=== mul_rr_scheduler ===
Figure 1. Congestion heat map (mul_rr_scheduler).
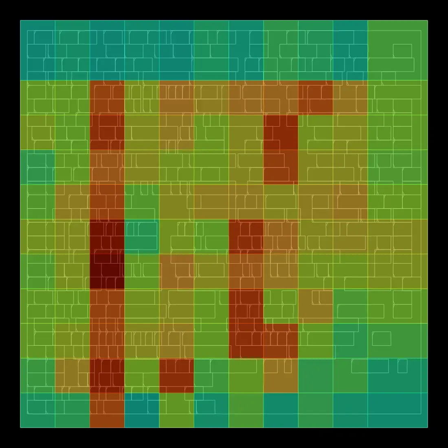
$ cat src/rtl/mul_sched_pkg.sv
// Shared types and helpers for the round-robin multiplier scheduler.
package mul_sched_pkg;

  typedef enum logic [1:0] {
    IDLE  = 2'd0,
    ISSUE = 2'd1,
    WAIT  = 2'd2,
    RESP  = 2'd3
  } state_t;

  function automatic int cnt_width(input int timeout_cyc);
    return (timeout_cyc > 1) ? $clog2(timeout_cyc) : 1;
  endfunction

endpackage

$ cat src/rtl/rr_arbiter.sv
// Combinational round-robin arbiter: the first active request at or after ptr wins.
module rr_arbiter #(
  parameter int NUM_REQ = 4,
  parameter int ID_W    = 2
) (
  input  logic [NUM_REQ-1:0] req,
  input  logic [ID_W-1:0]    ptr,
  output logic [NUM_REQ-1:0] grant,
  output logic [ID_W-1:0]    grant_idx,
  output logic               valid
);

  assign valid = |req;

  // Walk from the farthest position back toward ptr so the closest hit is kept.
  always_comb begin
    int pos;
    logic [ID_W-1:0] pos_idx;
    grant_idx = '0;
    pos       = 0;
    pos_idx   = '0;
    for (int k = NUM_REQ - 1; k >= 0; k--) begin
      pos = int'(ptr) + k;
      if (pos >= NUM_REQ) pos = pos - NUM_REQ;
      pos_idx = ID_W'(pos);
      if (req[pos_idx]) grant_idx = pos_idx;
    end
  end

  genvar gi;
  generate
    for (gi = 0; gi < NUM_REQ; gi++) begin : g_grant
      assign grant[gi] = valid && (grant_idx == ID_W'(gi));
    end
  endgenerate

endmodule

$ cat src/rtl/mul_rr_scheduler.sv
// Shares one sequential multiplier among NUM_REQ requesters with round-robin
// arbitration, a registered req/ack handshake and a completion watchdog.
module mul_rr_scheduler
  import mul_sched_pkg::*;
#(
  parameter int OP_WIDTH    = 8,
  parameter int NUM_REQ     = 4,
  parameter int TIMEOUT_CYC = 64,
  parameter int ID_W        = $clog2(NUM_REQ)
) (
  input  logic                          clk,
  input  logic                          rst_n,
  input  logic [NUM_REQ-1:0]            req,
  input  logic [NUM_REQ*2*OP_WIDTH-1:0] req_data,
  output logic [NUM_REQ-1:0]            ack,
  output logic [2*OP_WIDTH-1:0]         ack_data,
  output logic                          ack_err,
  output logic                          mul_start,
  output logic [OP_WIDTH-1:0]           mul_op1,
  output logic [OP_WIDTH-1:0]           mul_op2,
  input  logic [2*OP_WIDTH-1:0]         mul_result,
  input  logic                          mul_done,
  output logic                          busy,
  output logic [ID_W-1:0]               grant_id
);

  localparam int CNT_W = cnt_width(TIMEOUT_CYC);
  localparam int PW    = 2 * OP_WIDTH;

  state_t           state_reg;
  logic [ID_W-1:0]  ptr_reg;
  logic [CNT_W-1:0] cnt_reg;

  logic [PW-1:0]      req_slice [NUM_REQ];
  logic [PW-1:0]      sel_data;
  logic [NUM_REQ-1:0] arb_grant;
  logic [ID_W-1:0]    arb_idx;
  logic               arb_valid;

  genvar gi;
  generate
    for (gi = 0; gi < NUM_REQ; gi++) begin : g_slice
      assign req_slice[gi] = req_data[gi*PW +: PW];
    end
  endgenerate

  rr_arbiter #(
    .NUM_REQ (NUM_REQ),
    .ID_W    (ID_W)
  ) u_arb (
    .req       (req),
    .ptr       (ptr_reg),
    .grant     (arb_grant),
    .grant_idx (arb_idx),
    .valid     (arb_valid)
  );

  // One-hot AND-OR mux of the winning requester's operand slice.
  always_comb begin
    sel_data = '0;
    for (int k = 0; k < NUM_REQ; k++) begin
      if (arb_grant[k]) sel_data = sel_data | req_slice[k];
    end
  end

  assign busy = (state_reg != IDLE);

  always_ff @(posedge clk or negedge rst_n) begin
    if (!rst_n) begin
      state_reg <= IDLE;
      ptr_reg   <= '0;
      cnt_reg   <= '0;
      grant_id  <= '0;
      mul_op1   <= '0;
      mul_op2   <= '0;
      mul_start <= 1'b0;
      ack       <= '0;
      ack_data  <= '0;
      ack_err   <= 1'b0;
    end else begin
      mul_start <= 1'b0;
      ack       <= '0;
      case (state_reg)
        IDLE: begin
          if (arb_valid) begin
            grant_id  <= arb_idx;
            mul_op1   <= sel_data[PW-1:OP_WIDTH];
            mul_op2   <= sel_data[OP_WIDTH-1:0];
            ptr_reg   <= (arb_idx == ID_W'(NUM_REQ - 1)) ? '0 : arb_idx + 1'b1;
            mul_start <= 1'b1;
            state_reg <= ISSUE;
          end
        end
        ISSUE: begin
          cnt_reg   <= '0;
          state_reg <= WAIT;
        end
        WAIT: begin
          // A done pulse on the terminal count still counts as a good result.
          if (mul_done) begin
            ack       <= NUM_REQ'(1) << grant_id;
            ack_data  <= mul_result;
            ack_err   <= 1'b0;
            state_reg <= RESP;
          end else if (cnt_reg == CNT_W'(TIMEOUT_CYC - 1)) begin
            ack       <= NUM_REQ'(1) << grant_id;
            ack_data  <= '0;
            ack_err   <= 1'b1;
            state_reg <= RESP;
          end else begin
            cnt_reg <= cnt_reg + 1'b1;
          end
        end
        RESP: begin
          ack_data  <= '0;
          ack_err   <= 1'b0;
          state_reg <= IDLE;
        end
        default: state_reg <= IDLE;
      endcase
    end
  end

endmodule

$ cat config.mk
export PLATFORM = sky130hd
export DESIGN_NAME = mul_rr_scheduler
export DESIGN_NICKNAME = d
export VERILOG_FILES = /design/src/rtl/mul_sched_pkg.sv /design/src/rtl/rr_arbiter.sv /design/src/rtl/mul_rr_scheduler.sv
export SDC_FILE = /design/constraint.sdc
export NUM_CORES = 1
export LEC_CHECK = 0
export CAP_MARGIN = 20
export CORE_UTILIZATION = 45
export DETAILED_ROUTE_END_ITERATION = 10
export PLACE_DENSITY = 0.86
export SYNTH_ARGS = -nofsm -noshare
export SYNTH_HDL_FRONTEND = slang
export SYNTH_HIERARCHICAL = 1
export SYNTH_SLANG_ARGS = --single-unit
$ cat constraint.sdc
create_clock -name clk -period 4.2 [get_ports clk]
set_input_delay 0.63 -clock clk [delete_from_list [all_inputs] [get_ports clk]]
set_output_delay 0.63 -clock clk [all_outputs]
set_load 0.05 [all_outputs]
==> GITHUB_STEP_SUMMARY <==
### Flow metrics

| Metric | Value |
|---|---|
| WP data arrival | `1.92 ns` |
| R2r setup slk | `2.03 ns` |
| Wire per inst | `15.9 µm` |
| Asr flop ratio synth | `100%` |
| Crit path to | `busy` |
| Via Count | `2690` |
| H-tree depth | `2` |
| Final-stage net count | `481` |
| CP max FO | `4` |
| Num CTS Buffers | `5` |
| Fp util | `47.0%` |
| Outcome | `complete, no violations` |
| Largest net degree at the start of global routing | `51` |
| Die H | `80.9 µm` |
| Power Density | `703 nW/µm²` |
| Die width | `80.9 µm` |
| DP Area | `4000 µm²` |
| Core area | `5960 µm²` |
| TritonCTS clock tree | `yes` |
| Clk. pwr | `0.339 mW` |
| Routed wl met2 | `3570 µm` |
| Fin. Hold Viols | `0` |
| Max reg flops | `16` |
| GR Overflow Total | `0` |
| WL final | `7330 µm` |
About Figure 1:
busiest grt layer: met2
met3 Use GR: 5.06%
GRT Total Usage: 22.8%

==> cell families (layout without fill, tap and decap cells) <==
kind of cell    after synthesis  in the layout  share of synthesized area (%)
compound gates              116            116                           31.9
simple gates                 62             62                           11.6
flops                        50             50                           44.7
buf+inv                      37            148                           7.15
fa+ha+maj                     7              7                           3.13
mux                           4              4                           1.56
==> worst min-delay path by stage <==
stage	endpoint	slack, ns	cells past startpoint
after global routing	cnt_reg[5]	0.31	1
final	cnt_reg[5]	0.28	1
after detailed placement	mul_op2[0]	0.47	2
after floorplan	ack[0]	0.33	0
after CTS	mul_op2[0]	0.49	2
after global placement	mul_op2[0]	0.46	2
==> critical path: stages, from the launching register on <==
cell and delay, ns:
dfrtp_1 0.43, inv_1 0.11, ha_1 0.23, inv_1 0.06, clkdlybuf4s50_1 0.79
==> area by class of cell <==
type | count | area (µm²) | share of cell area, %
clock buffer | 6 | 82.6 | 1.98
clock inverter | 1 | 30.0 | 0.720
inverter | 11 | 41.3 | 0.990
multi-input combinational | 189 | 1350 | 32.4
sequential | 50 | 1250 | 30.0
tap | 75 | 93.8 | 2.25
timing repair buffer | 130 | 1320 | 31.7

=== cmp_result_filter_flat ===
File: src/rtl/cmp_result_filter_if.sv
`default_nettype none
// +--------------------------------------------------------------------------+
// | cmp_result_filter_if : comparator flags in, filtered decision out        |
// | Rev 1.0                                                                  |
// +--------------------------------------------------------------------------+
interface cmp_result_filter_if #(
   parameter int CNT_W = 3
);
   logic             clear;
   logic             in_valid;
   logic             a_less_b;
   logic             a_equal_b;
   logic             a_greater_b;
   logic             stable_valid;
   logic             stable_lt;
   logic             stable_eq;
   logic             stable_gt;
   logic             change_pulse;
   logic             err_pulse;
   logic [CNT_W-1:0] run_cnt;

   modport master (
      output clear, in_valid, a_less_b, a_equal_b, a_greater_b,
      input  stable_valid, stable_lt, stable_eq, stable_gt,
             change_pulse, err_pulse, run_cnt
   );

   modport slave (
      input  clear, in_valid, a_less_b, a_equal_b, a_greater_b,
      output stable_valid, stable_lt, stable_eq, stable_gt,
             change_pulse, err_pulse, run_cnt
   );
endinterface
`default_nettype wire

File: src/rtl/cmp_result_filter.sv
`default_nettype none
// +--------------------------------------------------------------------------+
// | cmp_result_filter : persistence filter over one-hot comparator flags     |
// | Rev 1.0                                                                  |
// +--------------------------------------------------------------------------+
module cmp_result_filter #(
   parameter int PERSIST = 4,
   parameter int CNT_W   = 3
) (
   input  wire logic           clk,
   input  wire logic           rst_n,
   cmp_result_filter_if.slave  bus
);
   localparam logic [1:0] S_IDLE   = 2'd0;
   localparam logic [1:0] S_TRACK  = 2'd1;
   localparam logic [1:0] S_LOCKED = 2'd2;

   localparam logic [CNT_W-1:0] c_persist = CNT_W'(PERSIST);
   localparam logic [CNT_W-1:0] c_one     = CNT_W'(1);

   logic [1:0]       r_state,        w_state_nxt;
   logic [2:0]       r_cand,         w_cand_nxt;
   logic [2:0]       r_stable,       w_stable_nxt;
   logic             r_stable_valid, w_stable_valid_nxt;
   logic             r_change,       w_change_nxt;
   logic             r_err,          w_err_nxt;
   logic [CNT_W-1:0] r_run_cnt,      w_run_cnt_nxt;

   logic [2:0]       w_sample;
   logic             w_legal;
   logic             w_lock;
   logic [CNT_W-1:0] w_cnt_inc;

   // Sample and decisions share the {gt, eq, lt} bit order.
   assign w_sample  = {bus.a_greater_b, bus.a_equal_b, bus.a_less_b};
   assign w_legal   = (w_sample == 3'b001) || (w_sample == 3'b010) || (w_sample == 3'b100);
   assign w_cnt_inc = r_run_cnt + c_one;

   always_comb begin
      w_state_nxt        = r_state;
      w_cand_nxt         = r_cand;
      w_stable_nxt       = r_stable;
      w_stable_valid_nxt = r_stable_valid;
      w_run_cnt_nxt      = r_run_cnt;
      w_change_nxt       = 1'b0;
      w_err_nxt          = 1'b0;
      w_lock             = 1'b0;

      if (bus.clear) begin
         w_state_nxt        = S_IDLE;
         w_cand_nxt         = 3'b000;
         w_stable_nxt       = 3'b000;
         w_stable_valid_nxt = 1'b0;
         w_run_cnt_nxt      = '0;
      end else if (bus.in_valid) begin
         if (!w_legal) begin
            // A locked decision survives a bad sample; only the run is lost.
            w_err_nxt     = 1'b1;
            w_run_cnt_nxt = '0;
            w_cand_nxt    = 3'b000;
            if (r_state == S_TRACK) begin
               w_state_nxt = S_IDLE;
            end
         end else if ((r_state == S_LOCKED) && (w_sample == r_stable)) begin
            w_run_cnt_nxt = (r_run_cnt >= c_persist) ? c_persist : w_cnt_inc;
         end else if ((r_state == S_TRACK) && (w_sample == r_cand)) begin
            w_run_cnt_nxt = w_cnt_inc;
            w_lock        = (w_cnt_inc == c_persist);
         end else begin
            w_cand_nxt    = w_sample;
            w_run_cnt_nxt = c_one;
            w_state_nxt   = S_TRACK;
            w_lock        = (PERSIST == 1);
         end

         // Whenever a lock happens the candidate equals the current sample.
         if (w_lock) begin
            w_change_nxt       = !r_stable_valid || (r_stable != w_sample);
            w_stable_nxt       = w_sample;
            w_stable_valid_nxt = 1'b1;
            w_state_nxt        = S_LOCKED;
         end
      end
   end

   always_ff @(posedge clk or negedge rst_n) begin
      if (!rst_n) begin
         r_state        <= S_IDLE;
         r_cand         <= 3'b000;
         r_stable       <= 3'b000;
         r_stable_valid <= 1'b0;
         r_change       <= 1'b0;
         r_err          <= 1'b0;
         r_run_cnt      <= '0;
      end else begin
         r_state        <= w_state_nxt;
         r_cand         <= w_cand_nxt;
         r_stable       <= w_stable_nxt;
         r_stable_valid <= w_stable_valid_nxt;
         r_change       <= w_change_nxt;
         r_err          <= w_err_nxt;
         r_run_cnt      <= w_run_cnt_nxt;
      end
   end

   assign bus.stable_valid = r_stable_valid;
   assign bus.stable_lt    = r_stable[0];
   assign bus.stable_eq    = r_stable[1];
   assign bus.stable_gt    = r_stable[2];
   assign bus.change_pulse = r_change;
   assign bus.err_pulse    = r_err;
   assign bus.run_cnt      = r_run_cnt;
endmodule
`default_nettype wire
File: src/flat_wrapper.sv
// flat-port wrapper written by rule: the top's interface ports become plain ports
module cmp_result_filter_flat 
#(
   parameter int PERSIST = 4,
   parameter int CNT_W   = 3
)
  (clk, rst_n, bus_clear, bus_in_valid, bus_a_less_b, bus_a_equal_b, bus_a_greater_b, bus_stable_valid, bus_stable_lt, bus_stable_eq, bus_stable_gt, bus_change_pulse, bus_err_pulse, bus_run_cnt);
  cmp_result_filter_if #(.CNT_W(CNT_W)) bus_i ();
  input  wire logic clk;
  input  wire logic rst_n;
  input wire logic [$bits(bus_i.clear)-1:0] bus_clear;
  input wire logic [$bits(bus_i.in_valid)-1:0] bus_in_valid;
  input wire logic [$bits(bus_i.a_less_b)-1:0] bus_a_less_b;
  input wire logic [$bits(bus_i.a_equal_b)-1:0] bus_a_equal_b;
  input wire logic [$bits(bus_i.a_greater_b)-1:0] bus_a_greater_b;
  output wire logic [$bits(bus_i.stable_valid)-1:0] bus_stable_valid;
  output wire logic [$bits(bus_i.stable_lt)-1:0] bus_stable_lt;
  output wire logic [$bits(bus_i.stable_eq)-1:0] bus_stable_eq;
  output wire logic [$bits(bus_i.stable_gt)-1:0] bus_stable_gt;
  output wire logic [$bits(bus_i.change_pulse)-1:0] bus_change_pulse;
  output wire logic [$bits(bus_i.err_pulse)-1:0] bus_err_pulse;
  output wire logic [$bits(bus_i.run_cnt)-1:0] bus_run_cnt;
  assign bus_i.clear = bus_clear;
  assign bus_i.in_valid = bus_in_valid;
  assign bus_i.a_less_b = bus_a_less_b;
  assign bus_i.a_equal_b = bus_a_equal_b;
  assign bus_i.a_greater_b = bus_a_greater_b;
  assign bus_stable_valid = bus_i.stable_valid;
  assign bus_stable_lt = bus_i.stable_lt;
  assign bus_stable_eq = bus_i.stable_eq;
  assign bus_stable_gt = bus_i.stable_gt;
  assign bus_change_pulse = bus_i.change_pulse;
  assign bus_err_pulse = bus_i.err_pulse;
  assign bus_run_cnt = bus_i.run_cnt;
  cmp_result_filter #(.PERSIST(PERSIST), .CNT_W(CNT_W)) u_core (.clk(clk), .rst_n(rst_n), .bus(bus_i));
endmodule
File: config.mk
export PLATFORM = sky130hd
export DESIGN_NAME = cmp_result_filter_flat
export DESIGN_NICKNAME = d
export VERILOG_FILES = /design/src/rtl/cmp_result_filter_if.sv /design/src/rtl/cmp_result_filter.sv /design/src/flat_wrapper.sv
export SDC_FILE = /design/constraint.sdc
export NUM_CORES = 1
export LEC_CHECK = 0
export CAP_MARGIN = 10
export CORE_MARGIN = 3
export CORE_UTILIZATION = 40
export DETAILED_ROUTE_END_ITERATION = 16
export HOLD_SLACK_MARGIN = 0.02
export PLACE_DENSITY_LB_ADDON = 0.3
export REMOVE_ABC_BUFFERS = 1
export SLEW_MARGIN = 20
export SYNTH_ARGS = -nofsm -noshare
export SYNTH_HDL_FRONTEND = slang
export SYNTH_SLANG_ARGS = --single-unit
export TNS_END_PERCENT = 5
File: constraint.sdc
create_clock -name clk -period 1.5 [get_ports clk]
set_input_delay 0.15 -clock clk [delete_from_list [all_inputs] [get_ports clk]]
set_output_delay 0.15 -clock clk [all_outputs]
set_load 0.1 [all_outputs]
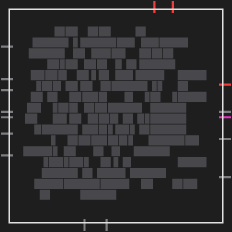
Figure 2: cmp_result_filter_flat, I/O pins on the die edge.
Scale: 4 px per µm. Pins as bars across the die edge, other pins in gray.
[bus_run_cnt] red | pins: 3 | direction: output | edge: 2 top, 1 right
[bus_err_pulse] magenta | pins: 1 | direction: output | edge: right
all pins by edge: 7 left, 5 right, 2 top, 2 bottom

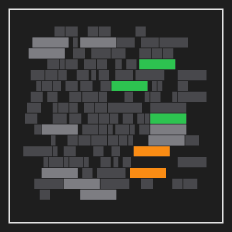
Figure 3: cmp_result_filter_flat, register map, names as in the netlist.
Scale: 4 px per µm. Other sequential cells in the stronger gray, the rest of the logic in the fainter gray.
[u_core.bus.run_cnt] green | flops: 3
[u_core.r_state] orange | flops: 2
not colored: 9

==> GITHUB_STEP_SUMMARY <==
### Flow metrics

| Metric | Value |
|---|---|
| Met3 Use GR | `2.82%` |
| WL final | `2130 µm` |
| Die area | `2810 µm²` |
| Post-Synthesis Cells | `88` |
| Reg-to-Reg Start | `u_core.r_state[0]` |
| Busiest grt layer | `met2` |
| Final Cell Area | `1300 µm²` |
| Post-synthesis simple-gate area fraction | `19.3%` |
| Crit-path cells | `clkdlybuf4s50_1 > xnor2_1 > and4_4 > buf_4 > o21ai_0 > a22o_1` |
| Xor+xnor area frac | `6.94%` |
| Static Leak | `0.566 nW` |
| Mapped cell area | `883 µm²` |
| Top-count cell post-synth | `dfrtp_1` |
| IR drop worst, VDD | `0.507 mV` |
| Post-route setup slack | `0.0601 ns` |
| Outcome | `complete, no violations` |
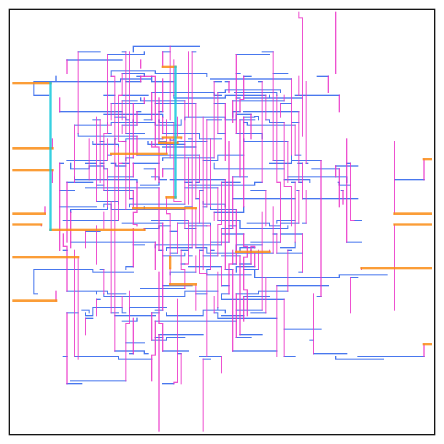
Figure 4: cmp_result_filter_flat, routed metal, one color a layer.
Scale: 8 px per µm.
[metal 3] orange | wire length: 96.9 µm
[metal 1] blue | wire length: 902 µm
[metal 2] magenta | wire length: 1100 µm
[metal 4] cyan | wire length: 34.7 µm

==> layout make-up <==
cell class                 instances  area [µm²]  share of cell area [%]
timing repair buffer              34         380                    29.3
sequential                        14         350                    27.0
inverter                           4        15.0                    1.16
clock buffer                       4        36.3                    2.79
multi-input combinational         62         483                    37.2
tap                               27        33.8                    2.60
==> cell usage in the layout, fill, tap and decap left out, types with 2 or more instances in the layout <==
cell type	instances
xnor2_1	6
nand4_1	6
and4_4	3
clkbuf_4	3
o221ai_1	3
mux2i_1	3
o2111ai_1	3
o21a_1	2
buf_12	9
inv_1	3
dfrtp_1	14
ha_1	2
nand2_1	12
buf_4	19
dlygate4sd2_1	2
nor2_1	3
clkdlybuf4s50_1	4
==> stage by stage <==
stage | TNS (ns) | power [mW] | utilization (%)
after floorplan | -6.05 | 0.477 | -
after global placement | -3.24 | 0.568 | 61.0
after detailed placement | -3.87 | 0.572 | 61.0
after CTS | 0 | 0.847 | 62.7
after global routing | -0.0153 | 0.893 | 64.2
final | 0 | 0.851 | 64.2
==> power by group <==
part / total [mW] / switching, mW / internal (mW)
registers: 0.393 / 0.00776 / 0.386
clock network: 0.282 / 0.134 / 0.148
logic: 0.176 / 0.0972 / 0.0785
total: 0.851 / 0.239 / 0.612

=== mvu_data_loader_flat ===
Figure 5. I/O pins on the die edge (mvu_data_loader_flat).
Scale: 2 px per µm. Pins as bars across the die edge, other pins in gray.
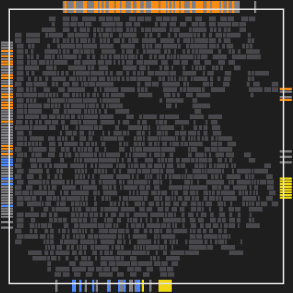
Figure 6. Register map, names as in the netlist (mvu_data_loader_flat).
Scale: 2 px per µm. Other sequential cells in the stronger gray, the rest of the logic in the fainter gray.
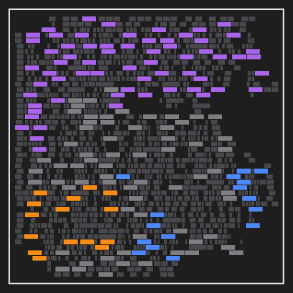
### src/rtl/mvu_data_loader_if.sv
// ============================================================================
//  Module   : mvu_data_loader_if
//  Brief    : Command, activation stream and MVU write-port bundle for the loader
//  Revision : 1.0
// ============================================================================
`default_nettype none

interface mvu_data_loader_if #(
  parameter int NMVU    = 8,
  parameter int N       = 64,
  parameter int BDBANKA = 15,
  parameter int BLEN    = 16
);
  logic                cmd_valid;
  logic                cmd_ready;
  logic [NMVU-1:0]     cmd_mask;
  logic [BDBANKA-1:0]  cmd_addr;
  logic [BLEN-1:0]     cmd_len;
  logic                in_valid;
  logic                in_ready;
  logic [N-1:0]        in_word;
  logic [NMVU-1:0]     wrc_en;
  logic [NMVU-1:0]     wrc_grnt;
  logic [BDBANKA-1:0]  wrc_addr;
  logic [N-1:0]        wrc_word;
  logic                busy;
  logic                done;

  modport master (
    output cmd_valid, cmd_mask, cmd_addr, cmd_len, in_valid, in_word, wrc_grnt,
    input  cmd_ready, in_ready, wrc_en, wrc_addr, wrc_word, busy, done
  );

  modport slave (
    input  cmd_valid, cmd_mask, cmd_addr, cmd_len, in_valid, in_word, wrc_grnt,
    output cmd_ready, in_ready, wrc_en, wrc_addr, wrc_word, busy, done
  );
endinterface

`default_nettype wire

### src/rtl/mvu_data_loader.sv
// ============================================================================
//  Module   : mvu_data_loader
//  Brief    : Streams activation words into the data banks of selected MVUs
//  Revision : 1.0
// ============================================================================
`default_nettype none

module mvu_data_loader #(
  parameter int NMVU    = 8,
  parameter int N       = 64,
  parameter int BDBANKA = 15,
  parameter int BLEN    = 16
) (
  input  wire logic          clk,
  input  wire logic          rst,
  mvu_data_loader_if.slave   bus
);

  localparam logic [1:0] S_IDLE = 2'd0;
  localparam logic [1:0] S_LOAD = 2'd1;
  localparam logic [1:0] S_FIN  = 2'd2;

  logic [1:0]          r_state;
  logic [1:0]          w_state_nxt;
  logic                r_busy;

  logic [NMVU-1:0]     r_mask;
  logic [BDBANKA-1:0]  r_addr;
  logic [BLEN-1:0]     r_len;
  logic [BLEN-1:0]     r_acc_cnt;
  logic [BLEN-1:0]     r_ret_cnt;
  logic                r_buf_v;
  logic [N-1:0]        r_buf_word;
  logic [NMVU-1:0]     r_pend;
  logic [BDBANKA-1:0]  r_wrc_addr;

  logic                w_cmd_hs;
  logic                w_in_hs;
  logic                w_in_ready;
  logic [NMVU-1:0]     w_pend_left;
  logic                w_retire;
  logic                w_last;
  logic [BDBANKA-1:0]  w_addr_inc;
  logic [BLEN-1:0]     w_ret_inc;

  assign w_pend_left = r_pend & ~bus.wrc_grnt;
  assign w_retire    = (r_state == S_LOAD) && r_buf_v && (w_pend_left == '0);
  assign w_ret_inc   = r_ret_cnt + BLEN'(1);
  assign w_last      = w_retire && (w_ret_inc == r_len);
  assign w_addr_inc  = r_addr + BDBANKA'(1);
  assign w_cmd_hs    = bus.cmd_valid && (r_state == S_IDLE);
  // Refill is allowed in the retire cycle so full grants sustain one word per cycle.
  assign w_in_ready  = (r_state == S_LOAD) && (r_acc_cnt < r_len) && (!r_buf_v || w_retire);
  assign w_in_hs     = bus.in_valid && w_in_ready;

  always_ff @(posedge clk) begin
    if (rst) begin
      r_state <= S_IDLE;
      r_busy  <= 1'b0;
    end else begin
      r_state <= w_state_nxt;
      r_busy  <= (w_state_nxt == S_LOAD);
    end
  end

  always_comb begin
    w_state_nxt = r_state;
    case (r_state)
      S_IDLE: begin
        if (bus.cmd_valid) begin
          if ((bus.cmd_len == '0) || (bus.cmd_mask == '0)) w_state_nxt = S_FIN;
          else                                            w_state_nxt = S_LOAD;
        end
      end
      S_LOAD:  if (w_last) w_state_nxt = S_FIN;
      S_FIN:   w_state_nxt = S_IDLE;
      default: w_state_nxt = S_IDLE;
    endcase
  end

  always_comb begin
    bus.cmd_ready = (r_state == S_IDLE);
    bus.done      = (r_state == S_FIN);
    bus.in_ready  = w_in_ready;
    bus.wrc_en    = '0;
    if ((r_state == S_LOAD) && r_buf_v) bus.wrc_en = r_pend;
  end

  assign bus.busy     = r_busy;
  assign bus.wrc_addr = r_wrc_addr;
  assign bus.wrc_word = r_buf_word;

  always_ff @(posedge clk) begin
    if (rst) begin
      r_mask     <= '0;
      r_addr     <= '0;
      r_len      <= '0;
      r_acc_cnt  <= '0;
      r_ret_cnt  <= '0;
      r_buf_v    <= 1'b0;
      r_buf_word <= '0;
      r_pend     <= '0;
      r_wrc_addr <= '0;
    end else if (w_cmd_hs) begin
      r_mask    <= bus.cmd_mask;
      r_addr    <= bus.cmd_addr;
      r_len     <= bus.cmd_len;
      r_acc_cnt <= '0;
      r_ret_cnt <= '0;
      r_buf_v   <= 1'b0;
      r_pend    <= '0;
    end else if (r_state == S_LOAD) begin
      // Grants only clear outstanding bits, so no MVU is written twice.
      r_pend <= w_pend_left;
      if (w_retire) begin
        r_ret_cnt <= w_ret_inc;
        r_addr    <= w_addr_inc;
        r_buf_v   <= 1'b0;
      end
      if (w_in_hs) begin
        r_buf_word <= bus.in_word;
        r_buf_v    <= 1'b1;
        r_pend     <= r_mask;
        r_acc_cnt  <= r_acc_cnt + BLEN'(1);
        r_wrc_addr <= w_retire ? w_addr_inc : r_addr;
      end
    end
  end

endmodule

`default_nettype wire

### src/flat_wrapper.sv
// flat-port wrapper written by rule: the top's interface ports become plain ports
module mvu_data_loader_flat 
#(
  parameter int NMVU    = 8,
  parameter int N       = 64,
  parameter int BDBANKA = 15,
  parameter int BLEN    = 16
)
  (clk, rst, bus_cmd_valid, bus_cmd_mask, bus_cmd_addr, bus_cmd_len, bus_in_valid, bus_in_word, bus_wrc_grnt, bus_cmd_ready, bus_in_ready, bus_wrc_en, bus_wrc_addr, bus_wrc_word, bus_busy, bus_done);
  mvu_data_loader_if #(.NMVU(NMVU), .N(N), .BDBANKA(BDBANKA), .BLEN(BLEN)) bus_i ();
  input  wire logic clk;
  input  wire logic rst;
  input wire logic [$bits(bus_i.cmd_valid)-1:0] bus_cmd_valid;
  input wire logic [$bits(bus_i.cmd_mask)-1:0] bus_cmd_mask;
  input wire logic [$bits(bus_i.cmd_addr)-1:0] bus_cmd_addr;
  input wire logic [$bits(bus_i.cmd_len)-1:0] bus_cmd_len;
  input wire logic [$bits(bus_i.in_valid)-1:0] bus_in_valid;
  input wire logic [$bits(bus_i.in_word)-1:0] bus_in_word;
  input wire logic [$bits(bus_i.wrc_grnt)-1:0] bus_wrc_grnt;
  output wire logic [$bits(bus_i.cmd_ready)-1:0] bus_cmd_ready;
  output wire logic [$bits(bus_i.in_ready)-1:0] bus_in_ready;
  output wire logic [$bits(bus_i.wrc_en)-1:0] bus_wrc_en;
  output wire logic [$bits(bus_i.wrc_addr)-1:0] bus_wrc_addr;
  output wire logic [$bits(bus_i.wrc_word)-1:0] bus_wrc_word;
  output wire logic [$bits(bus_i.busy)-1:0] bus_busy;
  output wire logic [$bits(bus_i.done)-1:0] bus_done;
  assign bus_i.cmd_valid = bus_cmd_valid;
  assign bus_i.cmd_mask = bus_cmd_mask;
  assign bus_i.cmd_addr = bus_cmd_addr;
  assign bus_i.cmd_len = bus_cmd_len;
  assign bus_i.in_valid = bus_in_valid;
  assign bus_i.in_word = bus_in_word;
  assign bus_i.wrc_grnt = bus_wrc_grnt;
  assign bus_cmd_ready = bus_i.cmd_ready;
  assign bus_in_ready = bus_i.in_ready;
  assign bus_wrc_en = bus_i.wrc_en;
  assign bus_wrc_addr = bus_i.wrc_addr;
  assign bus_wrc_word = bus_i.wrc_word;
  assign bus_busy = bus_i.busy;
  assign bus_done = bus_i.done;
  mvu_data_loader #(.NMVU(NMVU), .N(N), .BDBANKA(BDBANKA), .BLEN(BLEN)) u_core (.clk(clk), .rst(rst), .bus(bus_i));
endmodule
### config.mk
export PLATFORM = sky130hd
export DESIGN_NAME = mvu_data_loader_flat
export DESIGN_NICKNAME = d
export VERILOG_FILES = /design/src/rtl/mvu_data_loader_if.sv /design/src/rtl/mvu_data_loader.sv /design/src/flat_wrapper.sv
export SDC_FILE = /design/constraint.sdc
export NUM_CORES = 1
export LEC_CHECK = 0
export CAP_MARGIN = 20
export CORE_MARGIN = 2
export CORE_UTILIZATION = 45
export CTS_CLUSTER_DIAMETER = 100
export CTS_CLUSTER_SIZE = 16
export DETAILED_ROUTE_END_ITERATION = 10
export GPL_TIMING_DRIVEN = 0
export PLACE_DENSITY = 0.82
export SYNTH_ARGS = -nofsm -noshare
export SYNTH_HDL_FRONTEND = slang
export SYNTH_SLANG_ARGS = --single-unit
### constraint.sdc
create_clock -name clk -period 7.1 [get_ports clk]
set_clock_uncertainty 0.05 [all_clocks]
set_input_delay 0.71 -clock clk [delete_from_list [all_inputs] [get_ports clk]]
set_output_delay 0.71 -clock clk [all_outputs]
set_load 0.01 [all_outputs]
==> GITHUB_STEP_SUMMARY <==
### Flow metrics

| Metric | Value |
|---|---|
| Post-CTS Resized | `0` |
| Synthesized area per cell | `7.91 µm²` |
| Crit path to | `bus_in_ready` |
| Reg2reg end | `u_core.r_pend[4]` |
| First-pass GRT wire length | `40100 µm` |
| Antenna violations before repair | `0` |
| Synth Flop Type | `dfxtp_1` |
| Worst path max stage delay | `0.55 ns` |
| Hold buffers post-CTS | `0` |
| Worst path depth | `10` |
| Reg2reg path depth | `9` |
| GRT Total Usage | `27.5%` |
| Longest Clk Path Bufs | `2` |
| Wire per inst | `17.6 µm` |
| Post-synth top cells | `dfxtp_1, a21oi_1, nand2_1, nand3_1, o21ai_0` |
| CP most frequent cell | `buf_2` |
| Post-CTS setup buffer count | `0` |
| Outcome | `complete, no violations` |
| Top class by area | `multi-input combinational cells` |
| Buffers on Ports | `205` |
| Synth cell types | `53` |
| Endpoints failing setup | `0` |
| Drc violations | `0` |
| Fraction of area in registers | `30.2%` |
| Leading area contributor after synthesis | `dfxtp_1` |
Notes on Figure 5 above:
[bus_wrc_word] orange | pins: 64 | direction: output | edge: 46 top, 16 left, 2 right
[bus_wrc_addr] blue | pins: 15 | direction: output | edge: 9 bottom, 6 left
[bus_cmd_len] yellow | pins: 16 | direction: input | edge: 8 bottom, 8 right

Notes on Figure 6 above:
[u_core.r_len] blue | flops: 16
[u_core.r_addr] orange | flops: 15 | where: lower left
[u_core.bus.wrc_word] purple | flops: 64
not colored: 67

-- routing by layer --
metal / wire (µm) / global-route usage, % / vias to the layer above
met5: 0 / 0 / -
met2: 12100 / 43.7 / 366
met3: 1980 / 6.86 / 68
li1: - / - / 4037
met1: 10800 / 35.2 / 4006
met4: 839 / 12.5 / 0
-- tightest hold or removal path, delay by kind of cell (launching register included) --
family	cells	cell delay (ns)
AND-OR/OR-AND	1	0.05
flip-flops	1	0.31
AND/OR/NAND/NOR	1	0.05
-- power breakdown --
| part | leakage [nW] | total (mW) | switching (mW) | internal, mW |
|---|---|---|---|---|
| sequential | 1.32 | 0.976 | 0.0288 | 0.947 |
| combinational | 2.04 | 0.307 | 0.154 | 0.153 |
| clock | 0.252 | 0.859 | 0.393 | 0.467 |
-- logic make-up (layout without fill, tap and decap cells) --
family / after synthesis / count (layout) / share of synthesized area (%)
flops: 162 / 162 / 41.1
xor+xnor: 39 / 39 / 4.33
simple gates: 375 / 375 / 24.4
compound gates: 285 / 285 / 20.3
buf+inv: 104 / 341 / 5.17
mux: 14 / 14 / 1.78
fa+ha+maj: 18 / 18 / 2.86

=== axi4l_master_bridge_flat ===
Figure 7. Routed metal, one color a layer (axi4l_master_bridge_flat).
Scale: 3 px per µm.
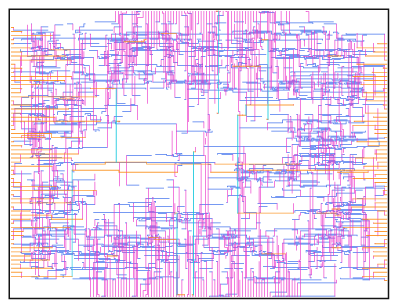
Figure 8. I/O pins on the die edge (axi4l_master_bridge_flat).
Scale: 2 px per µm. Pins as bars across the die edge, other pins in gray.
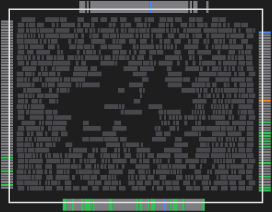
`src/rtl/axi4l_pkg.sv`:
```
// rtl/axi4l_pkg.sv - AXI4-Lite shared types for the master bridge slice
// Purpose: address/data/strobe/response types and a response-error helper.
// Ports: none (package).
package axi4l_pkg;

   typedef logic [31:0] addr_t;
   typedef logic [31:0] data_t;
   typedef logic [3:0]  strb_t;

   typedef enum logic [1:0] {
      OKAY   = 2'b00,
      EXOKAY = 2'b01,
      SLVERR = 2'b10,
      DECERR = 2'b11
   } resp_t;

   function automatic logic resp_is_err(input resp_t resp);
      return resp != OKAY;
   endfunction

endpackage

```
`src/rtl/axi4l_if.sv`:
```
// rtl/axi4l_if.sv - AXI4-Lite channel bundle with master/slave modports
// Purpose: the five AXI4-Lite channels (AW, W, B, AR, R).
// Ports: master modport drives valids/payload and bready/rready;
//        slave modport drives readies and B/R responses.
interface axi4l_if;
   import axi4l_pkg::*;

   addr_t      awaddr;
   logic [2:0] awprot;
   logic       awvalid;
   logic       awready;

   data_t      wdata;
   strb_t      wstrb;
   logic       wvalid;
   logic       wready;

   resp_t      bresp;
   logic       bvalid;
   logic       bready;

   addr_t      araddr;
   logic [2:0] arprot;
   logic       arvalid;
   logic       arready;

   data_t      rdata;
   resp_t      rresp;
   logic       rvalid;
   logic       rready;

   modport master (
      output awaddr, awprot, awvalid, input awready,
      output wdata, wstrb, wvalid, input wready,
      input  bresp, bvalid, output bready,
      output araddr, arprot, arvalid, input arready,
      input  rdata, rresp, rvalid, output rready
   );

   modport slave (
      input  awaddr, awprot, awvalid, output awready,
      input  wdata, wstrb, wvalid, output wready,
      output bresp, bvalid, input bready,
      input  araddr, arprot, arvalid, output arready,
      output rdata, rresp, rvalid, input rready
   );

endinterface

```
`src/rtl/axi4l_master_bridge.sv`:
```
// rtl/axi4l_master_bridge.sv - single-outstanding core request to AXI4-Lite initiator
// Purpose: accepts one core request at a time and runs it as an AXI4-Lite
//          write (AW+W then B) or read (AR then R), returning a one-cycle
//          response strobe with error flag and read data.
// Ports:   aclk/aresetn (sync, active-low) | req_i/gnt_o/we_i/be_i/addr_i/wdata_i
//          core request | rvalid_o/rdata_o/err_o core response | axi master modport.
// Config:  AXI4L_MASTER_ALIGN_CHECK_EN - misaligned addresses complete locally
//          with err_o=1 and no AXI activity.
module axi4l_master_bridge
   import axi4l_pkg::*;
#(
   parameter logic [2:0] PROT = 3'b000
) (
   input  logic         aclk,
   input  logic         aresetn,
   input  logic         req_i,
   output logic         gnt_o,
   input  logic         we_i,
   input  logic [3:0]   be_i,
   input  logic [31:0]  addr_i,
   input  logic [31:0]  wdata_i,
   output logic         rvalid_o,
   output logic [31:0]  rdata_o,
   output logic         err_o,
   axi4l_if.master      axi
);

   typedef enum logic [2:0] {
      IDLE,
      WR_REQ,
      WR_RESP,
      RD_REQ,
      RD_RESP
`ifdef AXI4L_MASTER_ALIGN_CHECK_EN
      , ALIGN_ERR
`endif
   } state_t;

   state_t state;

   addr_t addr_q;
   data_t wdata_q;
   strb_t strb_q;
   logic  awvalid_q, wvalid_q, arvalid_q, bready_q, rready_q;
   logic  aw_done, w_done;
   logic  rvalid_q, err_q;
   data_t rdata_q;

   logic  aw_hs, w_hs, aw_fin, w_fin;

   assign aw_hs  = awvalid_q & axi.awready;
   assign w_hs   = wvalid_q & axi.wready;
   // A channel counts as finished if it completed earlier or completes now.
   assign aw_fin = aw_done | aw_hs;
   assign w_fin  = w_done | w_hs;

   assign gnt_o    = (state == IDLE);
   assign rvalid_o = rvalid_q;
   assign rdata_o  = rdata_q;
   assign err_o    = err_q;

   assign axi.awaddr  = addr_q;
   assign axi.awprot  = PROT;
   assign axi.awvalid = awvalid_q;
   assign axi.wdata   = wdata_q;
   assign axi.wstrb   = strb_q;
   assign axi.wvalid  = wvalid_q;
   assign axi.bready  = bready_q;
   assign axi.araddr  = addr_q;
   assign axi.arprot  = PROT;
   assign axi.arvalid = arvalid_q;
   assign axi.rready  = rready_q;

   always_ff @(posedge aclk) begin
      if (!aresetn) begin
         state     <= IDLE;
         addr_q    <= '0;
         wdata_q   <= '0;
         strb_q    <= '0;
         awvalid_q <= 1'b0;
         wvalid_q  <= 1'b0;
         arvalid_q <= 1'b0;
         bready_q  <= 1'b0;
         rready_q  <= 1'b0;
         aw_done   <= 1'b0;
         w_done    <= 1'b0;
         rvalid_q  <= 1'b0;
         err_q     <= 1'b0;
         rdata_q   <= '0;
      end else begin
         rvalid_q <= 1'b0;
         case (state)
            IDLE: begin
               if (req_i) begin
                  addr_q <= addr_i;
                  // Reads keep write data and strobes at zero on the bus.
                  wdata_q <= we_i ? wdata_i : '0;
                  strb_q  <= we_i ? be_i : '0;
`ifdef AXI4L_MASTER_ALIGN_CHECK_EN
                  if (addr_i[1:0] != 2'b00) begin
                     state <= ALIGN_ERR;
                  end else
`endif
                  if (we_i) begin
                     state     <= WR_REQ;
                     awvalid_q <= 1'b1;
                     wvalid_q  <= 1'b1;
                  end else begin
                     state     <= RD_REQ;
                     arvalid_q <= 1'b1;
                  end
               end
            end
            WR_REQ: begin
               if (aw_hs) awvalid_q <= 1'b0;
               if (w_hs)  wvalid_q  <= 1'b0;
               aw_done <= aw_fin;
               w_done  <= w_fin;
               if (aw_fin && w_fin) begin
                  state    <= WR_RESP;
                  bready_q <= 1'b1;
                  aw_done  <= 1'b0;
                  w_done   <= 1'b0;
               end
            end
            WR_RESP: begin
               if (axi.bvalid) begin
                  state    <= IDLE;
                  bready_q <= 1'b0;
                  rvalid_q <= 1'b1;
                  err_q    <= resp_is_err(axi.bresp);
                  rdata_q  <= '0;
               end
            end
            RD_REQ: begin
               if (axi.arready) begin
                  state     <= RD_RESP;
                  arvalid_q <= 1'b0;
                  rready_q  <= 1'b1;
               end
            end
            RD_RESP: begin
               if (axi.rvalid) begin
                  state    <= IDLE;
                  rready_q <= 1'b0;
                  rvalid_q <= 1'b1;
                  err_q    <= resp_is_err(axi.rresp);
                  rdata_q  <= axi.rdata;
               end
            end
`ifdef AXI4L_MASTER_ALIGN_CHECK_EN
            ALIGN_ERR: begin
               state    <= IDLE;
               rvalid_q <= 1'b1;
               err_q    <= 1'b1;
               rdata_q  <= '0;
            end
`endif
            default: state <= IDLE;
         endcase
      end
   end

endmodule

```
`src/flat_wrapper.sv`:
```
// flat-port wrapper written by rule: the top's interface ports become plain ports
module axi4l_master_bridge_flat import axi4l_pkg::*;
#(
   parameter logic [2:0] PROT = 3'b000
)
  (aclk, aresetn, req_i, gnt_o, we_i, be_i, addr_i, wdata_i, rvalid_o, rdata_o, err_o, axi_awaddr, axi_awprot, axi_awvalid, axi_awready, axi_wdata, axi_wstrb, axi_wvalid, axi_wready, axi_bresp, axi_bvalid, axi_bready, axi_araddr, axi_arprot, axi_arvalid, axi_arready, axi_rdata, axi_rresp, axi_rvalid, axi_rready);
  axi4l_if axi_i ();
  input  logic aclk;
  input  logic aresetn;
  input  logic req_i;
  output logic gnt_o;
  input  logic we_i;
  input  logic [3:0] be_i;
  input  logic [31:0] addr_i;
  input  logic [31:0] wdata_i;
  output logic rvalid_o;
  output logic [31:0] rdata_o;
  output logic err_o;
  output wire logic [$bits(axi_i.awaddr)-1:0] axi_awaddr;
  output wire logic [$bits(axi_i.awprot)-1:0] axi_awprot;
  output wire logic [$bits(axi_i.awvalid)-1:0] axi_awvalid;
  input wire logic [$bits(axi_i.awready)-1:0] axi_awready;
  output wire logic [$bits(axi_i.wdata)-1:0] axi_wdata;
  output wire logic [$bits(axi_i.wstrb)-1:0] axi_wstrb;
  output wire logic [$bits(axi_i.wvalid)-1:0] axi_wvalid;
  input wire logic [$bits(axi_i.wready)-1:0] axi_wready;
  input wire logic [$bits(axi_i.bresp)-1:0] axi_bresp;
  input wire logic [$bits(axi_i.bvalid)-1:0] axi_bvalid;
  output wire logic [$bits(axi_i.bready)-1:0] axi_bready;
  output wire logic [$bits(axi_i.araddr)-1:0] axi_araddr;
  output wire logic [$bits(axi_i.arprot)-1:0] axi_arprot;
  output wire logic [$bits(axi_i.arvalid)-1:0] axi_arvalid;
  input wire logic [$bits(axi_i.arready)-1:0] axi_arready;
  input wire logic [$bits(axi_i.rdata)-1:0] axi_rdata;
  input wire logic [$bits(axi_i.rresp)-1:0] axi_rresp;
  input wire logic [$bits(axi_i.rvalid)-1:0] axi_rvalid;
  output wire logic [$bits(axi_i.rready)-1:0] axi_rready;
  assign axi_awaddr = axi_i.awaddr;
  assign axi_awprot = axi_i.awprot;
  assign axi_awvalid = axi_i.awvalid;
  assign axi_i.awready = axi_awready;
  assign axi_wdata = axi_i.wdata;
  assign axi_wstrb = axi_i.wstrb;
  assign axi_wvalid = axi_i.wvalid;
  assign axi_i.wready = axi_wready;
  assign axi_i.bresp = axi_bresp;
  assign axi_i.bvalid = axi_bvalid;
  assign axi_bready = axi_i.bready;
  assign axi_araddr = axi_i.araddr;
  assign axi_arprot = axi_i.arprot;
  assign axi_arvalid = axi_i.arvalid;
  assign axi_i.arready = axi_arready;
  assign axi_i.rdata = axi_rdata;
  assign axi_i.rresp = axi_rresp;
  assign axi_i.rvalid = axi_rvalid;
  assign axi_rready = axi_i.rready;
  axi4l_master_bridge #(.PROT(PROT)) u_core (.aclk(aclk), .aresetn(aresetn), .req_i(req_i), .gnt_o(gnt_o), .we_i(we_i), .be_i(be_i), .addr_i(addr_i), .wdata_i(wdata_i), .rvalid_o(rvalid_o), .rdata_o(rdata_o), .err_o(err_o), .axi(axi_i));
endmodule
```
`config.mk`:
```
export PLATFORM = sky130hd
export DESIGN_NAME = axi4l_master_bridge_flat
export DESIGN_NICKNAME = d
export VERILOG_FILES = /design/src/rtl/axi4l_pkg.sv /design/src/rtl/axi4l_if.sv /design/src/rtl/axi4l_master_bridge.sv /design/src/flat_wrapper.sv
export SDC_FILE = /design/constraint.sdc
export NUM_CORES = 1
export LEC_CHECK = 0
export ABC_AREA = 1
export CORE_ASPECT_RATIO = 0.75
export CORE_MARGIN = 3
export CORE_UTILIZATION = 41
export DETAILED_ROUTE_END_ITERATION = 12
export PLACE_DENSITY = 0.95
export SLEW_MARGIN = 5
export SYNTH_ARGS = -nofsm -noshare
export SYNTH_HDL_FRONTEND = slang
export SYNTH_SLANG_ARGS = --single-unit
```
`constraint.sdc`:
```
create_clock -name aclk -period 2.8 [get_ports aclk]
set_input_delay 0.84 -clock aclk [delete_from_list [all_inputs] [get_ports aclk]]
set_output_delay 0.84 -clock aclk [all_outputs]
set_load 0.005 [all_outputs]
```
==> GITHUB_STEP_SUMMARY <==
### Flow metrics

| Metric | Value |
|---|---|
| Outcome | `complete, no violations` |
| TritonCTS clock tree | `yes` |
| Buffers on Ports | `252` |
| Layout cells sized above 1 | `4.16%` |
| Met2 usage | `34.7%` |
| Post-synthesis simple-gate area fraction | `23.5%` |
| Ys flops | `112` |
| Final setup TNS | `0 ns` |
| Row cnt | `32` |
| Tightest Pin Transition | `0.576 ns` |
| CP max FO | `6` |
| Drc violations | `0` |
| CP max-delay cell | `clkdlybuf4s50_1` |
| Worst path max stage delay | `0.50 ns` |
| ANT nets after route | `0` |
| Fmax | `400 MHz` |
| Routability congestion estimate from global placement | `0.814` |
| Root Buffer | `clkbuf_16` |
| Post-Synthesis Cells | `564` |
| Register area share after synthesis | `50.7%` |
| Synth Flop Type | `dfxtp_1` |
| Number of global-route vias before repair | `4040` |
| Static Leak | `2.56 nW` |
| R2r setup slk | `1.07 ns` |
| Slew Viols, Final | `0` |
Notes on Figure 7 above:
[metal 2] magenta | wire length: 6450 µm
[metal 3] orange | wire length: 1200 µm
[metal 4] cyan | wire length: 231 µm
[metal 1] blue | wire length: 5430 µm
WL final: 13300 µm
Via Count: 4433
GRT Total Usage: 20.9%
wire per inst: 14.7 µm

Notes on Figure 8 above:
[axi_arprot] blue | pins: 3 | direction: output | edge: 1 top, 1 bottom, 1 right
[axi_arready] orange | pins: 1 | direction: input | edge: right
[addr_i] green | pins: 32 | direction: input | edge: 20 bottom, 9 right, 3 left
all pins by edge: 77 bottom, 62 left, 61 top, 59 right

-- metrics by stage --
stage               util [%]  instances
floorplan                  -        569
global placement        64.7        891
detailed placement      64.7        891
CTS                     67.2        905
global route            67.2        905
finish                  67.2        905
-- cell usage after synthesis, types with 4 or more instances --
master | number | area share (%)
o21ai_0 | 39 | 4.4
a21oi_1 | 76 | 8.6
nand3_1 | 57 | 6.5
clkbuf_1 | 18 | 1.5
dfxtp_1 | 112 | 51
nor2_1 | 83 | 7.0
nand2_2 | 4 | 0.57
buf_6 | 7 | 1.8
buf_4 | 41 | 7.0
nand2_1 | 98 | 8.3
buf_2 | 6 | 0.68
inv_2 | 5 | 0.42
inv_1 | 10 | 0.85
-- where the power goes --
group          leakage (nW)  switching (mW)  internal (mW)  total [mW]
clock                 0.121           0.558          0.599        1.16
combinational          1.53           0.734          0.951        1.68
sequential            0.913           0.187           1.84        2.02
total                  2.56            1.48           3.39        4.86
-- final cells by class --
class / count / area, µm²
Fill cell: 844 / 3420
Timing Repair Buffer: 259 / 2610
Sequential cell: 112 / 2240
Multi-Input combinational cell: 369 / 1650
Clock buffer: 10 / 229
Tap cell: 136 / 170
Inverter: 15 / 56.3
Clock inverter: 4 / 32.5

=== wb_timer ===
## config.mk

```make
export PLATFORM = sky130hd
export DESIGN_NAME = wb_timer
export DESIGN_NICKNAME = d
export VERILOG_FILES = /design/src/rtl/wb_timer.sv
export SDC_FILE = /design/constraint.sdc
export NUM_CORES = 1
export LEC_CHECK = 0
export ABC_CLOCK_PERIOD_IN_PS = 4800
export CORE_UTILIZATION = 55
export DETAILED_ROUTE_END_ITERATION = 6
export PLACE_DENSITY = 0.76
export SYNTH_ARGS = -nofsm -noshare
export SYNTH_HDL_FRONTEND = slang
export SYNTH_SLANG_ARGS = --single-unit
```

## constraint.sdc

```tcl
create_clock -name wb_clk_i -period 4.8 [get_ports wb_clk_i]
set_input_delay 0.96 -clock wb_clk_i [delete_from_list [all_inputs] [get_ports wb_clk_i]]
set_output_delay 0.96 -clock wb_clk_i [all_outputs]
set_load 0.01 [all_outputs]
```

## src/rtl/wb_timer.sv

```systemverilog
// Wishbone classic 64-bit machine timer (MTIME/MTIMECMP) with a level interrupt.
// Define WB_TIMER_PRESCALER_EN to include the 16-bit prescaler and PRESCALE register.
module wb_timer #(
    parameter logic [15:0] PRESCALE_RESET = 16'h0000,
    parameter logic [63:0] CMP_RESET      = 64'hFFFF_FFFF_FFFF_FFFF
) (
    input  logic        wb_clk_i,
    input  logic        wb_rst_i,
    input  logic [2:0]  wb_adr_i,
    input  logic [31:0] wb_dat_i,
    input  logic [3:0]  wb_sel_i,
    input  logic        wb_we_i,
    input  logic        wb_cyc_i,
    input  logic        wb_stb_i,
    output logic [31:0] wb_dat_o,
    output logic        wb_ack_o,
    output logic        wb_err_o,
    output logic        irq_o
);

    logic        req;
    logic        wr;
    logic [31:0] byte_mask;
    logic [63:0] mtime;
    logic [63:0] mtimecmp;
    logic [63:0] mtime_inc;
    logic        en;
    logic        irq_en;
    logic        match;
    logic        tick;
    logic [15:0] prescale;
    logic [31:0] rdata;

    // A new request is only accepted once the previous response has retired.
    assign req       = wb_cyc_i & wb_stb_i & ~wb_ack_o & ~wb_err_o;
    assign wr        = req & wb_we_i;
    assign byte_mask = {{8{wb_sel_i[3]}}, {8{wb_sel_i[2]}}, {8{wb_sel_i[1]}}, {8{wb_sel_i[0]}}};
    assign mtime_inc = mtime + {63'd0, tick};

`ifdef WB_TIMER_PRESCALER_EN
    logic [15:0] pcount;
    logic        prescale_wr;
    logic        en_clr;

    assign prescale_wr = wr && (wb_adr_i == 3'd5);
    assign en_clr      = wr && (wb_adr_i == 3'd4) && wb_sel_i[0] && !wb_dat_i[0];
    assign tick        = en && (pcount == prescale);

    always_ff @(posedge wb_clk_i) begin
        if (wb_rst_i) begin
            prescale <= PRESCALE_RESET;
            pcount   <= 16'd0;
        end else begin
            if (prescale_wr) begin
                prescale <= (prescale & ~byte_mask[15:0]) | (wb_dat_i[15:0] & byte_mask[15:0]);
            end
            if (prescale_wr || en_clr) begin
                pcount <= 16'd0;
            end else if (en) begin
                pcount <= tick ? 16'd0 : pcount + 16'd1;
            end
        end
    end
`else
    // Without the prescaler the register reads as zero and the parameter has no effect.
    assign prescale = PRESCALE_RESET & 16'h0000;
    assign tick     = en;
`endif

    always_comb begin
        rdata = 32'h0;
        case (wb_adr_i)
            3'd0:    rdata = mtime[31:0];
            3'd1:    rdata = mtime[63:32];
            3'd2:    rdata = mtimecmp[31:0];
            3'd3:    rdata = mtimecmp[63:32];
            3'd4:    rdata = {30'h0, irq_en, en};
            3'd5:    rdata = {16'h0, prescale};
            3'd6:    rdata = {31'h0, match};
            default: rdata = 32'h0;
        endcase
    end

    // Written MTIME bytes override the tick; unwritten bytes still advance.
    always_ff @(posedge wb_clk_i) begin
        if (wb_rst_i) begin
            mtime    <= 64'd0;
            mtimecmp <= CMP_RESET;
            en       <= 1'b0;
            irq_en   <= 1'b0;
            match    <= 1'b0;
            irq_o    <= 1'b0;
            wb_ack_o <= 1'b0;
            wb_err_o <= 1'b0;
            wb_dat_o <= 32'h0;
        end else begin
            mtime <= mtime_inc;
            if (wr && (wb_adr_i == 3'd0)) begin
                mtime[31:0] <= (mtime_inc[31:0] & ~byte_mask) | (wb_dat_i & byte_mask);
            end
            if (wr && (wb_adr_i == 3'd1)) begin
                mtime[63:32] <= (mtime_inc[63:32] & ~byte_mask) | (wb_dat_i & byte_mask);
            end
            if (wr && (wb_adr_i == 3'd2)) begin
                mtimecmp[31:0] <= (mtimecmp[31:0] & ~byte_mask) | (wb_dat_i & byte_mask);
            end
            if (wr && (wb_adr_i == 3'd3)) begin
                mtimecmp[63:32] <= (mtimecmp[63:32] & ~byte_mask) | (wb_dat_i & byte_mask);
            end
            if (wr && (wb_adr_i == 3'd4) && wb_sel_i[0]) begin
                en     <= wb_dat_i[0];
                irq_en <= wb_dat_i[1];
            end

            match <= (mtime >= mtimecmp);
            irq_o <= (mtime >= mtimecmp) & irq_en;

            wb_ack_o <= req && (wb_adr_i != 3'd7);
            wb_err_o <= req && (wb_adr_i == 3'd7);
            wb_dat_o <= (req && (wb_adr_i != 3'd7)) ? rdata : 32'h0;
        end
    end

endmodule

```

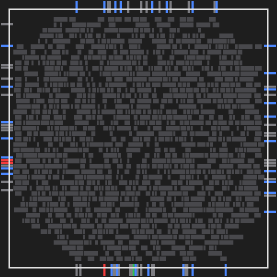
Figure 9: wb_timer, I/O pins on the die edge.
Scale: 2 px per µm. Pins as bars across the die edge, other pins in gray.
[wb_stb_i] green | pins: 1 | direction: input | edge: bottom
[wb_dat_o] blue | pins: 32 | direction: output | edge: 10 right, 8 top, 7 left, 7 bottom
[wb_adr_i] red | pins: 3 | direction: input | edge: 2 left, 1 bottom
die width: 128 µm
Die H: 128 µm
Buffers on Ports: 78

==> GITHUB_STEP_SUMMARY <==
### Flow metrics

| Metric | Value |
|---|---|
| Drt first pass iters | `7` |
| Critical Path RT | `5.06 ns` |
| Outcome | `complete, no violations` |
| Tightest Pin Transition | `1.02 ns` |
| Clk. pwr | `1.44 mW` |
| Longest Clk Path Bufs | `2` |
| Mapped cell area | `8800 µm²` |
| First-pass GRT wire length | `39200 µm` |
| Synth Area in Adders | `9.39%` |
| Combinational power share | `5.6%` |
| Wire per inst | `18.3 µm` |
| GRT Total Usage | `30.5%` |
| Logic area | `5020 µm²` |
| Final-stage net count | `1201` |
| Via density | `6.12` |
| Final setup TNS | `0 ns` |
| Post-CTS Resized | `0` |
| Rel. slew slack | `31.6%` |
| Routability congestion estimate from global placement | `0.883` |
| Yosys warns | `0` |
| CP max-delay cell | `nor2_1` |
| Worst Setup End Kind | `flip-flop` |
| Ports | `79` |
[critical path, delay by kind of cell]
family / cells / cell delay, ns
AOI/OAI and AO/OA: 1 / 0.18
and+or+nand+nor: 4 / 1.80
buffers and inverters: 1 / 0.45
[area by class of cell]
type | count | area share (%)
diodes | 1 | 0.0241
multi-input cells | 745 | 48.5
flip-flops and latches | 166 | 32.1
inverters | 71 | 2.57
well taps | 211 | 2.55
clock inverters | 12 | 1.46
repair buffers | 90 | 8.35
clock buffers | 20 | 4.50
[per-stage QoR]
stage                     cells  total power [mW]
final                      1316              3.00
after floorplan            1036              1.50
after CTS                  1315              3.01
after detailed placement   1283              1.59
after global placement     1283              1.59
after global routing       1316              3.08
[per-layer routing]
layer | part of all wire [%] | track usage (%) | wire length (µm) | vias up
met5 | 0 | 0 | 0 | -
met4 | 2.3 | 11.4 | 558 | 0
met3 | 6.9 | 5.32 | 1660 | 45
met2 | 46 | 49.2 | 11100 | 319
met1 | 45 | 40.9 | 10700 | 3801
li1 | - | - | - | 3892

=== uart_rx ===
Figure 10. Register map, names as in the netlist (uart_rx).
Scale: 4 px per µm. Other sequential cells in the stronger gray, the rest of the logic in the fainter gray.
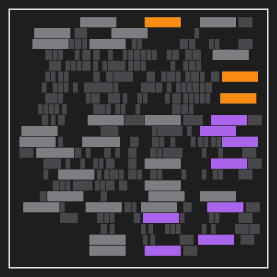
Figure 11. Routed metal, one color a layer (uart_rx).
Scale: 6 px per µm.
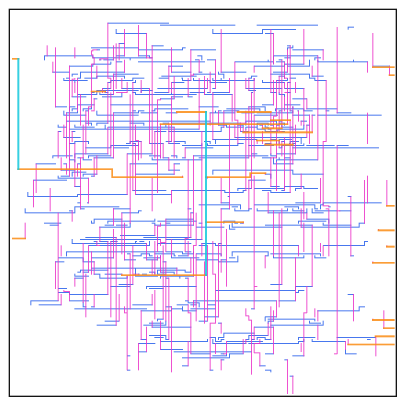
File: config.mk
export PLATFORM = sky130hd
export DESIGN_NAME = uart_rx
export DESIGN_NICKNAME = d
export VERILOG_FILES = /design/src/rtl/uart_pkg.sv /design/src/rtl/uart_sync2.sv /design/src/rtl/uart_rx.sv
export SDC_FILE = /design/constraint.sdc
export NUM_CORES = 1
export LEC_CHECK = 0
export ABC_AREA = 1
export CORE_UTILIZATION = 45
export DETAILED_ROUTE_END_ITERATION = 6
export PLACE_DENSITY_LB_ADDON = 0.05
export SYNTH_ARGS = -nofsm -noshare
export SYNTH_HDL_FRONTEND = slang
export SYNTH_SLANG_ARGS = --single-unit
File: constraint.sdc
create_clock -name clk -period 3.73 [get_ports clk]
set_input_delay 0.373 -clock clk [delete_from_list [all_inputs] [get_ports clk]]
set_output_delay 0.373 -clock clk [all_outputs]
set_load 0.02 [all_outputs]
File: src/rtl/uart_pkg.sv
// uart_pkg: constants and state encodings shared by the UART receiver and
// transmitter.
//   CLKS_PER_BIT_DEF : default clk cycles per serial bit
//   DATA_W           : payload width of one frame
//   uart_state_e     : frame-level FSM state encoding
package uart_pkg;

  localparam int unsigned CLKS_PER_BIT_DEF = 8;
  localparam int unsigned DATA_W           = 8;

  typedef enum logic [2:0] {
    ST_IDLE      = 3'd0,
    ST_START_BIT = 3'd1,
    ST_DATA_BITS = 3'd2,
    ST_STOP_BIT  = 3'd3,
    ST_CLEANUP   = 3'd4
  } uart_state_e;

endpackage

File: src/rtl/uart_sync2.sv
// uart_sync2: two-flop synchronizer for the asynchronous serial line.
// Both flops reset to 1 so the line reads idle while and after reset.
//   clk   : system clock
//   rst_n : asynchronous active-low reset
//   d     : asynchronous input
//   q     : synchronized output
module uart_sync2 (
  input  logic clk,
  input  logic rst_n,
  input  logic d,
  output logic q
);

  logic meta_q, meta_d;
  logic sync_q, sync_d;

  always_comb begin
    meta_d = d;
    sync_d = meta_q;
  end

  always_ff @(posedge clk or negedge rst_n) begin
    if (!rst_n) begin
      meta_q <= 1'b1;
      sync_q <= 1'b1;
    end else begin
      meta_q <= meta_d;
      sync_q <= sync_d;
    end
  end

  assign q = sync_q;

endmodule

File: src/rtl/uart_rx.sv
// uart_rx: 8N1 serial receiver, mid-bit sampling.
//   clk         : system clock, rising edge
//   rst_n       : asynchronous active-low reset
//   rx          : serial line, idle high, asynchronous to clk
//   data_byte   : last correctly framed byte
//   data_valid  : one-cycle pulse, data_byte updated
//   framing_err : one-cycle pulse, stop bit sampled low
//   lineactive  : high while data/stop bits are being received
//
// state        | meaning
// -------------+------------------------------------------------------
// ST_IDLE      | line idle, waiting for rx_s low
// ST_START_BIT | timing half a bit to the middle of the start bit
// ST_DATA_BITS | sampling 8 data bits, LSB first, one per bit period
// ST_STOP_BIT  | sampling the stop bit, reporting byte or framing error
// ST_CLEANUP   | single cycle that ends the output pulses
module uart_rx
  import uart_pkg::*;
#(
  parameter int unsigned CLKS_PER_BIT = CLKS_PER_BIT_DEF
) (
  input  logic              clk,
  input  logic              rst_n,
  input  logic              rx,
  output logic [DATA_W-1:0] data_byte,
  output logic              data_valid,
  output logic              framing_err,
  output logic              lineactive
);

  localparam int unsigned IDX_W = $clog2(DATA_W);
  // Down-counter terminal loads: the counter hits zero on the sample cycle.
  localparam logic [7:0] HALF_TC = 8'(CLKS_PER_BIT / 2 - 1);
  localparam logic [7:0] BIT_TC  = 8'(CLKS_PER_BIT - 1);
  localparam logic [IDX_W-1:0] IDX_LAST = IDX_W'(DATA_W - 1);

  logic rx_s;

  uart_sync2 u_sync (
    .clk   (clk),
    .rst_n (rst_n),
    .d     (rx),
    .q     (rx_s)
  );

  uart_state_e       state_q, state_d;
  logic [7:0]        cnt_q, cnt_d;
  logic [IDX_W-1:0]  idx_q, idx_d;
  logic [DATA_W-1:0] shift_q, shift_d;
  logic [DATA_W-1:0] data_byte_q, data_byte_d;
  logic              data_valid_q, data_valid_d;
  logic              framing_err_q, framing_err_d;
  logic              lineactive_q, lineactive_d;

  always_ff @(posedge clk or negedge rst_n) begin
    if (!rst_n) begin
      state_q       <= ST_IDLE;
      cnt_q         <= '0;
      idx_q         <= '0;
      shift_q       <= '0;
      data_byte_q   <= '0;
      data_valid_q  <= 1'b0;
      framing_err_q <= 1'b0;
      lineactive_q  <= 1'b0;
    end else begin
      state_q       <= state_d;
      cnt_q         <= cnt_d;
      idx_q         <= idx_d;
      shift_q       <= shift_d;
      data_byte_q   <= data_byte_d;
      data_valid_q  <= data_valid_d;
      framing_err_q <= framing_err_d;
      lineactive_q  <= lineactive_d;
    end
  end

  always_comb begin
    state_d       = state_q;
    cnt_d         = cnt_q;
    idx_d         = idx_q;
    shift_d       = shift_q;
    data_byte_d   = data_byte_q;
    data_valid_d  = 1'b0;
    framing_err_d = 1'b0;
    lineactive_d  = lineactive_q;

    case (state_q)
      ST_IDLE: begin
        cnt_d        = '0;
        idx_d        = '0;
        lineactive_d = 1'b0;
        if (!rx_s) begin
          // The cycle that sees rx_s low counts as the first of the half bit.
          cnt_d   = HALF_TC;
          state_d = ST_START_BIT;
        end
      end

      ST_START_BIT: begin
        if (cnt_q != 8'd0) begin
          cnt_d = cnt_q - 8'd1;
        end else if (!rx_s) begin
          cnt_d        = BIT_TC;
          lineactive_d = 1'b1;
          state_d      = ST_DATA_BITS;
        end else begin
          // Start bit gone by mid-bit: a glitch, drop it silently.
          cnt_d   = '0;
          state_d = ST_IDLE;
        end
      end

      ST_DATA_BITS: begin
        if (cnt_q != 8'd0) begin
          cnt_d = cnt_q - 8'd1;
        end else begin
          shift_d[idx_q] = rx_s;
          cnt_d          = BIT_TC;
          if (idx_q == IDX_LAST) begin
            idx_d   = '0;
            state_d = ST_STOP_BIT;
          end else begin
            idx_d = idx_q + 1'b1;
          end
        end
      end

      ST_STOP_BIT: begin
        if (cnt_q != 8'd0) begin
          cnt_d = cnt_q - 8'd1;
        end else begin
          cnt_d        = '0;
          lineactive_d = 1'b0;
          state_d      = ST_CLEANUP;
          if (rx_s) begin
            data_byte_d  = shift_q;
            data_valid_d = 1'b1;
          end else begin
            framing_err_d = 1'b1;
          end
        end
      end

      ST_CLEANUP: begin
        state_d = ST_IDLE;
      end

      default: begin
        state_d      = ST_IDLE;
        cnt_d        = '0;
        idx_d        = '0;
        lineactive_d = 1'b0;
      end
    endcase
  end

  assign data_byte   = data_byte_q;
  assign data_valid  = data_valid_q;
  assign framing_err = framing_err_q;
  assign lineactive  = lineactive_q;

endmodule

==> GITHUB_STEP_SUMMARY <==
### Flow metrics

| Metric | Value |
|---|---|
| Reg power frac | `37.3%` |
| Routability congestion estimate from global placement | `0.899` |
| Outcome | `complete, no violations` |
| ANT nets after route | `0` |
| Ports | `14` |
| Maximum capacitance violations | `0` |
| Yosys stat chip area | `1740 µm²` |
| Hold buffers post-CTS | `0` |
| Rel. slew slack | `71.2%` |
| Synthesized area per cell | `8.15 µm²` |
| Reg2reg end | `lineactive` |
| Register area share after synthesis | `50.4%` |
| DP Area | `1920 µm²` |
| Area Overhead vs Synth | `14.6%` |
| TritonCTS clock tree | `yes` |
| Final setup TNS | `0 ns` |
| Yosys cell count | `214` |
| Row cnt | `22` |
Notes on Figure 10 above:
[data_byte] purple | flops: 8
[state_q] orange | flops: 3
Util after Layout: 54.2%
seq pwr: 0.541 mW
FF+latch area: 878 µm²
fraction of area in registers: 43.9%

Notes on Figure 11 above:
[metal 2] magenta | wire length: 1470 µm
[metal 3] orange | wire length: 151 µm
[metal 1] blue | wire length: 1670 µm
[metal 4] cyan | wire length: 45.6 µm
GRT Total Usage: 19.1%
WL final: 3340 µm
wire per inst: 11.9 µm
Via Count: 1379

cells in the final DEF (no fill, tap or decap), drive strengths merged:
master | Yosys | layout
a21oi | 1 | 1
buf | 3 | 1
clkbuf | 0 | 7
clkdlybuf4s50 | 0 | 13
clkinv | 0 | 1
dfrtp | 33 | 33
dfstp | 2 | 2
ha | 4 | 4
inv | 24 | 24
nand2 | 84 | 84
nand3 | 10 | 10
nand4 | 10 | 10
nor2 | 19 | 19
nor3 | 3 | 3
o21ai | 17 | 17
xor2 | 4 | 4
kinds of logic (layout without fill, tap and decap cells):
| logic type | after synthesis | after routing | share of synthesized area (%) |
|---|---|---|---|
| AND/OR/NAND/NOR | 126 | 126 | 32.7 |
| flip-flops | 35 | 35 | 50.4 |
| buffers and inverters | 27 | 46 | 6.67 |
| AND-OR/OR-AND | 18 | 18 | 5.38 |
| adder cells (fa/ha/maj) | 4 | 4 | 2.87 |
| XOR/XNOR | 4 | 4 | 2.01 |
critical path: cells and delay by family, from the launching register on:
kind          cells  cell delay, ns
flops             1            0.38
buf+inv           2            0.29
simple gates      6            0.64
fa+ha+maj         1            0.20

=== mpx_hilo_sched ===
Figure 12. Nets reached from selected ports (mpx_hilo_sched).
Scale: 3 px per µm.
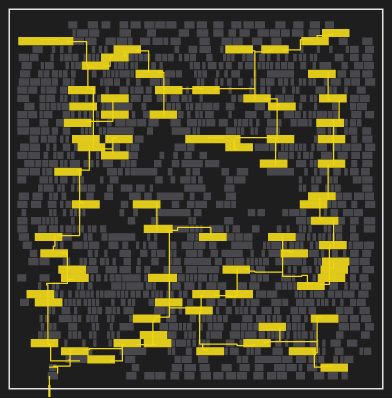
Figure 13. I/O pins on the die edge (mpx_hilo_sched).
Scale: 2 px per µm. Pins as bars across the die edge, other pins in gray.
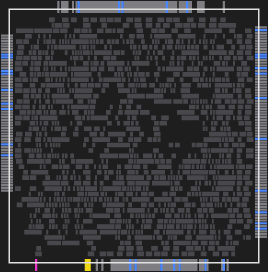
==> src/rtl/mpx_hilo_sched.sv <==
// HI/LO scheduler for the MPX multiply/divide unit: owns HI/LO, tracks one outstanding MUL/DIV.
// Optional MPX_HILO_ABORT_EN: R3000-style issue (abort/drop instead of stall while busy).
module mpx_hilo_sched #(
  parameter int unsigned TIMEOUT = 64
) (
  input  logic        clk_i,
  input  logic        rst_ni,
  input  logic        hold_i,
  input  logic        issue_valid_i,
  input  logic [2:0]  issue_op_i,
  input  logic [31:0] issue_data_i,
  output logic        issue_stall_o,
  output logic [31:0] mf_data_o,
  input  logic        mul_valid_i,
  input  logic [31:0] mul_hi_i,
  input  logic [31:0] mul_lo_i,
  output logic        div_start_o,
  output logic        div_abort_o,
  input  logic        div_valid_i,
  input  logic [31:0] div_hi_i,
  input  logic [31:0] div_lo_i,
  output logic [31:0] hi_o,
  output logic [31:0] lo_o,
  output logic        busy_o,
  output logic        err_o
);

  localparam int unsigned CW = $clog2(TIMEOUT + 1);
  localparam logic [2:0] OP_MUL  = 3'd1;
  localparam logic [2:0] OP_DIV  = 3'd2;
  localparam logic [2:0] OP_MTHI = 3'd3;
  localparam logic [2:0] OP_MTLO = 3'd4;
  localparam logic [2:0] OP_MFHI = 3'd5;
  localparam logic [2:0] OP_MFLO = 3'd6;

  typedef enum logic [1:0] {IDLE, MUL_WAIT, DIV_WAIT} state_e;

  state_e        state_q, state_d;
  logic [31:0]   hi_q, hi_d, lo_q, lo_d;
  logic [CW-1:0] cnt_q, cnt_d;
  logic          err_q, err_d;
  logic          validOp, isMf, busy, mulHit, divHit, arrive, accept, dropActive;
  logic [31:0]   arrHi, arrLo;

`ifdef MPX_HILO_ABORT_EN
  logic [1:0] drop_q, drop_d;
  logic       dropInc, dropDec;
  assign dropActive = (drop_q != 2'd0);
`else
  assign dropActive = 1'b0;
`endif

  always_comb begin
    validOp = (issue_op_i != 3'd0) && (issue_op_i != 3'd7);
    isMf    = (issue_op_i == OP_MFHI) || (issue_op_i == OP_MFLO);
    busy    = (state_q != IDLE);
    mulHit  = (state_q == MUL_WAIT) && mul_valid_i && !dropActive;
    divHit  = (state_q == DIV_WAIT) && div_valid_i;
    arrive  = mulHit || divHit;
    arrHi   = mulHit ? mul_hi_i : div_hi_i;
    arrLo   = mulHit ? mul_lo_i : div_lo_i;
`ifdef MPX_HILO_ABORT_EN
    issue_stall_o = issue_valid_i && isMf && busy && !arrive;
`else
    issue_stall_o = issue_valid_i && validOp && busy && !arrive;
`endif
    accept = issue_valid_i && validOp && !issue_stall_o && !hold_i;
    if (issue_op_i == OP_MFHI) mf_data_o = arrive ? arrHi : hi_q;
    else                       mf_data_o = arrive ? arrLo : lo_q;
  end

  always_comb begin
    state_d     = state_q;
    hi_d        = hi_q;
    lo_d        = lo_q;
    cnt_d       = cnt_q;
    err_d       = err_q;
    div_start_o = 1'b0;
    div_abort_o = 1'b0;
`ifdef MPX_HILO_ABORT_EN
    drop_d  = drop_q;
    dropInc = 1'b0;
    dropDec = mul_valid_i && dropActive;
`endif

    // Timeout counter saturates at TIMEOUT so err_o fires exactly once and stays sticky.
    if (busy && !hold_i && !arrive && (cnt_q != CW'(TIMEOUT))) begin
      cnt_d = cnt_q + CW'(1);
      if (cnt_q == CW'(TIMEOUT - 1)) err_d = 1'b1;
    end

    if (mul_valid_i && (state_q != MUL_WAIT) && !dropActive) err_d = 1'b1;
    if (div_valid_i && (state_q != DIV_WAIT)) err_d = 1'b1;

    if (arrive) begin
      state_d = IDLE;
      hi_d    = arrHi;
      lo_d    = arrLo;
    end

`ifdef MPX_HILO_ABORT_EN
    // Non-MF issue while an op is still in flight cancels it: abort the divider or drop the product.
    if (accept && !isMf && busy && !arrive) begin
      state_d = IDLE;
      if (state_q == DIV_WAIT) div_abort_o = 1'b1;
      else                     dropInc     = 1'b1;
    end
`endif

    if (accept) begin
      case (issue_op_i)
        OP_MUL: begin
          state_d = MUL_WAIT;
          cnt_d   = '0;
        end
        OP_DIV: begin
          state_d     = DIV_WAIT;
          cnt_d       = '0;
          div_start_o = 1'b1;
        end
        OP_MTHI: hi_d = issue_data_i;
        OP_MTLO: lo_d = issue_data_i;
        default: ;
      endcase
    end

`ifdef MPX_HILO_ABORT_EN
    if (dropInc && !dropDec && (drop_q != 2'd3)) drop_d = drop_q + 2'd1;
    else if (dropDec && !dropInc)                drop_d = drop_q - 2'd1;
`endif
  end

  always_ff @(posedge clk_i or negedge rst_ni) begin
    if (!rst_ni) begin
      state_q <= IDLE;
      hi_q    <= '0;
      lo_q    <= '0;
      cnt_q   <= '0;
      err_q   <= 1'b0;
`ifdef MPX_HILO_ABORT_EN
      drop_q  <= '0;
`endif
    end else begin
      state_q <= state_d;
      hi_q    <= hi_d;
      lo_q    <= lo_d;
      cnt_q   <= cnt_d;
      err_q   <= err_d;
`ifdef MPX_HILO_ABORT_EN
      drop_q  <= drop_d;
`endif
    end
  end

  assign hi_o   = hi_q;
  assign lo_o   = lo_q;
  assign busy_o = busy;
  assign err_o  = err_q;

endmodule

==> config.mk <==
export PLATFORM = sky130hd
export DESIGN_NAME = mpx_hilo_sched
export DESIGN_NICKNAME = d
export VERILOG_FILES = /design/src/rtl/mpx_hilo_sched.sv
export SDC_FILE = /design/constraint.sdc
export NUM_CORES = 1
export LEC_CHECK = 0
export ABC_AREA = 1
export CAP_MARGIN = 20
export CORE_AREA = 2 2 122 124
export DETAILED_ROUTE_END_ITERATION = 8
export DIE_AREA = 0 0 124 126
export GPL_ROUTABILITY_DRIVEN = 0
export GPL_TIMING_DRIVEN = 0
export HOLD_SLACK_MARGIN = 0.02
export PLACE_DENSITY_LB_ADDON = 0.25
export SLEW_MARGIN = 20
export SYNTH_ARGS = -nofsm -noshare
export SYNTH_HDL_FRONTEND = slang
export SYNTH_SLANG_ARGS = --single-unit
export TNS_END_PERCENT = 1
==> constraint.sdc <==
create_clock -name clk_i -period 1.4 [get_ports clk_i]
set_input_delay 0.14 -clock clk_i [delete_from_list [all_inputs] [get_ports clk_i]]
set_output_delay 0.14 -clock clk_i [all_outputs]
set_load 0.02 [all_outputs]
==> GITHUB_STEP_SUMMARY <==
### Flow metrics

| Metric | Value |
|---|---|
| Outcome | `complete, but fails checks` |
| Failing checks | `negative setup slack` |
| Endpoints failing setup | `107` |
| Yosys warns | `0` |
| DP Wirelength | `16500 µm` |
| Post-route setup slack | `-0.657 ns` |
| Fin. Hold Viols | `0` |
| Core area | `14300 µm²` |
| Synth logic family | `simple AND/OR/NAND/NOR gates` |
| Tool warnings | `30` |
| Register area share after synthesis | `36.5%` |
| Clock transition at path regs | `0.06 ns` |
| Yosys cell count | `794` |
| Logic area | `3150 µm²` |
| Crit path buf inv count | `4` |
| Mapped cell area | `5070 µm²` |
| H-tree depth | `3` |
| Top class by area | `non-clock buffers` |
| Clock buffers | `14` |
| Synthesized area per cell | `6.39 µm²` |
| Die area | `15600 µm²` |
| WP data arrival | `1.92 ns` |
| Util after Layout | `63.5%` |
| # Taps | `184` |
| Synth cell types | `27` |
| Worst path max stage delay | `0.46 ns` |
| Hold buffers post-CTS | `1` |
| Clk. pwr | `2.27 mW` |
| Registers | `74` |
About Figure 12:
[rst_ni] yellow | direction: input | edge: bottom | end cells: 74 | buffers: 3 | wire: 707 µm
Buffers on Ports: 268
Ports: 270

About Figure 13:
[mul_hi_i] blue | pins: 32 | direction: input | edge: 11 right, 9 left, 7 bottom, 5 top
[issue_op_i] yellow | pins: 3 | direction: input | edge: bottom
[rst_ni] magenta | pins: 1 | direction: input | edge: bottom
Die H: 126 µm
die width: 124 µm

## routing by layer
layer / up-vias / share of wire, % / global-route usage [%] / wire length, µm
met5: - / 0 / 0 / 0
met4: 0 / 3.1 / 11.7 / 720
met3: 50 / 9.2 / 6.79 / 2130
met2: 346 / 48 / 49.0 / 11100
met1: 3113 / 40 / 36.8 / 9370
li1: 3234 / - / - / -
## cells in the mapped netlist (all sizes together)
library cell | number | share of area (%)
dfrtp | 74 | 36
inv | 27 | 2.0
o22ai | 2 | 0.25
nor3 | 2 | 0.30
clkbuf | 22 | 1.6
ha | 2 | 0.49
conb | 1 | 0.074
xor2 | 1 | 0.17
nand4 | 66 | 8.1
xnor2 | 1 | 0.17
nand3b | 1 | 0.15
nor2 | 78 | 6.1
a21oi | 65 | 6.4
o21ai | 68 | 6.7
nand3 | 13 | 1.7
buf | 40 | 4.5
a221oi | 1 | 0.17
nand2 | 330 | 25
## metrics by stage
step	cells	hold WS (ns)	instance area (µm²)
after global routing	1293	0.368	9100
after detailed placement	1247	0.148	8100
after floorplan	794	-0.156	5170
after global placement	1246	0.466	8080
after CTS	1288	0.327	8830
final	1293	0.321	9100

=== game_controller ===
## config.mk

```make
export PLATFORM = sky130hd
export DESIGN_NAME = game_controller
export DESIGN_NICKNAME = d
export VERILOG_FILES = /design/src/rtl/game_controller_pkg.sv /design/src/rtl/game_controller_key_debouncer.sv /design/src/rtl/game_controller.sv
export SDC_FILE = /design/constraint.sdc
export NUM_CORES = 1
export LEC_CHECK = 0
export CAP_MARGIN = 20
export CORE_MARGIN = 2
export CORE_UTILIZATION = 25
export DETAILED_ROUTE_END_ITERATION = 10
export HOLD_SLACK_MARGIN = 0.12
export PLACE_DENSITY = 0.37
export RECOVER_POWER = 100
export SYNTH_ARGS = -nofsm -noshare
export SYNTH_HDL_FRONTEND = slang
export SYNTH_HIERARCHICAL = 1
export SYNTH_SLANG_ARGS = --single-unit
```

## constraint.sdc

```tcl
create_clock -name CLOCK_25 -period 6.91 [get_ports CLOCK_25]
set_input_delay 1.382 -clock CLOCK_25 [delete_from_list [all_inputs] [get_ports CLOCK_25]]
set_output_delay 1.382 -clock CLOCK_25 [all_outputs]
set_load 0.1 [all_outputs]
```

## src/rtl/game_controller_pkg.sv

```systemverilog
// Shared state encodings, colour codes and defaults
// for the pong match controller.
package game_controller_pkg;

  typedef enum logic [2:0] {
    ST_IDLE      = 3'd0,
    ST_SERVE     = 3'd1,
    ST_PLAY      = 3'd2,
    ST_POINT     = 3'd3,
    ST_PAUSED    = 3'd4,
    ST_GAME_OVER = 3'd5
  } state_e;

  localparam logic [2:0] COLOR_NONE = 3'b000;
  localparam logic [2:0] COLOR_P1   = 3'b001;
  localparam logic [2:0] COLOR_P2   = 3'b100;

  localparam int WIN_SCORE_DEF    = 5;
  localparam int SERVE_FRAMES_DEF = 60;

  function automatic logic [2:0] score_inc(
    input logic [2:0] s
  );
    return s + 3'd1;
  endfunction

endpackage

```

## src/rtl/game_controller_key_debouncer.sv

```systemverilog
// Two-flop synchroniser plus stability counter for one
// active-low key; emits a single pulse per accepted press.
module key_debouncer #(
  parameter int unsigned DEBOUNCE_CYCLES = 250000
) (
  input  logic clk,
  input  logic rst_n,
  input  logic key_n,
  output logic press
);

  localparam int DW = $clog2(DEBOUNCE_CYCLES + 1);
  localparam logic [DW-1:0] DB = DW'(DEBOUNCE_CYCLES);

  logic          sync1_q, sync1_d;
  logic          sync2_q, sync2_d;
  logic          level_q, level_d;
  logic [DW-1:0] cnt_q, cnt_d;
  logic          press_q, press_d;
  logic [DW-1:0] cnt_inc;

  assign cnt_inc = cnt_q + DW'(1);

  // Counter only runs while the synced level disagrees
  // with the accepted level; any agreement restarts it.
  always_comb begin
    sync1_d = key_n;
    sync2_d = sync1_q;
    level_d = level_q;
    cnt_d   = '0;
    press_d = 1'b0;
    if (sync2_q != level_q) begin
      if (cnt_inc == DB) begin
        level_d = sync2_q;
        press_d = ~sync2_q;
      end else begin
        cnt_d = cnt_inc;
      end
    end
  end

  always_ff @(posedge clk) begin
    if (!rst_n) begin
      sync1_q <= 1'b1;
      sync2_q <= 1'b1;
      level_q <= 1'b1;
      cnt_q   <= '0;
      press_q <= 1'b0;
    end else begin
      sync1_q <= sync1_d;
      sync2_q <= sync2_d;
      level_q <= level_d;
      cnt_q   <= cnt_d;
      press_q <= press_d;
    end
  end

  assign press = press_q;

endmodule

```

## src/rtl/game_controller.sv

```systemverilog
// Match FSM for pong: serve timing, scoring, pause
// and game-over handling with debounced keys.
import game_controller_pkg::*;

module game_controller #(
  parameter int WIN_SCORE       = WIN_SCORE_DEF,
  parameter int SERVE_FRAMES    = SERVE_FRAMES_DEF,
  parameter int DEBOUNCE_CYCLES = 250000
) (
  input  logic       CLOCK_25,
  input  logic       RESET_N,
  input  logic       frame_tick,
  input  logic       key_start_n,
  input  logic       key_pause_n,
  input  logic       miss_p1,
  input  logic       miss_p2,
  output logic       run,
  output logic       paddle_en,
  output logic       ball_reset,
  output logic       serve_left,
  output logic [2:0] score_1,
  output logic [2:0] score_2,
  output logic [2:0] winner_color,
  output logic [2:0] state
);

  localparam int CW = $clog2(SERVE_FRAMES + 1);
  localparam logic [CW-1:0] SF = CW'(SERVE_FRAMES);
  localparam logic [2:0] WIN = 3'(WIN_SCORE);

  logic start_p, pause_p;

  logic [2:0]    state_q, state_d;
  logic [2:0]    saved_q, saved_d;
  logic [CW-1:0] cnt_q, cnt_d;
  logic [2:0]    s1_q, s1_d;
  logic [2:0]    s2_q, s2_d;
  logic          sl_q, sl_d;
  logic [2:0]    win_q, win_d;
  logic          run_q, run_d;
  logic          pad_q, pad_d;
  logic          br_q, br_d;
  logic [CW-1:0] cnt_inc;
  logic [2:0]    s1_inc, s2_inc;

  key_debouncer #(
    .DEBOUNCE_CYCLES(DEBOUNCE_CYCLES)
  ) u_start (
    .clk  (CLOCK_25),
    .rst_n(RESET_N),
    .key_n(key_start_n),
    .press(start_p)
  );

  key_debouncer #(
    .DEBOUNCE_CYCLES(DEBOUNCE_CYCLES)
  ) u_pause (
    .clk  (CLOCK_25),
    .rst_n(RESET_N),
    .key_n(key_pause_n),
    .press(pause_p)
  );

  assign cnt_inc = cnt_q + CW'(1);
  assign s1_inc  = score_inc(s1_q);
  assign s2_inc  = score_inc(s2_q);

  always_ff @(posedge CLOCK_25) begin
    if (!RESET_N) begin
      state_q <= ST_IDLE;
      saved_q <= ST_IDLE;
      cnt_q   <= '0;
      s1_q    <= '0;
      s2_q    <= '0;
      sl_q    <= 1'b0;
      win_q   <= COLOR_NONE;
      run_q   <= 1'b0;
      pad_q   <= 1'b0;
      br_q    <= 1'b0;
    end else begin
      state_q <= state_d;
      saved_q <= saved_d;
      cnt_q   <= cnt_d;
      s1_q    <= s1_d;
      s2_q    <= s2_d;
      sl_q    <= sl_d;
      win_q   <= win_d;
      run_q   <= run_d;
      pad_q   <= pad_d;
      br_q    <= br_d;
    end
  end

  always_comb begin
    state_d = state_q;
    saved_d = saved_q;
    cnt_d   = cnt_q;
    s1_d    = s1_q;
    s2_d    = s2_q;
    sl_d    = sl_q;
    win_d   = win_q;
    case (state_q)
      ST_IDLE, ST_GAME_OVER: begin
        if (start_p) begin
          state_d = ST_SERVE;
          cnt_d   = '0;
          s1_d    = '0;
          s2_d    = '0;
          win_d   = COLOR_NONE;
        end
      end
      ST_SERVE: begin
        if (pause_p) begin
          state_d = ST_PAUSED;
          saved_d = ST_SERVE;
        end else if (frame_tick) begin
          cnt_d = cnt_inc;
          if (cnt_inc == SF) state_d = ST_PLAY;
        end
      end
      // miss_p1 has priority; a miss swallows a pause
      ST_PLAY: begin
        if (miss_p1) begin
          s2_d = s2_inc;
          sl_d = 1'b1;
          if (s2_inc == WIN) begin
            state_d = ST_GAME_OVER;
            win_d   = COLOR_P2;
          end else begin
            state_d = ST_POINT;
          end
        end else if (miss_p2) begin
          s1_d = s1_inc;
          sl_d = 1'b0;
          if (s1_inc == WIN) begin
            state_d = ST_GAME_OVER;
            win_d   = COLOR_P1;
          end else begin
            state_d = ST_POINT;
          end
        end else if (pause_p) begin
          state_d = ST_PAUSED;
          saved_d = ST_PLAY;
        end
      end
      ST_POINT: begin
        state_d = ST_SERVE;
        cnt_d   = '0;
      end
      ST_PAUSED: begin
        if (start_p) state_d = saved_q;
      end
      default: state_d = ST_IDLE;
    endcase
  end

  always_comb begin
    run_d = (state_d == ST_PLAY);
    pad_d = (state_d == ST_SERVE) ||
            (state_d == ST_PLAY);
    br_d  = (state_d == ST_POINT) ||
            (((state_q == ST_IDLE) ||
              (state_q == ST_GAME_OVER)) &&
             (state_d == ST_SERVE));
  end

  assign run          = run_q;
  assign paddle_en    = pad_q;
  assign ball_reset   = br_q;
  assign serve_left   = sl_q;
  assign score_1      = s1_q;
  assign score_2      = s2_q;
  assign winner_color = win_q;
  assign state        = state_q;

endmodule

```

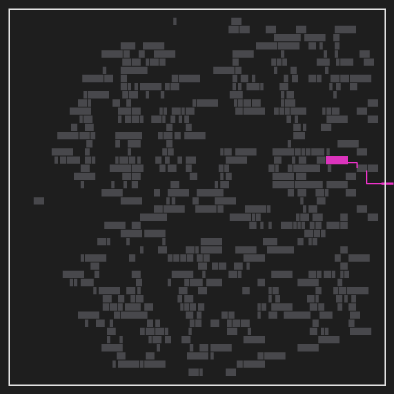
Figure 14: game_controller, nets reached from selected ports.
Scale: 3 px per µm.
[paddle_en] magenta | direction: output | edge: right | end cells: 1 | buffers: 1 | wire: 14.9 µm

==> GITHUB_STEP_SUMMARY <==
### Flow metrics

| Metric | Value |
|---|---|
| Outcome | `complete, but fails checks` |
| Failing checks | `max-capacitance violations, max-slew violations` |
| Largest net degree at the start of global routing | `33` |
| # Taps | `184` |
| # clock sinks | `67` |
| R2r setup slk | `3.48 ns` |
| Via density | `4.73` |
| Registers | `67` |
| Worst hold path type | `flip-flop to flip-flop` |
| ANT nets after route | `0` |
| Reg-to-Reg Start | `u_pause/cnt_q[5]` |
| Comb pwr | `0.0177 mW` |
| Static Leak | `1.44 nW` |
| Xor+xnor area frac | `9.84%` |
| Final setup TNS | `0 ns` |
| Wire per inst | `13.1 µm` |
| Yosys stat chip area | `3650 µm²` |
| WP data arrival | `4.06 ns` |
| Antenna violations before repair | `0` |
| Root Buffer | `clkbuf_16` |
| Maximum capacitance violations | `1` |
| Clock-cell share of area | `6.51%` |
| Routed wl met2 | `3560 µm` |
| Clock transition at path regs | `0.06 ns` |
| Met3 WL | `204 µm` |
| Non-clock inverter count | `18` |
| Slew Viols, Final | `17` |
-- synthesized netlist by cell type, types with 3 or more instances --
cell | instances | area [µm²]
nor2_2 | 7 | 43.8
nor3_1 | 11 | 55.1
nor2b_1 | 5 | 31.3
nor3b_1 | 3 | 22.5
inv_1 | 18 | 67.6
o211ai_1 | 3 | 22.5
and2_1 | 5 | 31.3
dfxtp_1 | 67 | 1340
xor2_1 | 17 | 149
a21boi_0 | 9 | 67.6
ha_1 | 7 | 87.6
nand3b_1 | 3 | 22.5
o21ai_0 | 11 | 55.1
or3_1 | 3 | 18.8
o21a_1 | 6 | 45.0
clkbuf_1 | 4 | 15.0
nand2b_1 | 10 | 62.6
and4_1 | 3 | 26.3
and3_1 | 13 | 81.3
nor2_1 | 52 | 195
nand2_1 | 32 | 120
a21oi_1 | 10 | 50.1
nand4b_1 | 3 | 26.3
buf_2 | 6 | 30.0
buf_6 | 6 | 67.6
xnor2_1 | 24 | 210
nand4_1 | 12 | 75.1
nor4_1 | 5 | 31.3
nand3_1 | 19 | 95.1
buf_4 | 3 | 22.5

=== hazard_controller_flat ===
**config.mk**
```make
export PLATFORM = sky130hd
export DESIGN_NAME = hazard_controller_flat
export DESIGN_NICKNAME = d
export VERILOG_FILES = /design/src/rtl/hazard_controller_if.sv /design/src/rtl/hazard_controller.sv /design/src/flat_wrapper.sv
export SDC_FILE = /design/constraint.sdc
export NUM_CORES = 1
export LEC_CHECK = 0
export ABC_CLOCK_PERIOD_IN_PS = 4900
export CAP_MARGIN = 40
export CORE_MARGIN = 2
export CORE_UTILIZATION = 25
export CTS_BUF_LIST = sky130_fd_sc_hd__clkbuf_4 sky130_fd_sc_hd__clkbuf_8 sky130_fd_sc_hd__clkbuf_16
export DETAILED_ROUTE_END_ITERATION = 12
export GPL_ROUTABILITY_DRIVEN = 0
export PLACE_DENSITY = 0.49
export SKIP_LAST_GASP = 1
export SLEW_MARGIN = 15
export SYNTH_ARGS = -nofsm -noshare
export SYNTH_HDL_FRONTEND = slang
export SYNTH_SLANG_ARGS = --single-unit
```
**constraint.sdc**
```tcl
create_clock -name clk -period 4.9 [get_ports clk]
set_clock_uncertainty 0.05 [all_clocks]
set_input_delay 0.49 -clock clk [delete_from_list [all_inputs] [get_ports clk]]
set_output_delay 0.49 -clock clk [all_outputs]
set_load 0.005 [all_outputs]
```
**src/rtl/hazard_controller_if.sv**
```systemverilog
// Hazard controller port bundle: ID-stage operand/dest info and branch resolve in,
// forwarding selects, stall/flush controls and event counters out.
interface hazard_controller_if #(
  parameter int CNT_W = 32
);
  logic             id_valid;
  logic [4:0]       id_rs1;
  logic [4:0]       id_rs2;
  logic             id_uses_rs1;
  logic             id_uses_rs2;
  logic [4:0]       id_rd;
  logic             id_reg_write;
  logic             id_mem_read;
  logic             branch_taken;
  logic [1:0]       forward_a;
  logic [1:0]       forward_b;
  logic             stall;
  logic             flush_if_id;
  logic             flush_id_ex;
  logic [CNT_W-1:0] stall_count;
  logic [CNT_W-1:0] flush_count;

  modport master (
    output id_valid, id_rs1, id_rs2, id_uses_rs1, id_uses_rs2,
           id_rd, id_reg_write, id_mem_read, branch_taken,
    input  forward_a, forward_b, stall, flush_if_id, flush_id_ex,
           stall_count, flush_count
  );

  modport slave (
    input  id_valid, id_rs1, id_rs2, id_uses_rs1, id_uses_rs2,
           id_rd, id_reg_write, id_mem_read, branch_taken,
    output forward_a, forward_b, stall, flush_if_id, flush_id_ex,
           stall_count, flush_count
  );
endinterface

```
**src/rtl/hazard_controller.sv**
```systemverilog
// Forwarding selects, load-use stall and branch flush for the 5-stage core; all
// controls combinational from shadowed EX/MEM/WB records (zero latency), no backpressure.
module hazard_controller #(
  parameter int CNT_W = 32
) (
  input logic                clk,
  input logic                rst,
  hazard_controller_if.slave hif
);

  typedef struct packed {
    logic       valid;
    logic [4:0] rs1;
    logic [4:0] rs2;
    logic       uses_rs1;
    logic       uses_rs2;
    logic [4:0] rd;
    logic       reg_write;
    logic       mem_read;
  } ex_rec_t;

  typedef struct packed {
    logic       valid;
    logic [4:0] rd;
    logic       reg_write;
  } wr_rec_t;

  localparam logic [CNT_W-1:0] CNT_ONE = {{(CNT_W-1){1'b0}}, 1'b1};
  localparam logic [CNT_W-1:0] CNT_MAX = {CNT_W{1'b1}};

  ex_rec_t          ex_q, ex_d;
  wr_rec_t          mem_q, mem_d;
  wr_rec_t          wb_q, wb_d;
  logic [CNT_W-1:0] stall_count_q, stall_count_d;
  logic [CNT_W-1:0] flush_count_q, flush_count_d;

  logic mem_src;
  logic wb_src;
  logic lu;
  logic stall;
  logic flush_id_ex;

  always_comb begin
    mem_src = mem_q.valid & mem_q.reg_write & (mem_q.rd != 5'd0);
    wb_src  = wb_q.valid & wb_q.reg_write & (wb_q.rd != 5'd0);

    lu = hif.id_valid & ex_q.valid & ex_q.mem_read & (ex_q.rd != 5'd0) &
         ((hif.id_uses_rs1 & (ex_q.rd == hif.id_rs1)) |
          (hif.id_uses_rs2 & (ex_q.rd == hif.id_rs2)));

    // A taken branch squashes the stalled ID instruction, so flush wins.
    stall       = lu & ~hif.branch_taken;
    flush_id_ex = hif.branch_taken | lu;

    hif.forward_a = 2'b00;
    if (ex_q.valid && ex_q.uses_rs1) begin
      if (mem_src && (mem_q.rd == ex_q.rs1)) begin
        hif.forward_a = 2'b10;
      end else if (wb_src && (wb_q.rd == ex_q.rs1)) begin
        hif.forward_a = 2'b01;
      end
    end

    hif.forward_b = 2'b00;
    if (ex_q.valid && ex_q.uses_rs2) begin
      if (mem_src && (mem_q.rd == ex_q.rs2)) begin
        hif.forward_b = 2'b10;
      end else if (wb_src && (wb_q.rd == ex_q.rs2)) begin
        hif.forward_b = 2'b01;
      end
    end

    hif.stall       = stall;
    hif.flush_if_id = hif.branch_taken;
    hif.flush_id_ex = flush_id_ex;
    hif.stall_count = stall_count_q;
    hif.flush_count = flush_count_q;
  end

  always_comb begin
    wb_d  = mem_q;
    mem_d = '{valid: ex_q.valid, rd: ex_q.rd, reg_write: ex_q.reg_write};

    ex_d = '0;
    if (hif.id_valid && !flush_id_ex) begin
      ex_d = '{valid:     1'b1,
               rs1:       hif.id_rs1,
               rs2:       hif.id_rs2,
               uses_rs1:  hif.id_uses_rs1,
               uses_rs2:  hif.id_uses_rs2,
               rd:        hif.id_rd,
               reg_write: hif.id_reg_write,
               mem_read:  hif.id_mem_read};
    end

    stall_count_d = stall_count_q;
    if (stall && (stall_count_q != CNT_MAX)) begin
      stall_count_d = stall_count_q + CNT_ONE;
    end

    flush_count_d = flush_count_q;
    if (hif.branch_taken && (flush_count_q != CNT_MAX)) begin
      flush_count_d = flush_count_q + CNT_ONE;
    end
  end

  always_ff @(posedge clk or posedge rst) begin
    if (rst) begin
      ex_q          <= '0;
      mem_q         <= '0;
      wb_q          <= '0;
      stall_count_q <= '0;
      flush_count_q <= '0;
    end else begin
      ex_q          <= ex_d;
      mem_q         <= mem_d;
      wb_q          <= wb_d;
      stall_count_q <= stall_count_d;
      flush_count_q <= flush_count_d;
    end
  end

endmodule

```
**src/flat_wrapper.sv**
```systemverilog
// flat-port wrapper written by rule: the top's interface ports become plain ports
module hazard_controller_flat 
#(
  parameter int CNT_W = 32
)
  (clk, rst, hif_id_valid, hif_id_rs1, hif_id_rs2, hif_id_uses_rs1, hif_id_uses_rs2, hif_id_rd, hif_id_reg_write, hif_id_mem_read, hif_branch_taken, hif_forward_a, hif_forward_b, hif_stall, hif_flush_if_id, hif_flush_id_ex, hif_stall_count, hif_flush_count);
  hazard_controller_if #(.CNT_W(CNT_W)) hif_i ();
  input logic clk;
  input logic rst;
  input wire logic [$bits(hif_i.id_valid)-1:0] hif_id_valid;
  input wire logic [$bits(hif_i.id_rs1)-1:0] hif_id_rs1;
  input wire logic [$bits(hif_i.id_rs2)-1:0] hif_id_rs2;
  input wire logic [$bits(hif_i.id_uses_rs1)-1:0] hif_id_uses_rs1;
  input wire logic [$bits(hif_i.id_uses_rs2)-1:0] hif_id_uses_rs2;
  input wire logic [$bits(hif_i.id_rd)-1:0] hif_id_rd;
  input wire logic [$bits(hif_i.id_reg_write)-1:0] hif_id_reg_write;
  input wire logic [$bits(hif_i.id_mem_read)-1:0] hif_id_mem_read;
  input wire logic [$bits(hif_i.branch_taken)-1:0] hif_branch_taken;
  output wire logic [$bits(hif_i.forward_a)-1:0] hif_forward_a;
  output wire logic [$bits(hif_i.forward_b)-1:0] hif_forward_b;
  output wire logic [$bits(hif_i.stall)-1:0] hif_stall;
  output wire logic [$bits(hif_i.flush_if_id)-1:0] hif_flush_if_id;
  output wire logic [$bits(hif_i.flush_id_ex)-1:0] hif_flush_id_ex;
  output wire logic [$bits(hif_i.stall_count)-1:0] hif_stall_count;
  output wire logic [$bits(hif_i.flush_count)-1:0] hif_flush_count;
  assign hif_i.id_valid = hif_id_valid;
  assign hif_i.id_rs1 = hif_id_rs1;
  assign hif_i.id_rs2 = hif_id_rs2;
  assign hif_i.id_uses_rs1 = hif_id_uses_rs1;
  assign hif_i.id_uses_rs2 = hif_id_uses_rs2;
  assign hif_i.id_rd = hif_id_rd;
  assign hif_i.id_reg_write = hif_id_reg_write;
  assign hif_i.id_mem_read = hif_id_mem_read;
  assign hif_i.branch_taken = hif_branch_taken;
  assign hif_forward_a = hif_i.forward_a;
  assign hif_forward_b = hif_i.forward_b;
  assign hif_stall = hif_i.stall;
  assign hif_flush_if_id = hif_i.flush_if_id;
  assign hif_flush_id_ex = hif_i.flush_id_ex;
  assign hif_stall_count = hif_i.stall_count;
  assign hif_flush_count = hif_i.flush_count;
  hazard_controller #(.CNT_W(CNT_W)) u_core (.clk(clk), .rst(rst), .hif(hif_i));
endmodule
```
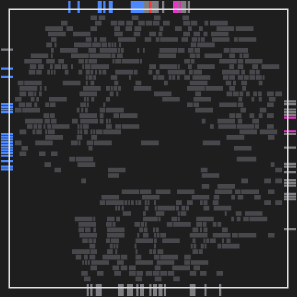
Figure 15: hazard_controller_flat, I/O pins on the die edge.
Scale: 2 px per µm. Pins as bars across the die edge, other pins in gray.
[hif_stall_count] blue | pins: 32 | direction: output | edge: 18 left, 14 top
[hif_id_mem_read] red | pins: 1 | direction: input | edge: top
[hif_id_rs1] magenta | pins: 5 | direction: input | edge: 3 top, 2 right
all pins by edge: 31 top, 25 bottom, 19 left, 19 right

## layout make-up
type	instances	area, µm²	area share [%]
clock inverters	7	95.1	1.57
clock buffers	9	225	3.72
inverters	9	36.3	0.600
repair buffers	95	966	16.0
flip-flops and latches	98	2450	40.5
multi-input cells	298	1990	32.9
well taps	229	287	4.74
## registers in the layout (all words and copies together), names as in the netlist
signal                  flops
u_core.ex_q                20
u_core.hif.flush_count     32
u_core.hif.stall_count     32
u_core.mem_q                7
u_core.wb_q                 7
## metal layers
layer | routed length [µm] | share of wire (%)
met1 | 5160 | 46
met2 | 5280 | 47
met3 | 533 | 4.8
met4 | 193 | 1.7
met5 | 0 | 0
## report_power, final
| group | total, mW | internal, mW | switching [mW] |
|---|---|---|---|
| combinational | 0.214 | 0.119 | 0.0952 |
| sequential | 0.904 | 0.850 | 0.0548 |
| clock | 0.762 | 0.412 | 0.350 |
## worst reg2reg max path, stage by stage (launching register included)
cell and delay [ns]:
dfrtp_1 0.42, ha_1 0.29, nand4_1 0.14, nor4_2 0.07, a31oi_1 0.25, nand3_2 0.39
nor4b_1 0.45, xor2_1 0.18
==> GITHUB_STEP_SUMMARY <==
### Flow metrics

| Metric | Value |
|---|---|
| DP Area | `5730 µm²` |
| Root Buffer | `clkbuf_16` |
| Post-Synthesis Cells | `412` |
| Antenna violations before repair | `0` |
| Synth cell types | `38` |
| Late-Pin Clk Latency | `0.35 ns` |
| Largest net degree at the start of global routing | `55` |
| Wire per inst | `15.0 µm` |
| Tot Pwr | `1.88 mW` |
| Reg2reg end | `u_core.hif.stall_count[14]` |
| Via Count | `3294` |
| Outcome | `complete, no violations` |
| WL final | `11200 µm` |
| Num CTS Buffers | `9` |
| Fmax | `328 MHz` |
| Tightest Pin Transition | `0.614 ns` |
| CP max FO | `5` |
| Yosys warns | `0` |
| Top-count cell post-synth | `dfrtp_1` |
| Post-CTS Resized | `0` |
| Register area share after synthesis | `54.2%` |
| Unrepaired setup endpoints after global routing | `false` |
| Final setup TNS | `0 ns` |
| Crit-path cells | `clkdlybuf4s50_1 > xnor2_1 > nand4_1 > o22ai_2 > nand2_1 > nor2_1 > clkdlybuf4s50_1` |

=== wait_state_memory ===
<file path="src/rtl/mem_pkg.sv">
// rtl/mem_pkg.sv - shared FSM state type and default geometry for wait_state_memory
package mem_pkg;

    typedef enum logic [1:0] {
        IDLE = 2'd0,
        WAIT = 2'd1,
        RESP = 2'd2
    } state_t;

    localparam int DEF_DATA_W = 16;
    localparam int DEF_ADDR_W = 16;
    localparam int DEF_DEPTH  = 128;
    localparam int BE_W       = DEF_DATA_W / 8;
    localparam int OFF_W      = $clog2(BE_W);
    localparam int IDX_W      = $clog2(DEF_DEPTH);

endpackage

</file>
<file path="src/rtl/mem_array.sv">
// rtl/mem_array.sv - single-port word RAM with per-byte write enable, registered read, no reset
//
// Ports:
//   clk    clock
//   en     access strobe for this cycle
//   we     1 = write the enabled bytes, 0 = read into rdata
//   addr   word index
//   be     byte enables, one per 8-bit lane
//   wdata  write data
//   rdata  read data, updated only on a read access
module mem_array #(
    parameter int DATA_W = 16,
    parameter int DEPTH  = 128
) (
    input  logic                             clk,
    input  logic                             en,
    input  logic                             we,
    input  logic [$clog2(DEPTH)-1:0]         addr,
    input  logic [DATA_W/8-1:0]              be,
    input  logic [DATA_W-1:0]                wdata,
    output logic [DATA_W-1:0]                rdata
);

    logic [DATA_W-1:0] memory [DEPTH];

    always_ff @(posedge clk) begin
        if (en) begin
            if (we) begin
                for (int i = 0; i < DATA_W / 8; i++) begin
                    if (be[i]) begin
                        memory[addr][8*i +: 8] <= wdata[8*i +: 8];
                    end
                end
            end else begin
                rdata <= memory[addr];
            end
        end
    end

endmodule

</file>
<file path="src/rtl/wait_state_memory.sv">
// rtl/wait_state_memory.sv - word RAM behind valid/ready request/response with wait states and error reporting
//
// Ports:
//   clk, rst_n                      clock, asynchronous active-low reset
//   req_valid/req_ready             request handshake
//   req_we/req_addr/req_wdata/req_be request payload (byte address, byte enables)
//   rsp_valid/rsp_ready             response handshake
//   rsp_rdata/rsp_err               response payload
//   stat_reads/stat_writes/stat_errs access counters, present only with MEM_STATS_EN defined
module wait_state_memory
    import mem_pkg::*;
#(
    parameter int DATA_W      = DEF_DATA_W,
    parameter int ADDR_W      = DEF_ADDR_W,
    parameter int DEPTH       = DEF_DEPTH,
    parameter int WAIT_STATES = 1
) (
    input  logic                clk,
    input  logic                rst_n,
    input  logic                req_valid,
    output logic                req_ready,
    input  logic                req_we,
    input  logic [ADDR_W-1:0]   req_addr,
    input  logic [DATA_W-1:0]   req_wdata,
    input  logic [DATA_W/8-1:0] req_be,
    output logic                rsp_valid,
    input  logic                rsp_ready,
    output logic [DATA_W-1:0]   rsp_rdata,
    output logic                rsp_err
`ifdef MEM_STATS_EN
    ,
    output logic [31:0]         stat_reads,
    output logic [31:0]         stat_writes,
    output logic [31:0]         stat_errs
`endif
);

    localparam int BYTES    = DATA_W / 8;
    localparam int OFF_BITS = $clog2(BYTES);
    localparam int IDX_BITS = $clog2(DEPTH);
    localparam logic [ADDR_W-1:0] OFF_MASK = ADDR_W'(BYTES - 1);

    state_t            state, state_n;
    logic [3:0]        wcnt, wcnt_n;
    logic              we_q;
    logic [ADDR_W-1:0] addr_q;
    logic [DATA_W-1:0] wdata_q;
    logic [BYTES-1:0]  be_q;
    logic              zero_q;

    logic              acc_we;
    logic [ADDR_W-1:0] acc_addr;
    logic [DATA_W-1:0] acc_wdata;
    logic [BYTES-1:0]  acc_be;
    logic [ADDR_W-1:0] acc_word;
    logic              acc_err;
    logic              enter_resp;
    logic [DATA_W-1:0] ram_rdata;

    // With zero wait states the array is accessed on the accept edge itself,
    // so the access uses the live request; otherwise the latched copy.
    always_comb begin
        acc_we    = (state == IDLE) ? req_we    : we_q;
        acc_addr  = (state == IDLE) ? req_addr  : addr_q;
        acc_wdata = (state == IDLE) ? req_wdata : wdata_q;
        acc_be    = (state == IDLE) ? req_be    : be_q;
        acc_word  = acc_addr >> OFF_BITS;
        // No wrap-around: any word index at or beyond DEPTH is an error.
        acc_err   = ((acc_addr & OFF_MASK) != '0) || (64'(acc_word) >= 64'(DEPTH));
    end

    always_comb begin
        state_n   = state;
        wcnt_n    = wcnt;
        req_ready = 1'b0;
        rsp_valid = 1'b0;
        case (state)
            IDLE: begin
                req_ready = 1'b1;
                if (req_valid) begin
                    if (WAIT_STATES == 0) begin
                        state_n = RESP;
                    end else begin
                        state_n = WAIT;
                        wcnt_n  = 4'(WAIT_STATES - 1);
                    end
                end
            end
            WAIT: begin
                if (wcnt == 4'd0) begin
                    state_n = RESP;
                end else begin
                    wcnt_n = wcnt - 4'd1;
                end
            end
            RESP: begin
                rsp_valid = 1'b1;
                if (rsp_ready) begin
                    state_n = IDLE;
                end
            end
            default: state_n = IDLE;
        endcase
    end

    assign enter_resp = (state_n == RESP) && (state != RESP);

    always_ff @(posedge clk or negedge rst_n) begin
        if (!rst_n) begin
            state   <= IDLE;
            wcnt    <= 4'd0;
            we_q    <= 1'b0;
            addr_q  <= '0;
            wdata_q <= '0;
            be_q    <= '0;
            rsp_err <= 1'b0;
            zero_q  <= 1'b1;
        end else begin
            state <= state_n;
            wcnt  <= wcnt_n;
            if (state == IDLE && req_valid) begin
                we_q    <= req_we;
                addr_q  <= req_addr;
                wdata_q <= req_wdata;
                be_q    <= req_be;
            end
            if (enter_resp) begin
                rsp_err <= acc_err;
                zero_q  <= acc_err || acc_we;
            end
        end
    end

    // The RAM output register is not reset; zero_q masks it for writes,
    // errors and the post-reset state.
    assign rsp_rdata = zero_q ? '0 : ram_rdata;

    mem_array #(
        .DATA_W (DATA_W),
        .DEPTH  (DEPTH)
    ) u_array (
        .clk   (clk),
        .en    (enter_resp && !acc_err),
        .we    (acc_we),
        .addr  (acc_word[IDX_BITS-1:0]),
        .be    (acc_be),
        .wdata (acc_wdata),
        .rdata (ram_rdata)
    );

`ifdef MEM_STATS_EN
    always_ff @(posedge clk or negedge rst_n) begin
        if (!rst_n) begin
            stat_reads  <= 32'd0;
            stat_writes <= 32'd0;
            stat_errs   <= 32'd0;
        end else if (enter_resp) begin
            if (acc_err) begin
                stat_errs <= stat_errs + 32'd1;
            end else if (acc_we) begin
                stat_writes <= stat_writes + 32'd1;
            end else begin
                stat_reads <= stat_reads + 32'd1;
            end
        end
    end
`endif

endmodule

</file>
<file path="config.mk">
export PLATFORM = sky130hd
export DESIGN_NAME = wait_state_memory
export DESIGN_NICKNAME = d
export VERILOG_FILES = /design/src/rtl/mem_pkg.sv /design/src/rtl/mem_array.sv /design/src/rtl/wait_state_memory.sv
export SDC_FILE = /design/constraint.sdc
export NUM_CORES = 2
export LEC_CHECK = 0
export CORE_ASPECT_RATIO = 1.25
export CORE_UTILIZATION = 62
export CTS_BUF_LIST = sky130_fd_sc_hd__clkbuf_8
export CTS_CLUSTER_SIZE = 30
export DETAILED_ROUTE_END_ITERATION = 6
export GPL_ROUTABILITY_DRIVEN = 0
export PLACE_DENSITY_LB_ADDON = 0.12
export SLEW_MARGIN = 20
export SYNTH_ARGS = -nofsm -noshare
export SYNTH_HDL_FRONTEND = slang
export SYNTH_SLANG_ARGS = --single-unit
</file>
<file path="constraint.sdc">
create_clock -name clk -period 4.1 [get_ports clk]
set_input_delay 1.23 -clock clk [delete_from_list [all_inputs] [get_ports clk]]
set_output_delay 1.23 -clock clk [all_outputs]
set_load 0.01 [all_outputs]
</file>
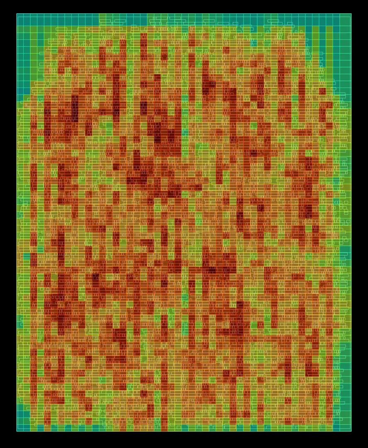
Figure 16: wait_state_memory, congestion heat map.
wire per inst: 27.6 µm
Util after Layout: 72.2%
routing usage on met1: 46.8%
GRT Total Usage: 35.8%

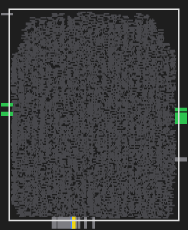
Figure 17: wait_state_memory, I/O pins on the die edge.
Scale: 0.5 px per µm. Pins as bars across the die edge, other pins in gray.
[req_be] yellow | pins: 2 | direction: input | edge: bottom
[rsp_rdata] green | pins: 16 | direction: output | edge: 11 right, 5 left
[rsp_err] blue | pins: 1 | direction: output | edge: bottom
all pins by edge: 39 bottom, 13 right, 6 left
die width: 336 µm
Die H: 419 µm
Buffers on Ports: 57

==> GITHUB_STEP_SUMMARY <==
### Flow metrics

| Metric | Value |
|---|---|
| Outcome | `complete, no violations` |
| Post-CTS setup buffer count | `1` |
| Tool warnings | `63` |
| Final Skew | `0.0555 ns` |
| Met3 Use GR | `6.86%` |
| Net Count, Synth | `6704` |
| Reg2reg path depth | `9` |
| Crit-path cells | `clkdlybuf4s50_1 > or3b_4 > buf_12 > buf_12 > nand3_1 > a21oi_1 > o41ai_1 > buf_4 > a41oi_1 > or4_1` |
| Asr flop ratio synth | `2.04%` |
| Fmax | `251 MHz` |
| Ys flops | `2107` |
| Worst Setup End Kind | `flip-flop` |
| Yosys warns | `0` |
| Xor+xnor area frac | `0.0203%` |
| Row cnt | `152` |
| Rel. slew slack | `26.1%` |
| CP top delay family | `buffers and inverters` |
| Post-route minimum period | `3.98 ns` |
| Post-CTS Resized | `6` |
| Worst path depth | `10` |
| Highest metal used | `met5` |
| Tot Pwr | `72.0 mW` |
| Crit path buf inv count | `4` |
| Final-stage net count | `7143` |
| Comb/total area | `21.0%` |
| Ant diodes | `2` |
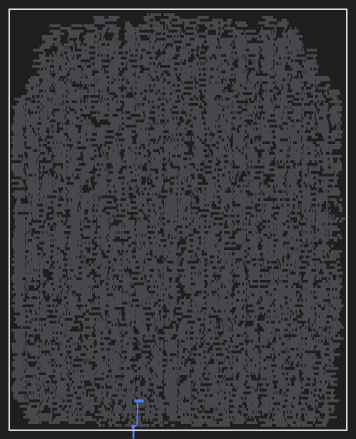
Figure 18: wait_state_memory, nets reached from selected ports.
Scale: 1 px per µm.
[rsp_err] blue | direction: output | edge: bottom | end cells: 1 | buffers: 1 | wire: 44.1 µm

## worst min-delay path by stage
| stage | start | end | slack [ns] | cells past startpoint |
|---|---|---|---|---|
| after global routing | rst_n | wdata_q[5] | 0.41 | 1 |
| after floorplan | addr_q[11] | addr_q[11] | 0.48 | 1 |
| after global placement | rsp_err | rsp_err | 0.49 | 1 |
| after CTS | rst_n | wdata_q[5] | 0.33 | 1 |
| after detailed placement | wdata_q[10] | wdata_q[10] | 0.50 | 1 |
| final | rst_n | wdata_q[5] | 0.37 | 1 |
## power by group through the flow
| stage | clock (mW) | sequential (mW) | combinational, mW |
|---|---|---|---|
| 5_1_grt | 17.0 | 28.1 | 29.3 |
| 3_5_place_dp | 0 | 28.6 | 27.3 |
| 6_report | 16.0 | 28.1 | 27.8 |
| 4_1_cts | 16.1 | 28.1 | 27.4 |
| 3_3_place_gp | 0 | 28.6 | 26.8 |
| 2_1_floorplan | 0 | 29.2 | 14.2 |
## state kept, by name (all words and copies together) (netlist names)
signal,count
rsp_err,1
state,2
addr_q,16
be_q,2
zero_q,1
we_q,1
wdata_q,16
u_array.memory,2048
wcnt,4
u_array.rdata,16

=== sdram_clk_ctrl ===
Figure 19. Nets reached from selected ports (sdram_clk_ctrl).
Scale: 3 px per µm.
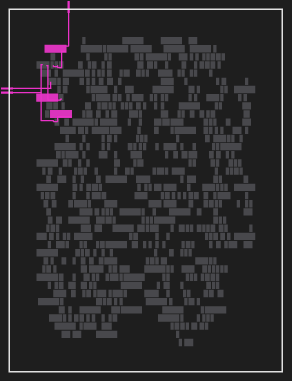
Figure 20. I/O pins on the die edge (sdram_clk_ctrl).
Scale: 2 px per µm. Pins as bars across the die edge, other pins in gray.
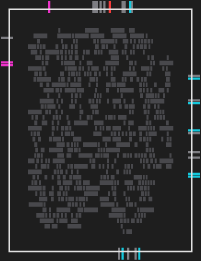
Figure 21. Routed metal, one color a layer (sdram_clk_ctrl).
Scale: 3 px per µm.
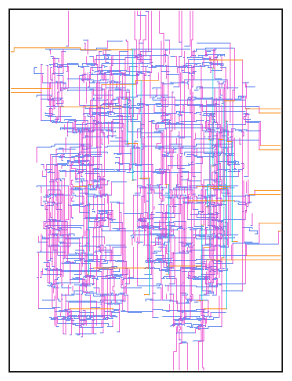
--- config.mk ---
export PLATFORM = sky130hd
export DESIGN_NAME = sdram_clk_ctrl
export DESIGN_NICKNAME = d
export VERILOG_FILES = /design/src/rtl/sdram_clk_ctrl.sv
export SDC_FILE = /design/constraint.sdc
export NUM_CORES = 1
export LEC_CHECK = 0
export ABC_AREA = 1
export CELL_PAD_IN_SITES_DETAIL_PLACEMENT = 0
export CELL_PAD_IN_SITES_GLOBAL_PLACEMENT = 1
export CORE_ASPECT_RATIO = 1.4
export CORE_MARGIN = 8
export CORE_UTILIZATION = 45
export DETAILED_ROUTE_END_ITERATION = 10
export DONT_BUFFER_PORTS = 1
export PLACE_DENSITY_LB_ADDON = 0.2
export SLEW_MARGIN = 15
export SYNTH_ARGS = -nofsm -noshare
export SYNTH_HDL_FRONTEND = slang
export SYNTH_SLANG_ARGS = --single-unit
--- constraint.sdc ---
create_clock -name clk -period 4.9 [get_ports clk]
set_input_delay 0.49 -clock clk [delete_from_list [all_inputs] [get_ports clk]]
set_output_delay 0.49 -clock clk [all_outputs]
set_load 0.03 [all_outputs]
--- src/rtl/sdram_clk_ctrl.sv ---
// DCM supervisor for the SDRAM clock domain: sequences DCM reset, waits for a
// settled lock with timeout and bounded retries, then walks the DCM fine phase
// shift to a programmable target before reporting ready.
//
// state        | meaning
// -------------+-----------------------------------------------------------
// S_RESET_DCM  | dcm_rst held high for RST_PULSE cycles, applied phase is 0
// S_WAIT_LOCK  | waiting up to LOCK_TIMEOUT cycles for dcm_locked
// S_SETTLE     | requiring SETTLE consecutive locked cycles
// S_SHIFT      | single-cycle PSEN with PSINCDEC toward the target
// S_SHIFT_WAIT | waiting up to LOCK_TIMEOUT cycles for PSDONE
// S_RUN        | locked, settled, at target phase; ready asserted
// S_FAULT      | retries exhausted; DCM held in reset until rst
module sdram_clk_ctrl #(
    parameter int RST_PULSE    = 3,
    parameter int LOCK_TIMEOUT = 65535,
    parameter int SETTLE       = 16,
    parameter int MAX_RETRY    = 4,
    parameter int PHASE_W      = 8
) (
    input  logic                      clk,
    input  logic                      rst,
    input  logic signed [PHASE_W-1:0] phase_target,
    input  logic                      phase_load,
    output logic                      dcm_rst,
    input  logic                      dcm_locked,
    output logic                      dcm_psen,
    output logic                      dcm_psincdec,
    input  logic                      dcm_psdone,
    output logic signed [PHASE_W-1:0] phase_current,
    output logic [2:0]                retry_count,
    output logic                      ready,
    output logic                      fault
);

    localparam int T_MAX0 = (LOCK_TIMEOUT > SETTLE) ? LOCK_TIMEOUT : SETTLE;
    localparam int T_MAX  = (T_MAX0 > RST_PULSE) ? T_MAX0 : RST_PULSE;
    localparam int TMR_W  = $clog2(T_MAX + 1);

    // Timers are down-counters loaded with (length - 1); terminal count is 0.
    localparam logic [TMR_W-1:0] T_RST    = TMR_W'(RST_PULSE - 1);
    localparam logic [TMR_W-1:0] T_LOCK   = TMR_W'(LOCK_TIMEOUT - 1);
    localparam logic [TMR_W-1:0] T_SETTLE = TMR_W'(SETTLE - 1);
    localparam logic [2:0]       RETRY_LIM = 3'(MAX_RETRY);

    typedef enum logic [2:0] {
        S_RESET_DCM,
        S_WAIT_LOCK,
        S_SETTLE,
        S_SHIFT,
        S_SHIFT_WAIT,
        S_RUN,
        S_FAULT
    } state_t;

    state_t                      state_q, state_nxt;
    logic [TMR_W-1:0]            timer_q, timer_nxt;
    logic signed [PHASE_W-1:0]   target_q, target_nxt;
    logic signed [PHASE_W-1:0]   phase_nxt;
    logic signed [PHASE_W-1:0]   ph_step;
    logic signed [PHASE_W-1:0]   tgt_eff;
    logic [2:0]                  retry_nxt, retry_inc;
    logic                        dcm_rst_nxt, psen_nxt, incdec_nxt, ready_nxt, fault_nxt;
    logic                        fail, go_reset, go_fault, go_shift, go_run;

    // Next-state and next-output decode; all outputs are registered from here.
    always_comb begin
        state_nxt   = state_q;
        timer_nxt   = timer_q;
        phase_nxt   = phase_current;
        retry_nxt   = retry_count;
        dcm_rst_nxt = dcm_rst;
        psen_nxt    = 1'b0;
        incdec_nxt  = dcm_psincdec;
        ready_nxt   = ready;
        fault_nxt   = fault;
        fail        = 1'b0;
        go_reset    = 1'b0;
        go_fault    = 1'b0;
        go_shift    = 1'b0;
        go_run      = 1'b0;

        // A load in this cycle is already the target for any decision made now.
        tgt_eff    = phase_load ? phase_target : target_q;
        target_nxt = tgt_eff;
        ph_step    = dcm_psincdec ? (phase_current + PHASE_W'(1))
                                  : (phase_current - PHASE_W'(1));
        retry_inc  = (retry_count == 3'd7) ? retry_count : (retry_count + 3'd1);

        case (state_q)
            S_RESET_DCM: begin
                phase_nxt   = '0;
                dcm_rst_nxt = 1'b1;
                if (timer_q == '0) begin
                    state_nxt   = S_WAIT_LOCK;
                    dcm_rst_nxt = 1'b0;
                    timer_nxt   = T_LOCK;
                end else begin
                    timer_nxt = timer_q - TMR_W'(1);
                end
            end
            S_WAIT_LOCK: begin
                if (dcm_locked) begin
                    state_nxt = S_SETTLE;
                    timer_nxt = T_SETTLE;
                end else if (timer_q == '0) begin
                    fail = 1'b1;
                end else begin
                    timer_nxt = timer_q - TMR_W'(1);
                end
            end
            S_SETTLE: begin
                if (!dcm_locked) begin
                    fail = 1'b1;
                end else if (timer_q == '0) begin
                    if (tgt_eff != phase_current) go_shift = 1'b1;
                    else                          go_run   = 1'b1;
                end else begin
                    timer_nxt = timer_q - TMR_W'(1);
                end
            end
            S_SHIFT: begin
                state_nxt = S_SHIFT_WAIT;
                timer_nxt = T_LOCK;
            end
            S_SHIFT_WAIT: begin
                if (!dcm_locked) begin
                    fail = 1'b1;
                end else if (dcm_psdone) begin
                    phase_nxt = ph_step;
                    if (ph_step == tgt_eff) go_run   = 1'b1;
                    else                    go_shift = 1'b1;
                end else if (timer_q == '0) begin
                    fail = 1'b1;
                end else begin
                    timer_nxt = timer_q - TMR_W'(1);
                end
            end
            S_RUN: begin
                retry_nxt = '0;
                // Losing lock while running is a recovery, not a failed attempt.
                if (!dcm_locked) begin
                    go_reset = 1'b1;
                end else if (phase_load && (phase_target != phase_current)) begin
                    go_shift = 1'b1;
                end
            end
            S_FAULT: begin
                dcm_rst_nxt = 1'b1;
                fault_nxt   = 1'b1;
                ready_nxt   = 1'b0;
            end
            default: go_reset = 1'b1;
        endcase

        if (fail) begin
            retry_nxt = retry_inc;
            if (retry_inc == RETRY_LIM) go_fault = 1'b1;
            else                        go_reset = 1'b1;
        end

        if (go_reset) begin
            state_nxt   = S_RESET_DCM;
            timer_nxt   = T_RST;
            dcm_rst_nxt = 1'b1;
            phase_nxt   = '0;
            ready_nxt   = 1'b0;
        end
        if (go_fault) begin
            state_nxt   = S_FAULT;
            dcm_rst_nxt = 1'b1;
            fault_nxt   = 1'b1;
            ready_nxt   = 1'b0;
        end
        if (go_shift) begin
            state_nxt  = S_SHIFT;
            psen_nxt   = 1'b1;
            incdec_nxt = (tgt_eff > phase_nxt);
            ready_nxt  = 1'b0;
        end
        if (go_run) begin
            state_nxt = S_RUN;
            ready_nxt = 1'b1;
            retry_nxt = '0;
        end
    end

    // State and output registers with synchronous reset.
    always_ff @(posedge clk) begin
        if (rst) begin
            state_q       <= S_RESET_DCM;
            timer_q       <= T_RST;
            target_q      <= '0;
            phase_current <= '0;
            retry_count   <= '0;
            dcm_rst       <= 1'b1;
            dcm_psen      <= 1'b0;
            dcm_psincdec  <= 1'b0;
            ready         <= 1'b0;
            fault         <= 1'b0;
        end else begin
            state_q       <= state_nxt;
            timer_q       <= timer_nxt;
            target_q      <= target_nxt;
            phase_current <= phase_nxt;
            retry_count   <= retry_nxt;
            dcm_rst       <= dcm_rst_nxt;
            dcm_psen      <= psen_nxt;
            dcm_psincdec  <= incdec_nxt;
            ready         <= ready_nxt;
            fault         <= fault_nxt;
        end
    end

endmodule
==> GITHUB_STEP_SUMMARY <==
### Flow metrics

| Metric | Value |
|---|---|
| Fin. Hold Viols | `0` |
| CP Launch Point | `dcm_psincdec` |
| Late-Pin Clk Latency | `0.31 ns` |
| Critical Path RT | `5.11 ns` |
| Worst setup SP type | `flip-flop` |
| Post-CTS Resized | `0` |
| FF+latch area | `861 µm²` |
| Highest metal used | `met4` |
| Maximum capacitance violations | `0` |
| Outcome | `complete, no violations` |
| Hold endpoint | `ready` |
| Area fraction in compound gates | `14.6%` |
| Number of global-route vias before repair | `3477` |
| CP top delay family | `adder cells` |
| Area Overhead vs Synth | `4.25%` |
| Worst hold path type | `input port to flip-flop` |
| Logic area | `2280 µm²` |
| Top class by area | `multi-input combinational cells` |
| CP most frequent cell | `nand2_1` |
| Worst path max stage delay | `0.64 ns` |
| TritonCTS clock tree | `yes` |
| Routed wl met2 | `5290 µm` |
| Register area share after synthesis | `24.6%` |
| Clock transition at path regs | `0.08 ns` |
| H-tree depth | `2` |
Notes on Figure 19 above:
[retry_count] magenta | direction: output | edge: 2 left, 1 top | end cells: 3 | buffers: 0 | wire: 96.7 µm

Notes on Figure 20 above:
[retry_count] magenta | pins: 3 | direction: output | edge: 2 left, 1 top
[fault] red | pins: 1 | direction: output | edge: top
[phase_current] cyan | pins: 8 | direction: output | edge: 5 right, 2 bottom, 1 top
all pins by edge: 11 top, 10 right, 5 bottom, 3 left
Buffers on Ports: 0
Die H: 120 µm

Notes on Figure 21 above:
[metal 1] blue | wire length: 3740 µm
[metal 4] cyan | wire length: 455 µm
[metal 3] orange | wire length: 327 µm
[metal 2] magenta | wire length: 5290 µm
Via Count: 3449
wire per inst: 15.1 µm
WL final: 9820 µm
GRT Total Usage: 18.5%

-- cells in the mapped netlist, types with 6 or more instances --
cell / count / area, µm²
o21ai_0: 16 / 80.1
nand3_1: 55 / 275
a21oi_1: 28 / 140
dfxtp_1: 43 / 861
inv_1: 71 / 267
nor2_1: 70 / 263
ha_1: 18 / 225
xor2_1: 12 / 105
nor3_1: 8 / 40.0
xnor2_1: 6 / 52.6
nand2_1: 139 / 522
nand4_1: 10 / 62.6
-- layout by cell type, fill, tap and decap left out, types with 2 or more instances in the layout --
master,synthesis,layout
and3_1,2,2
nand4_1,10,10
o21bai_1,2,2
o21ai_4,2,2
a31oi_1,3,3
clkbuf_1,1,2
a211oi_2,5,5
clkbuf_8,0,5
xor2_1,12,12
o21ai_0,16,16
dfxtp_1,43,43
nor3_2,5,5
nand3_1,55,55
nor3_1,8,8
o31ai_1,3,3
nor2_2,3,3
a21oi_1,28,28
ha_1,18,18
nand2_2,5,5
inv_1,71,71
nor2_1,70,70
inv_2,5,5
nand2_4,2,2
o22ai_1,2,2
nand2_1,139,139
xnor2_1,6,6
o21ai_2,3,3
o21ai_1,4,4
inv_4,3,3


==> screenshots <==
Congestion heat map.
Plate I
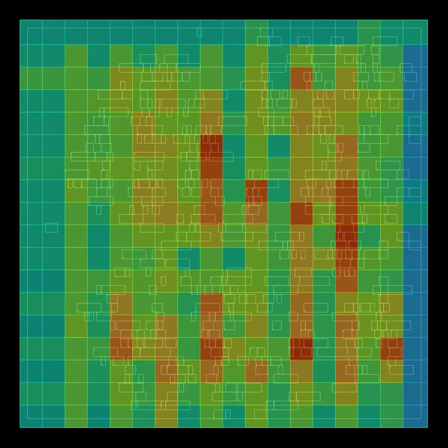
Plate II
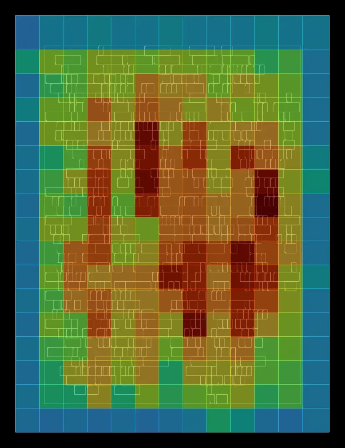
Plate III
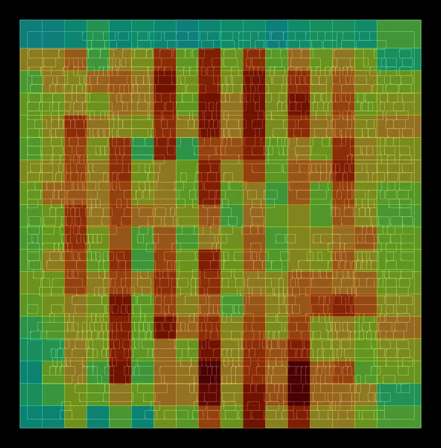
Plate IV
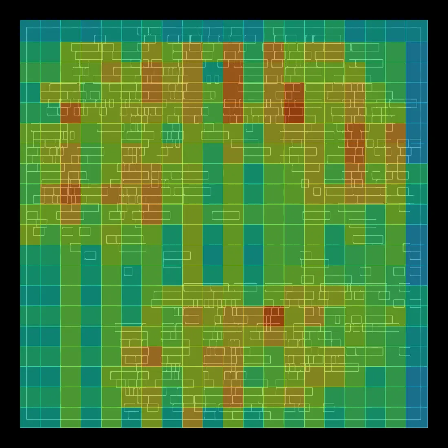
Plate V
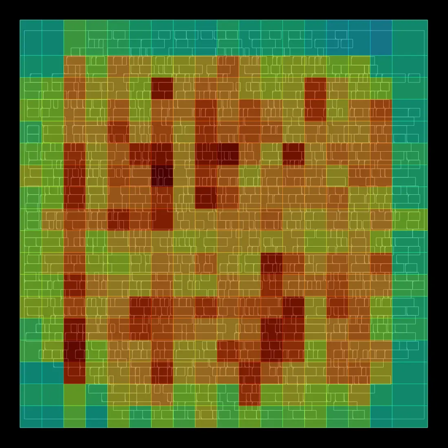
Plate VI
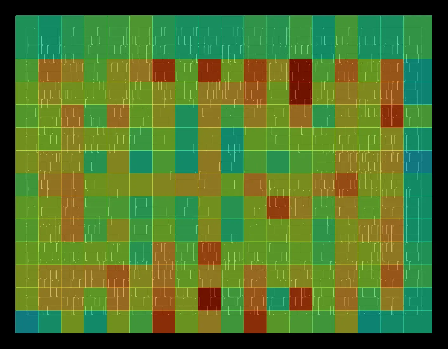
- Plate VI = axi4l_master_bridge_flat
- Plate III = mpx_hilo_sched
- Plate V = wb_timer
- Plate IV = hazard_controller_flat
- Plate I = game_controller
- Plate II = sdram_clk_ctrl
The one with the lowest utilization is Plate I.


==> layout pictures side by side <==
Congestion heat map.
image #1
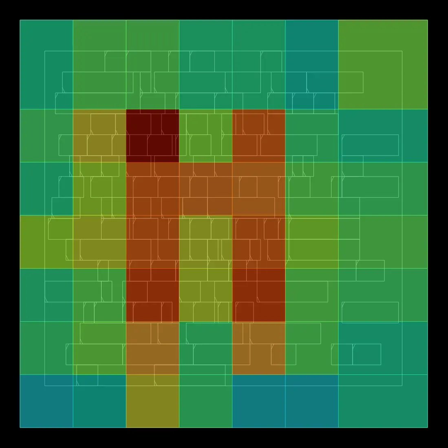
image #2
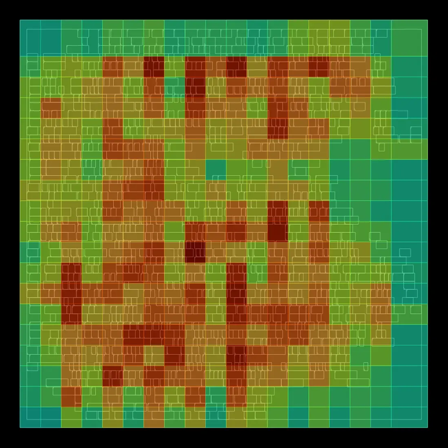
image #3
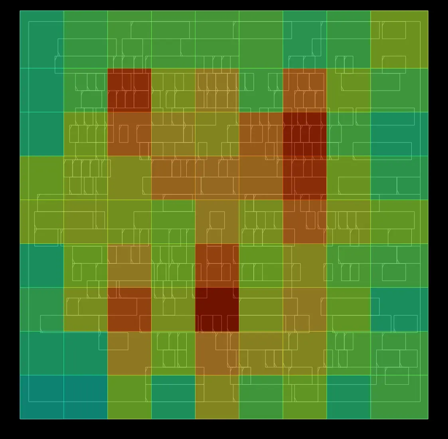
image #2 -> mvu_data_loader_flat
image #3 -> uart_rx
image #1 -> cmp_result_filter_flat

Power figures rest on the tool's default switching activity, not on a simulated workload.
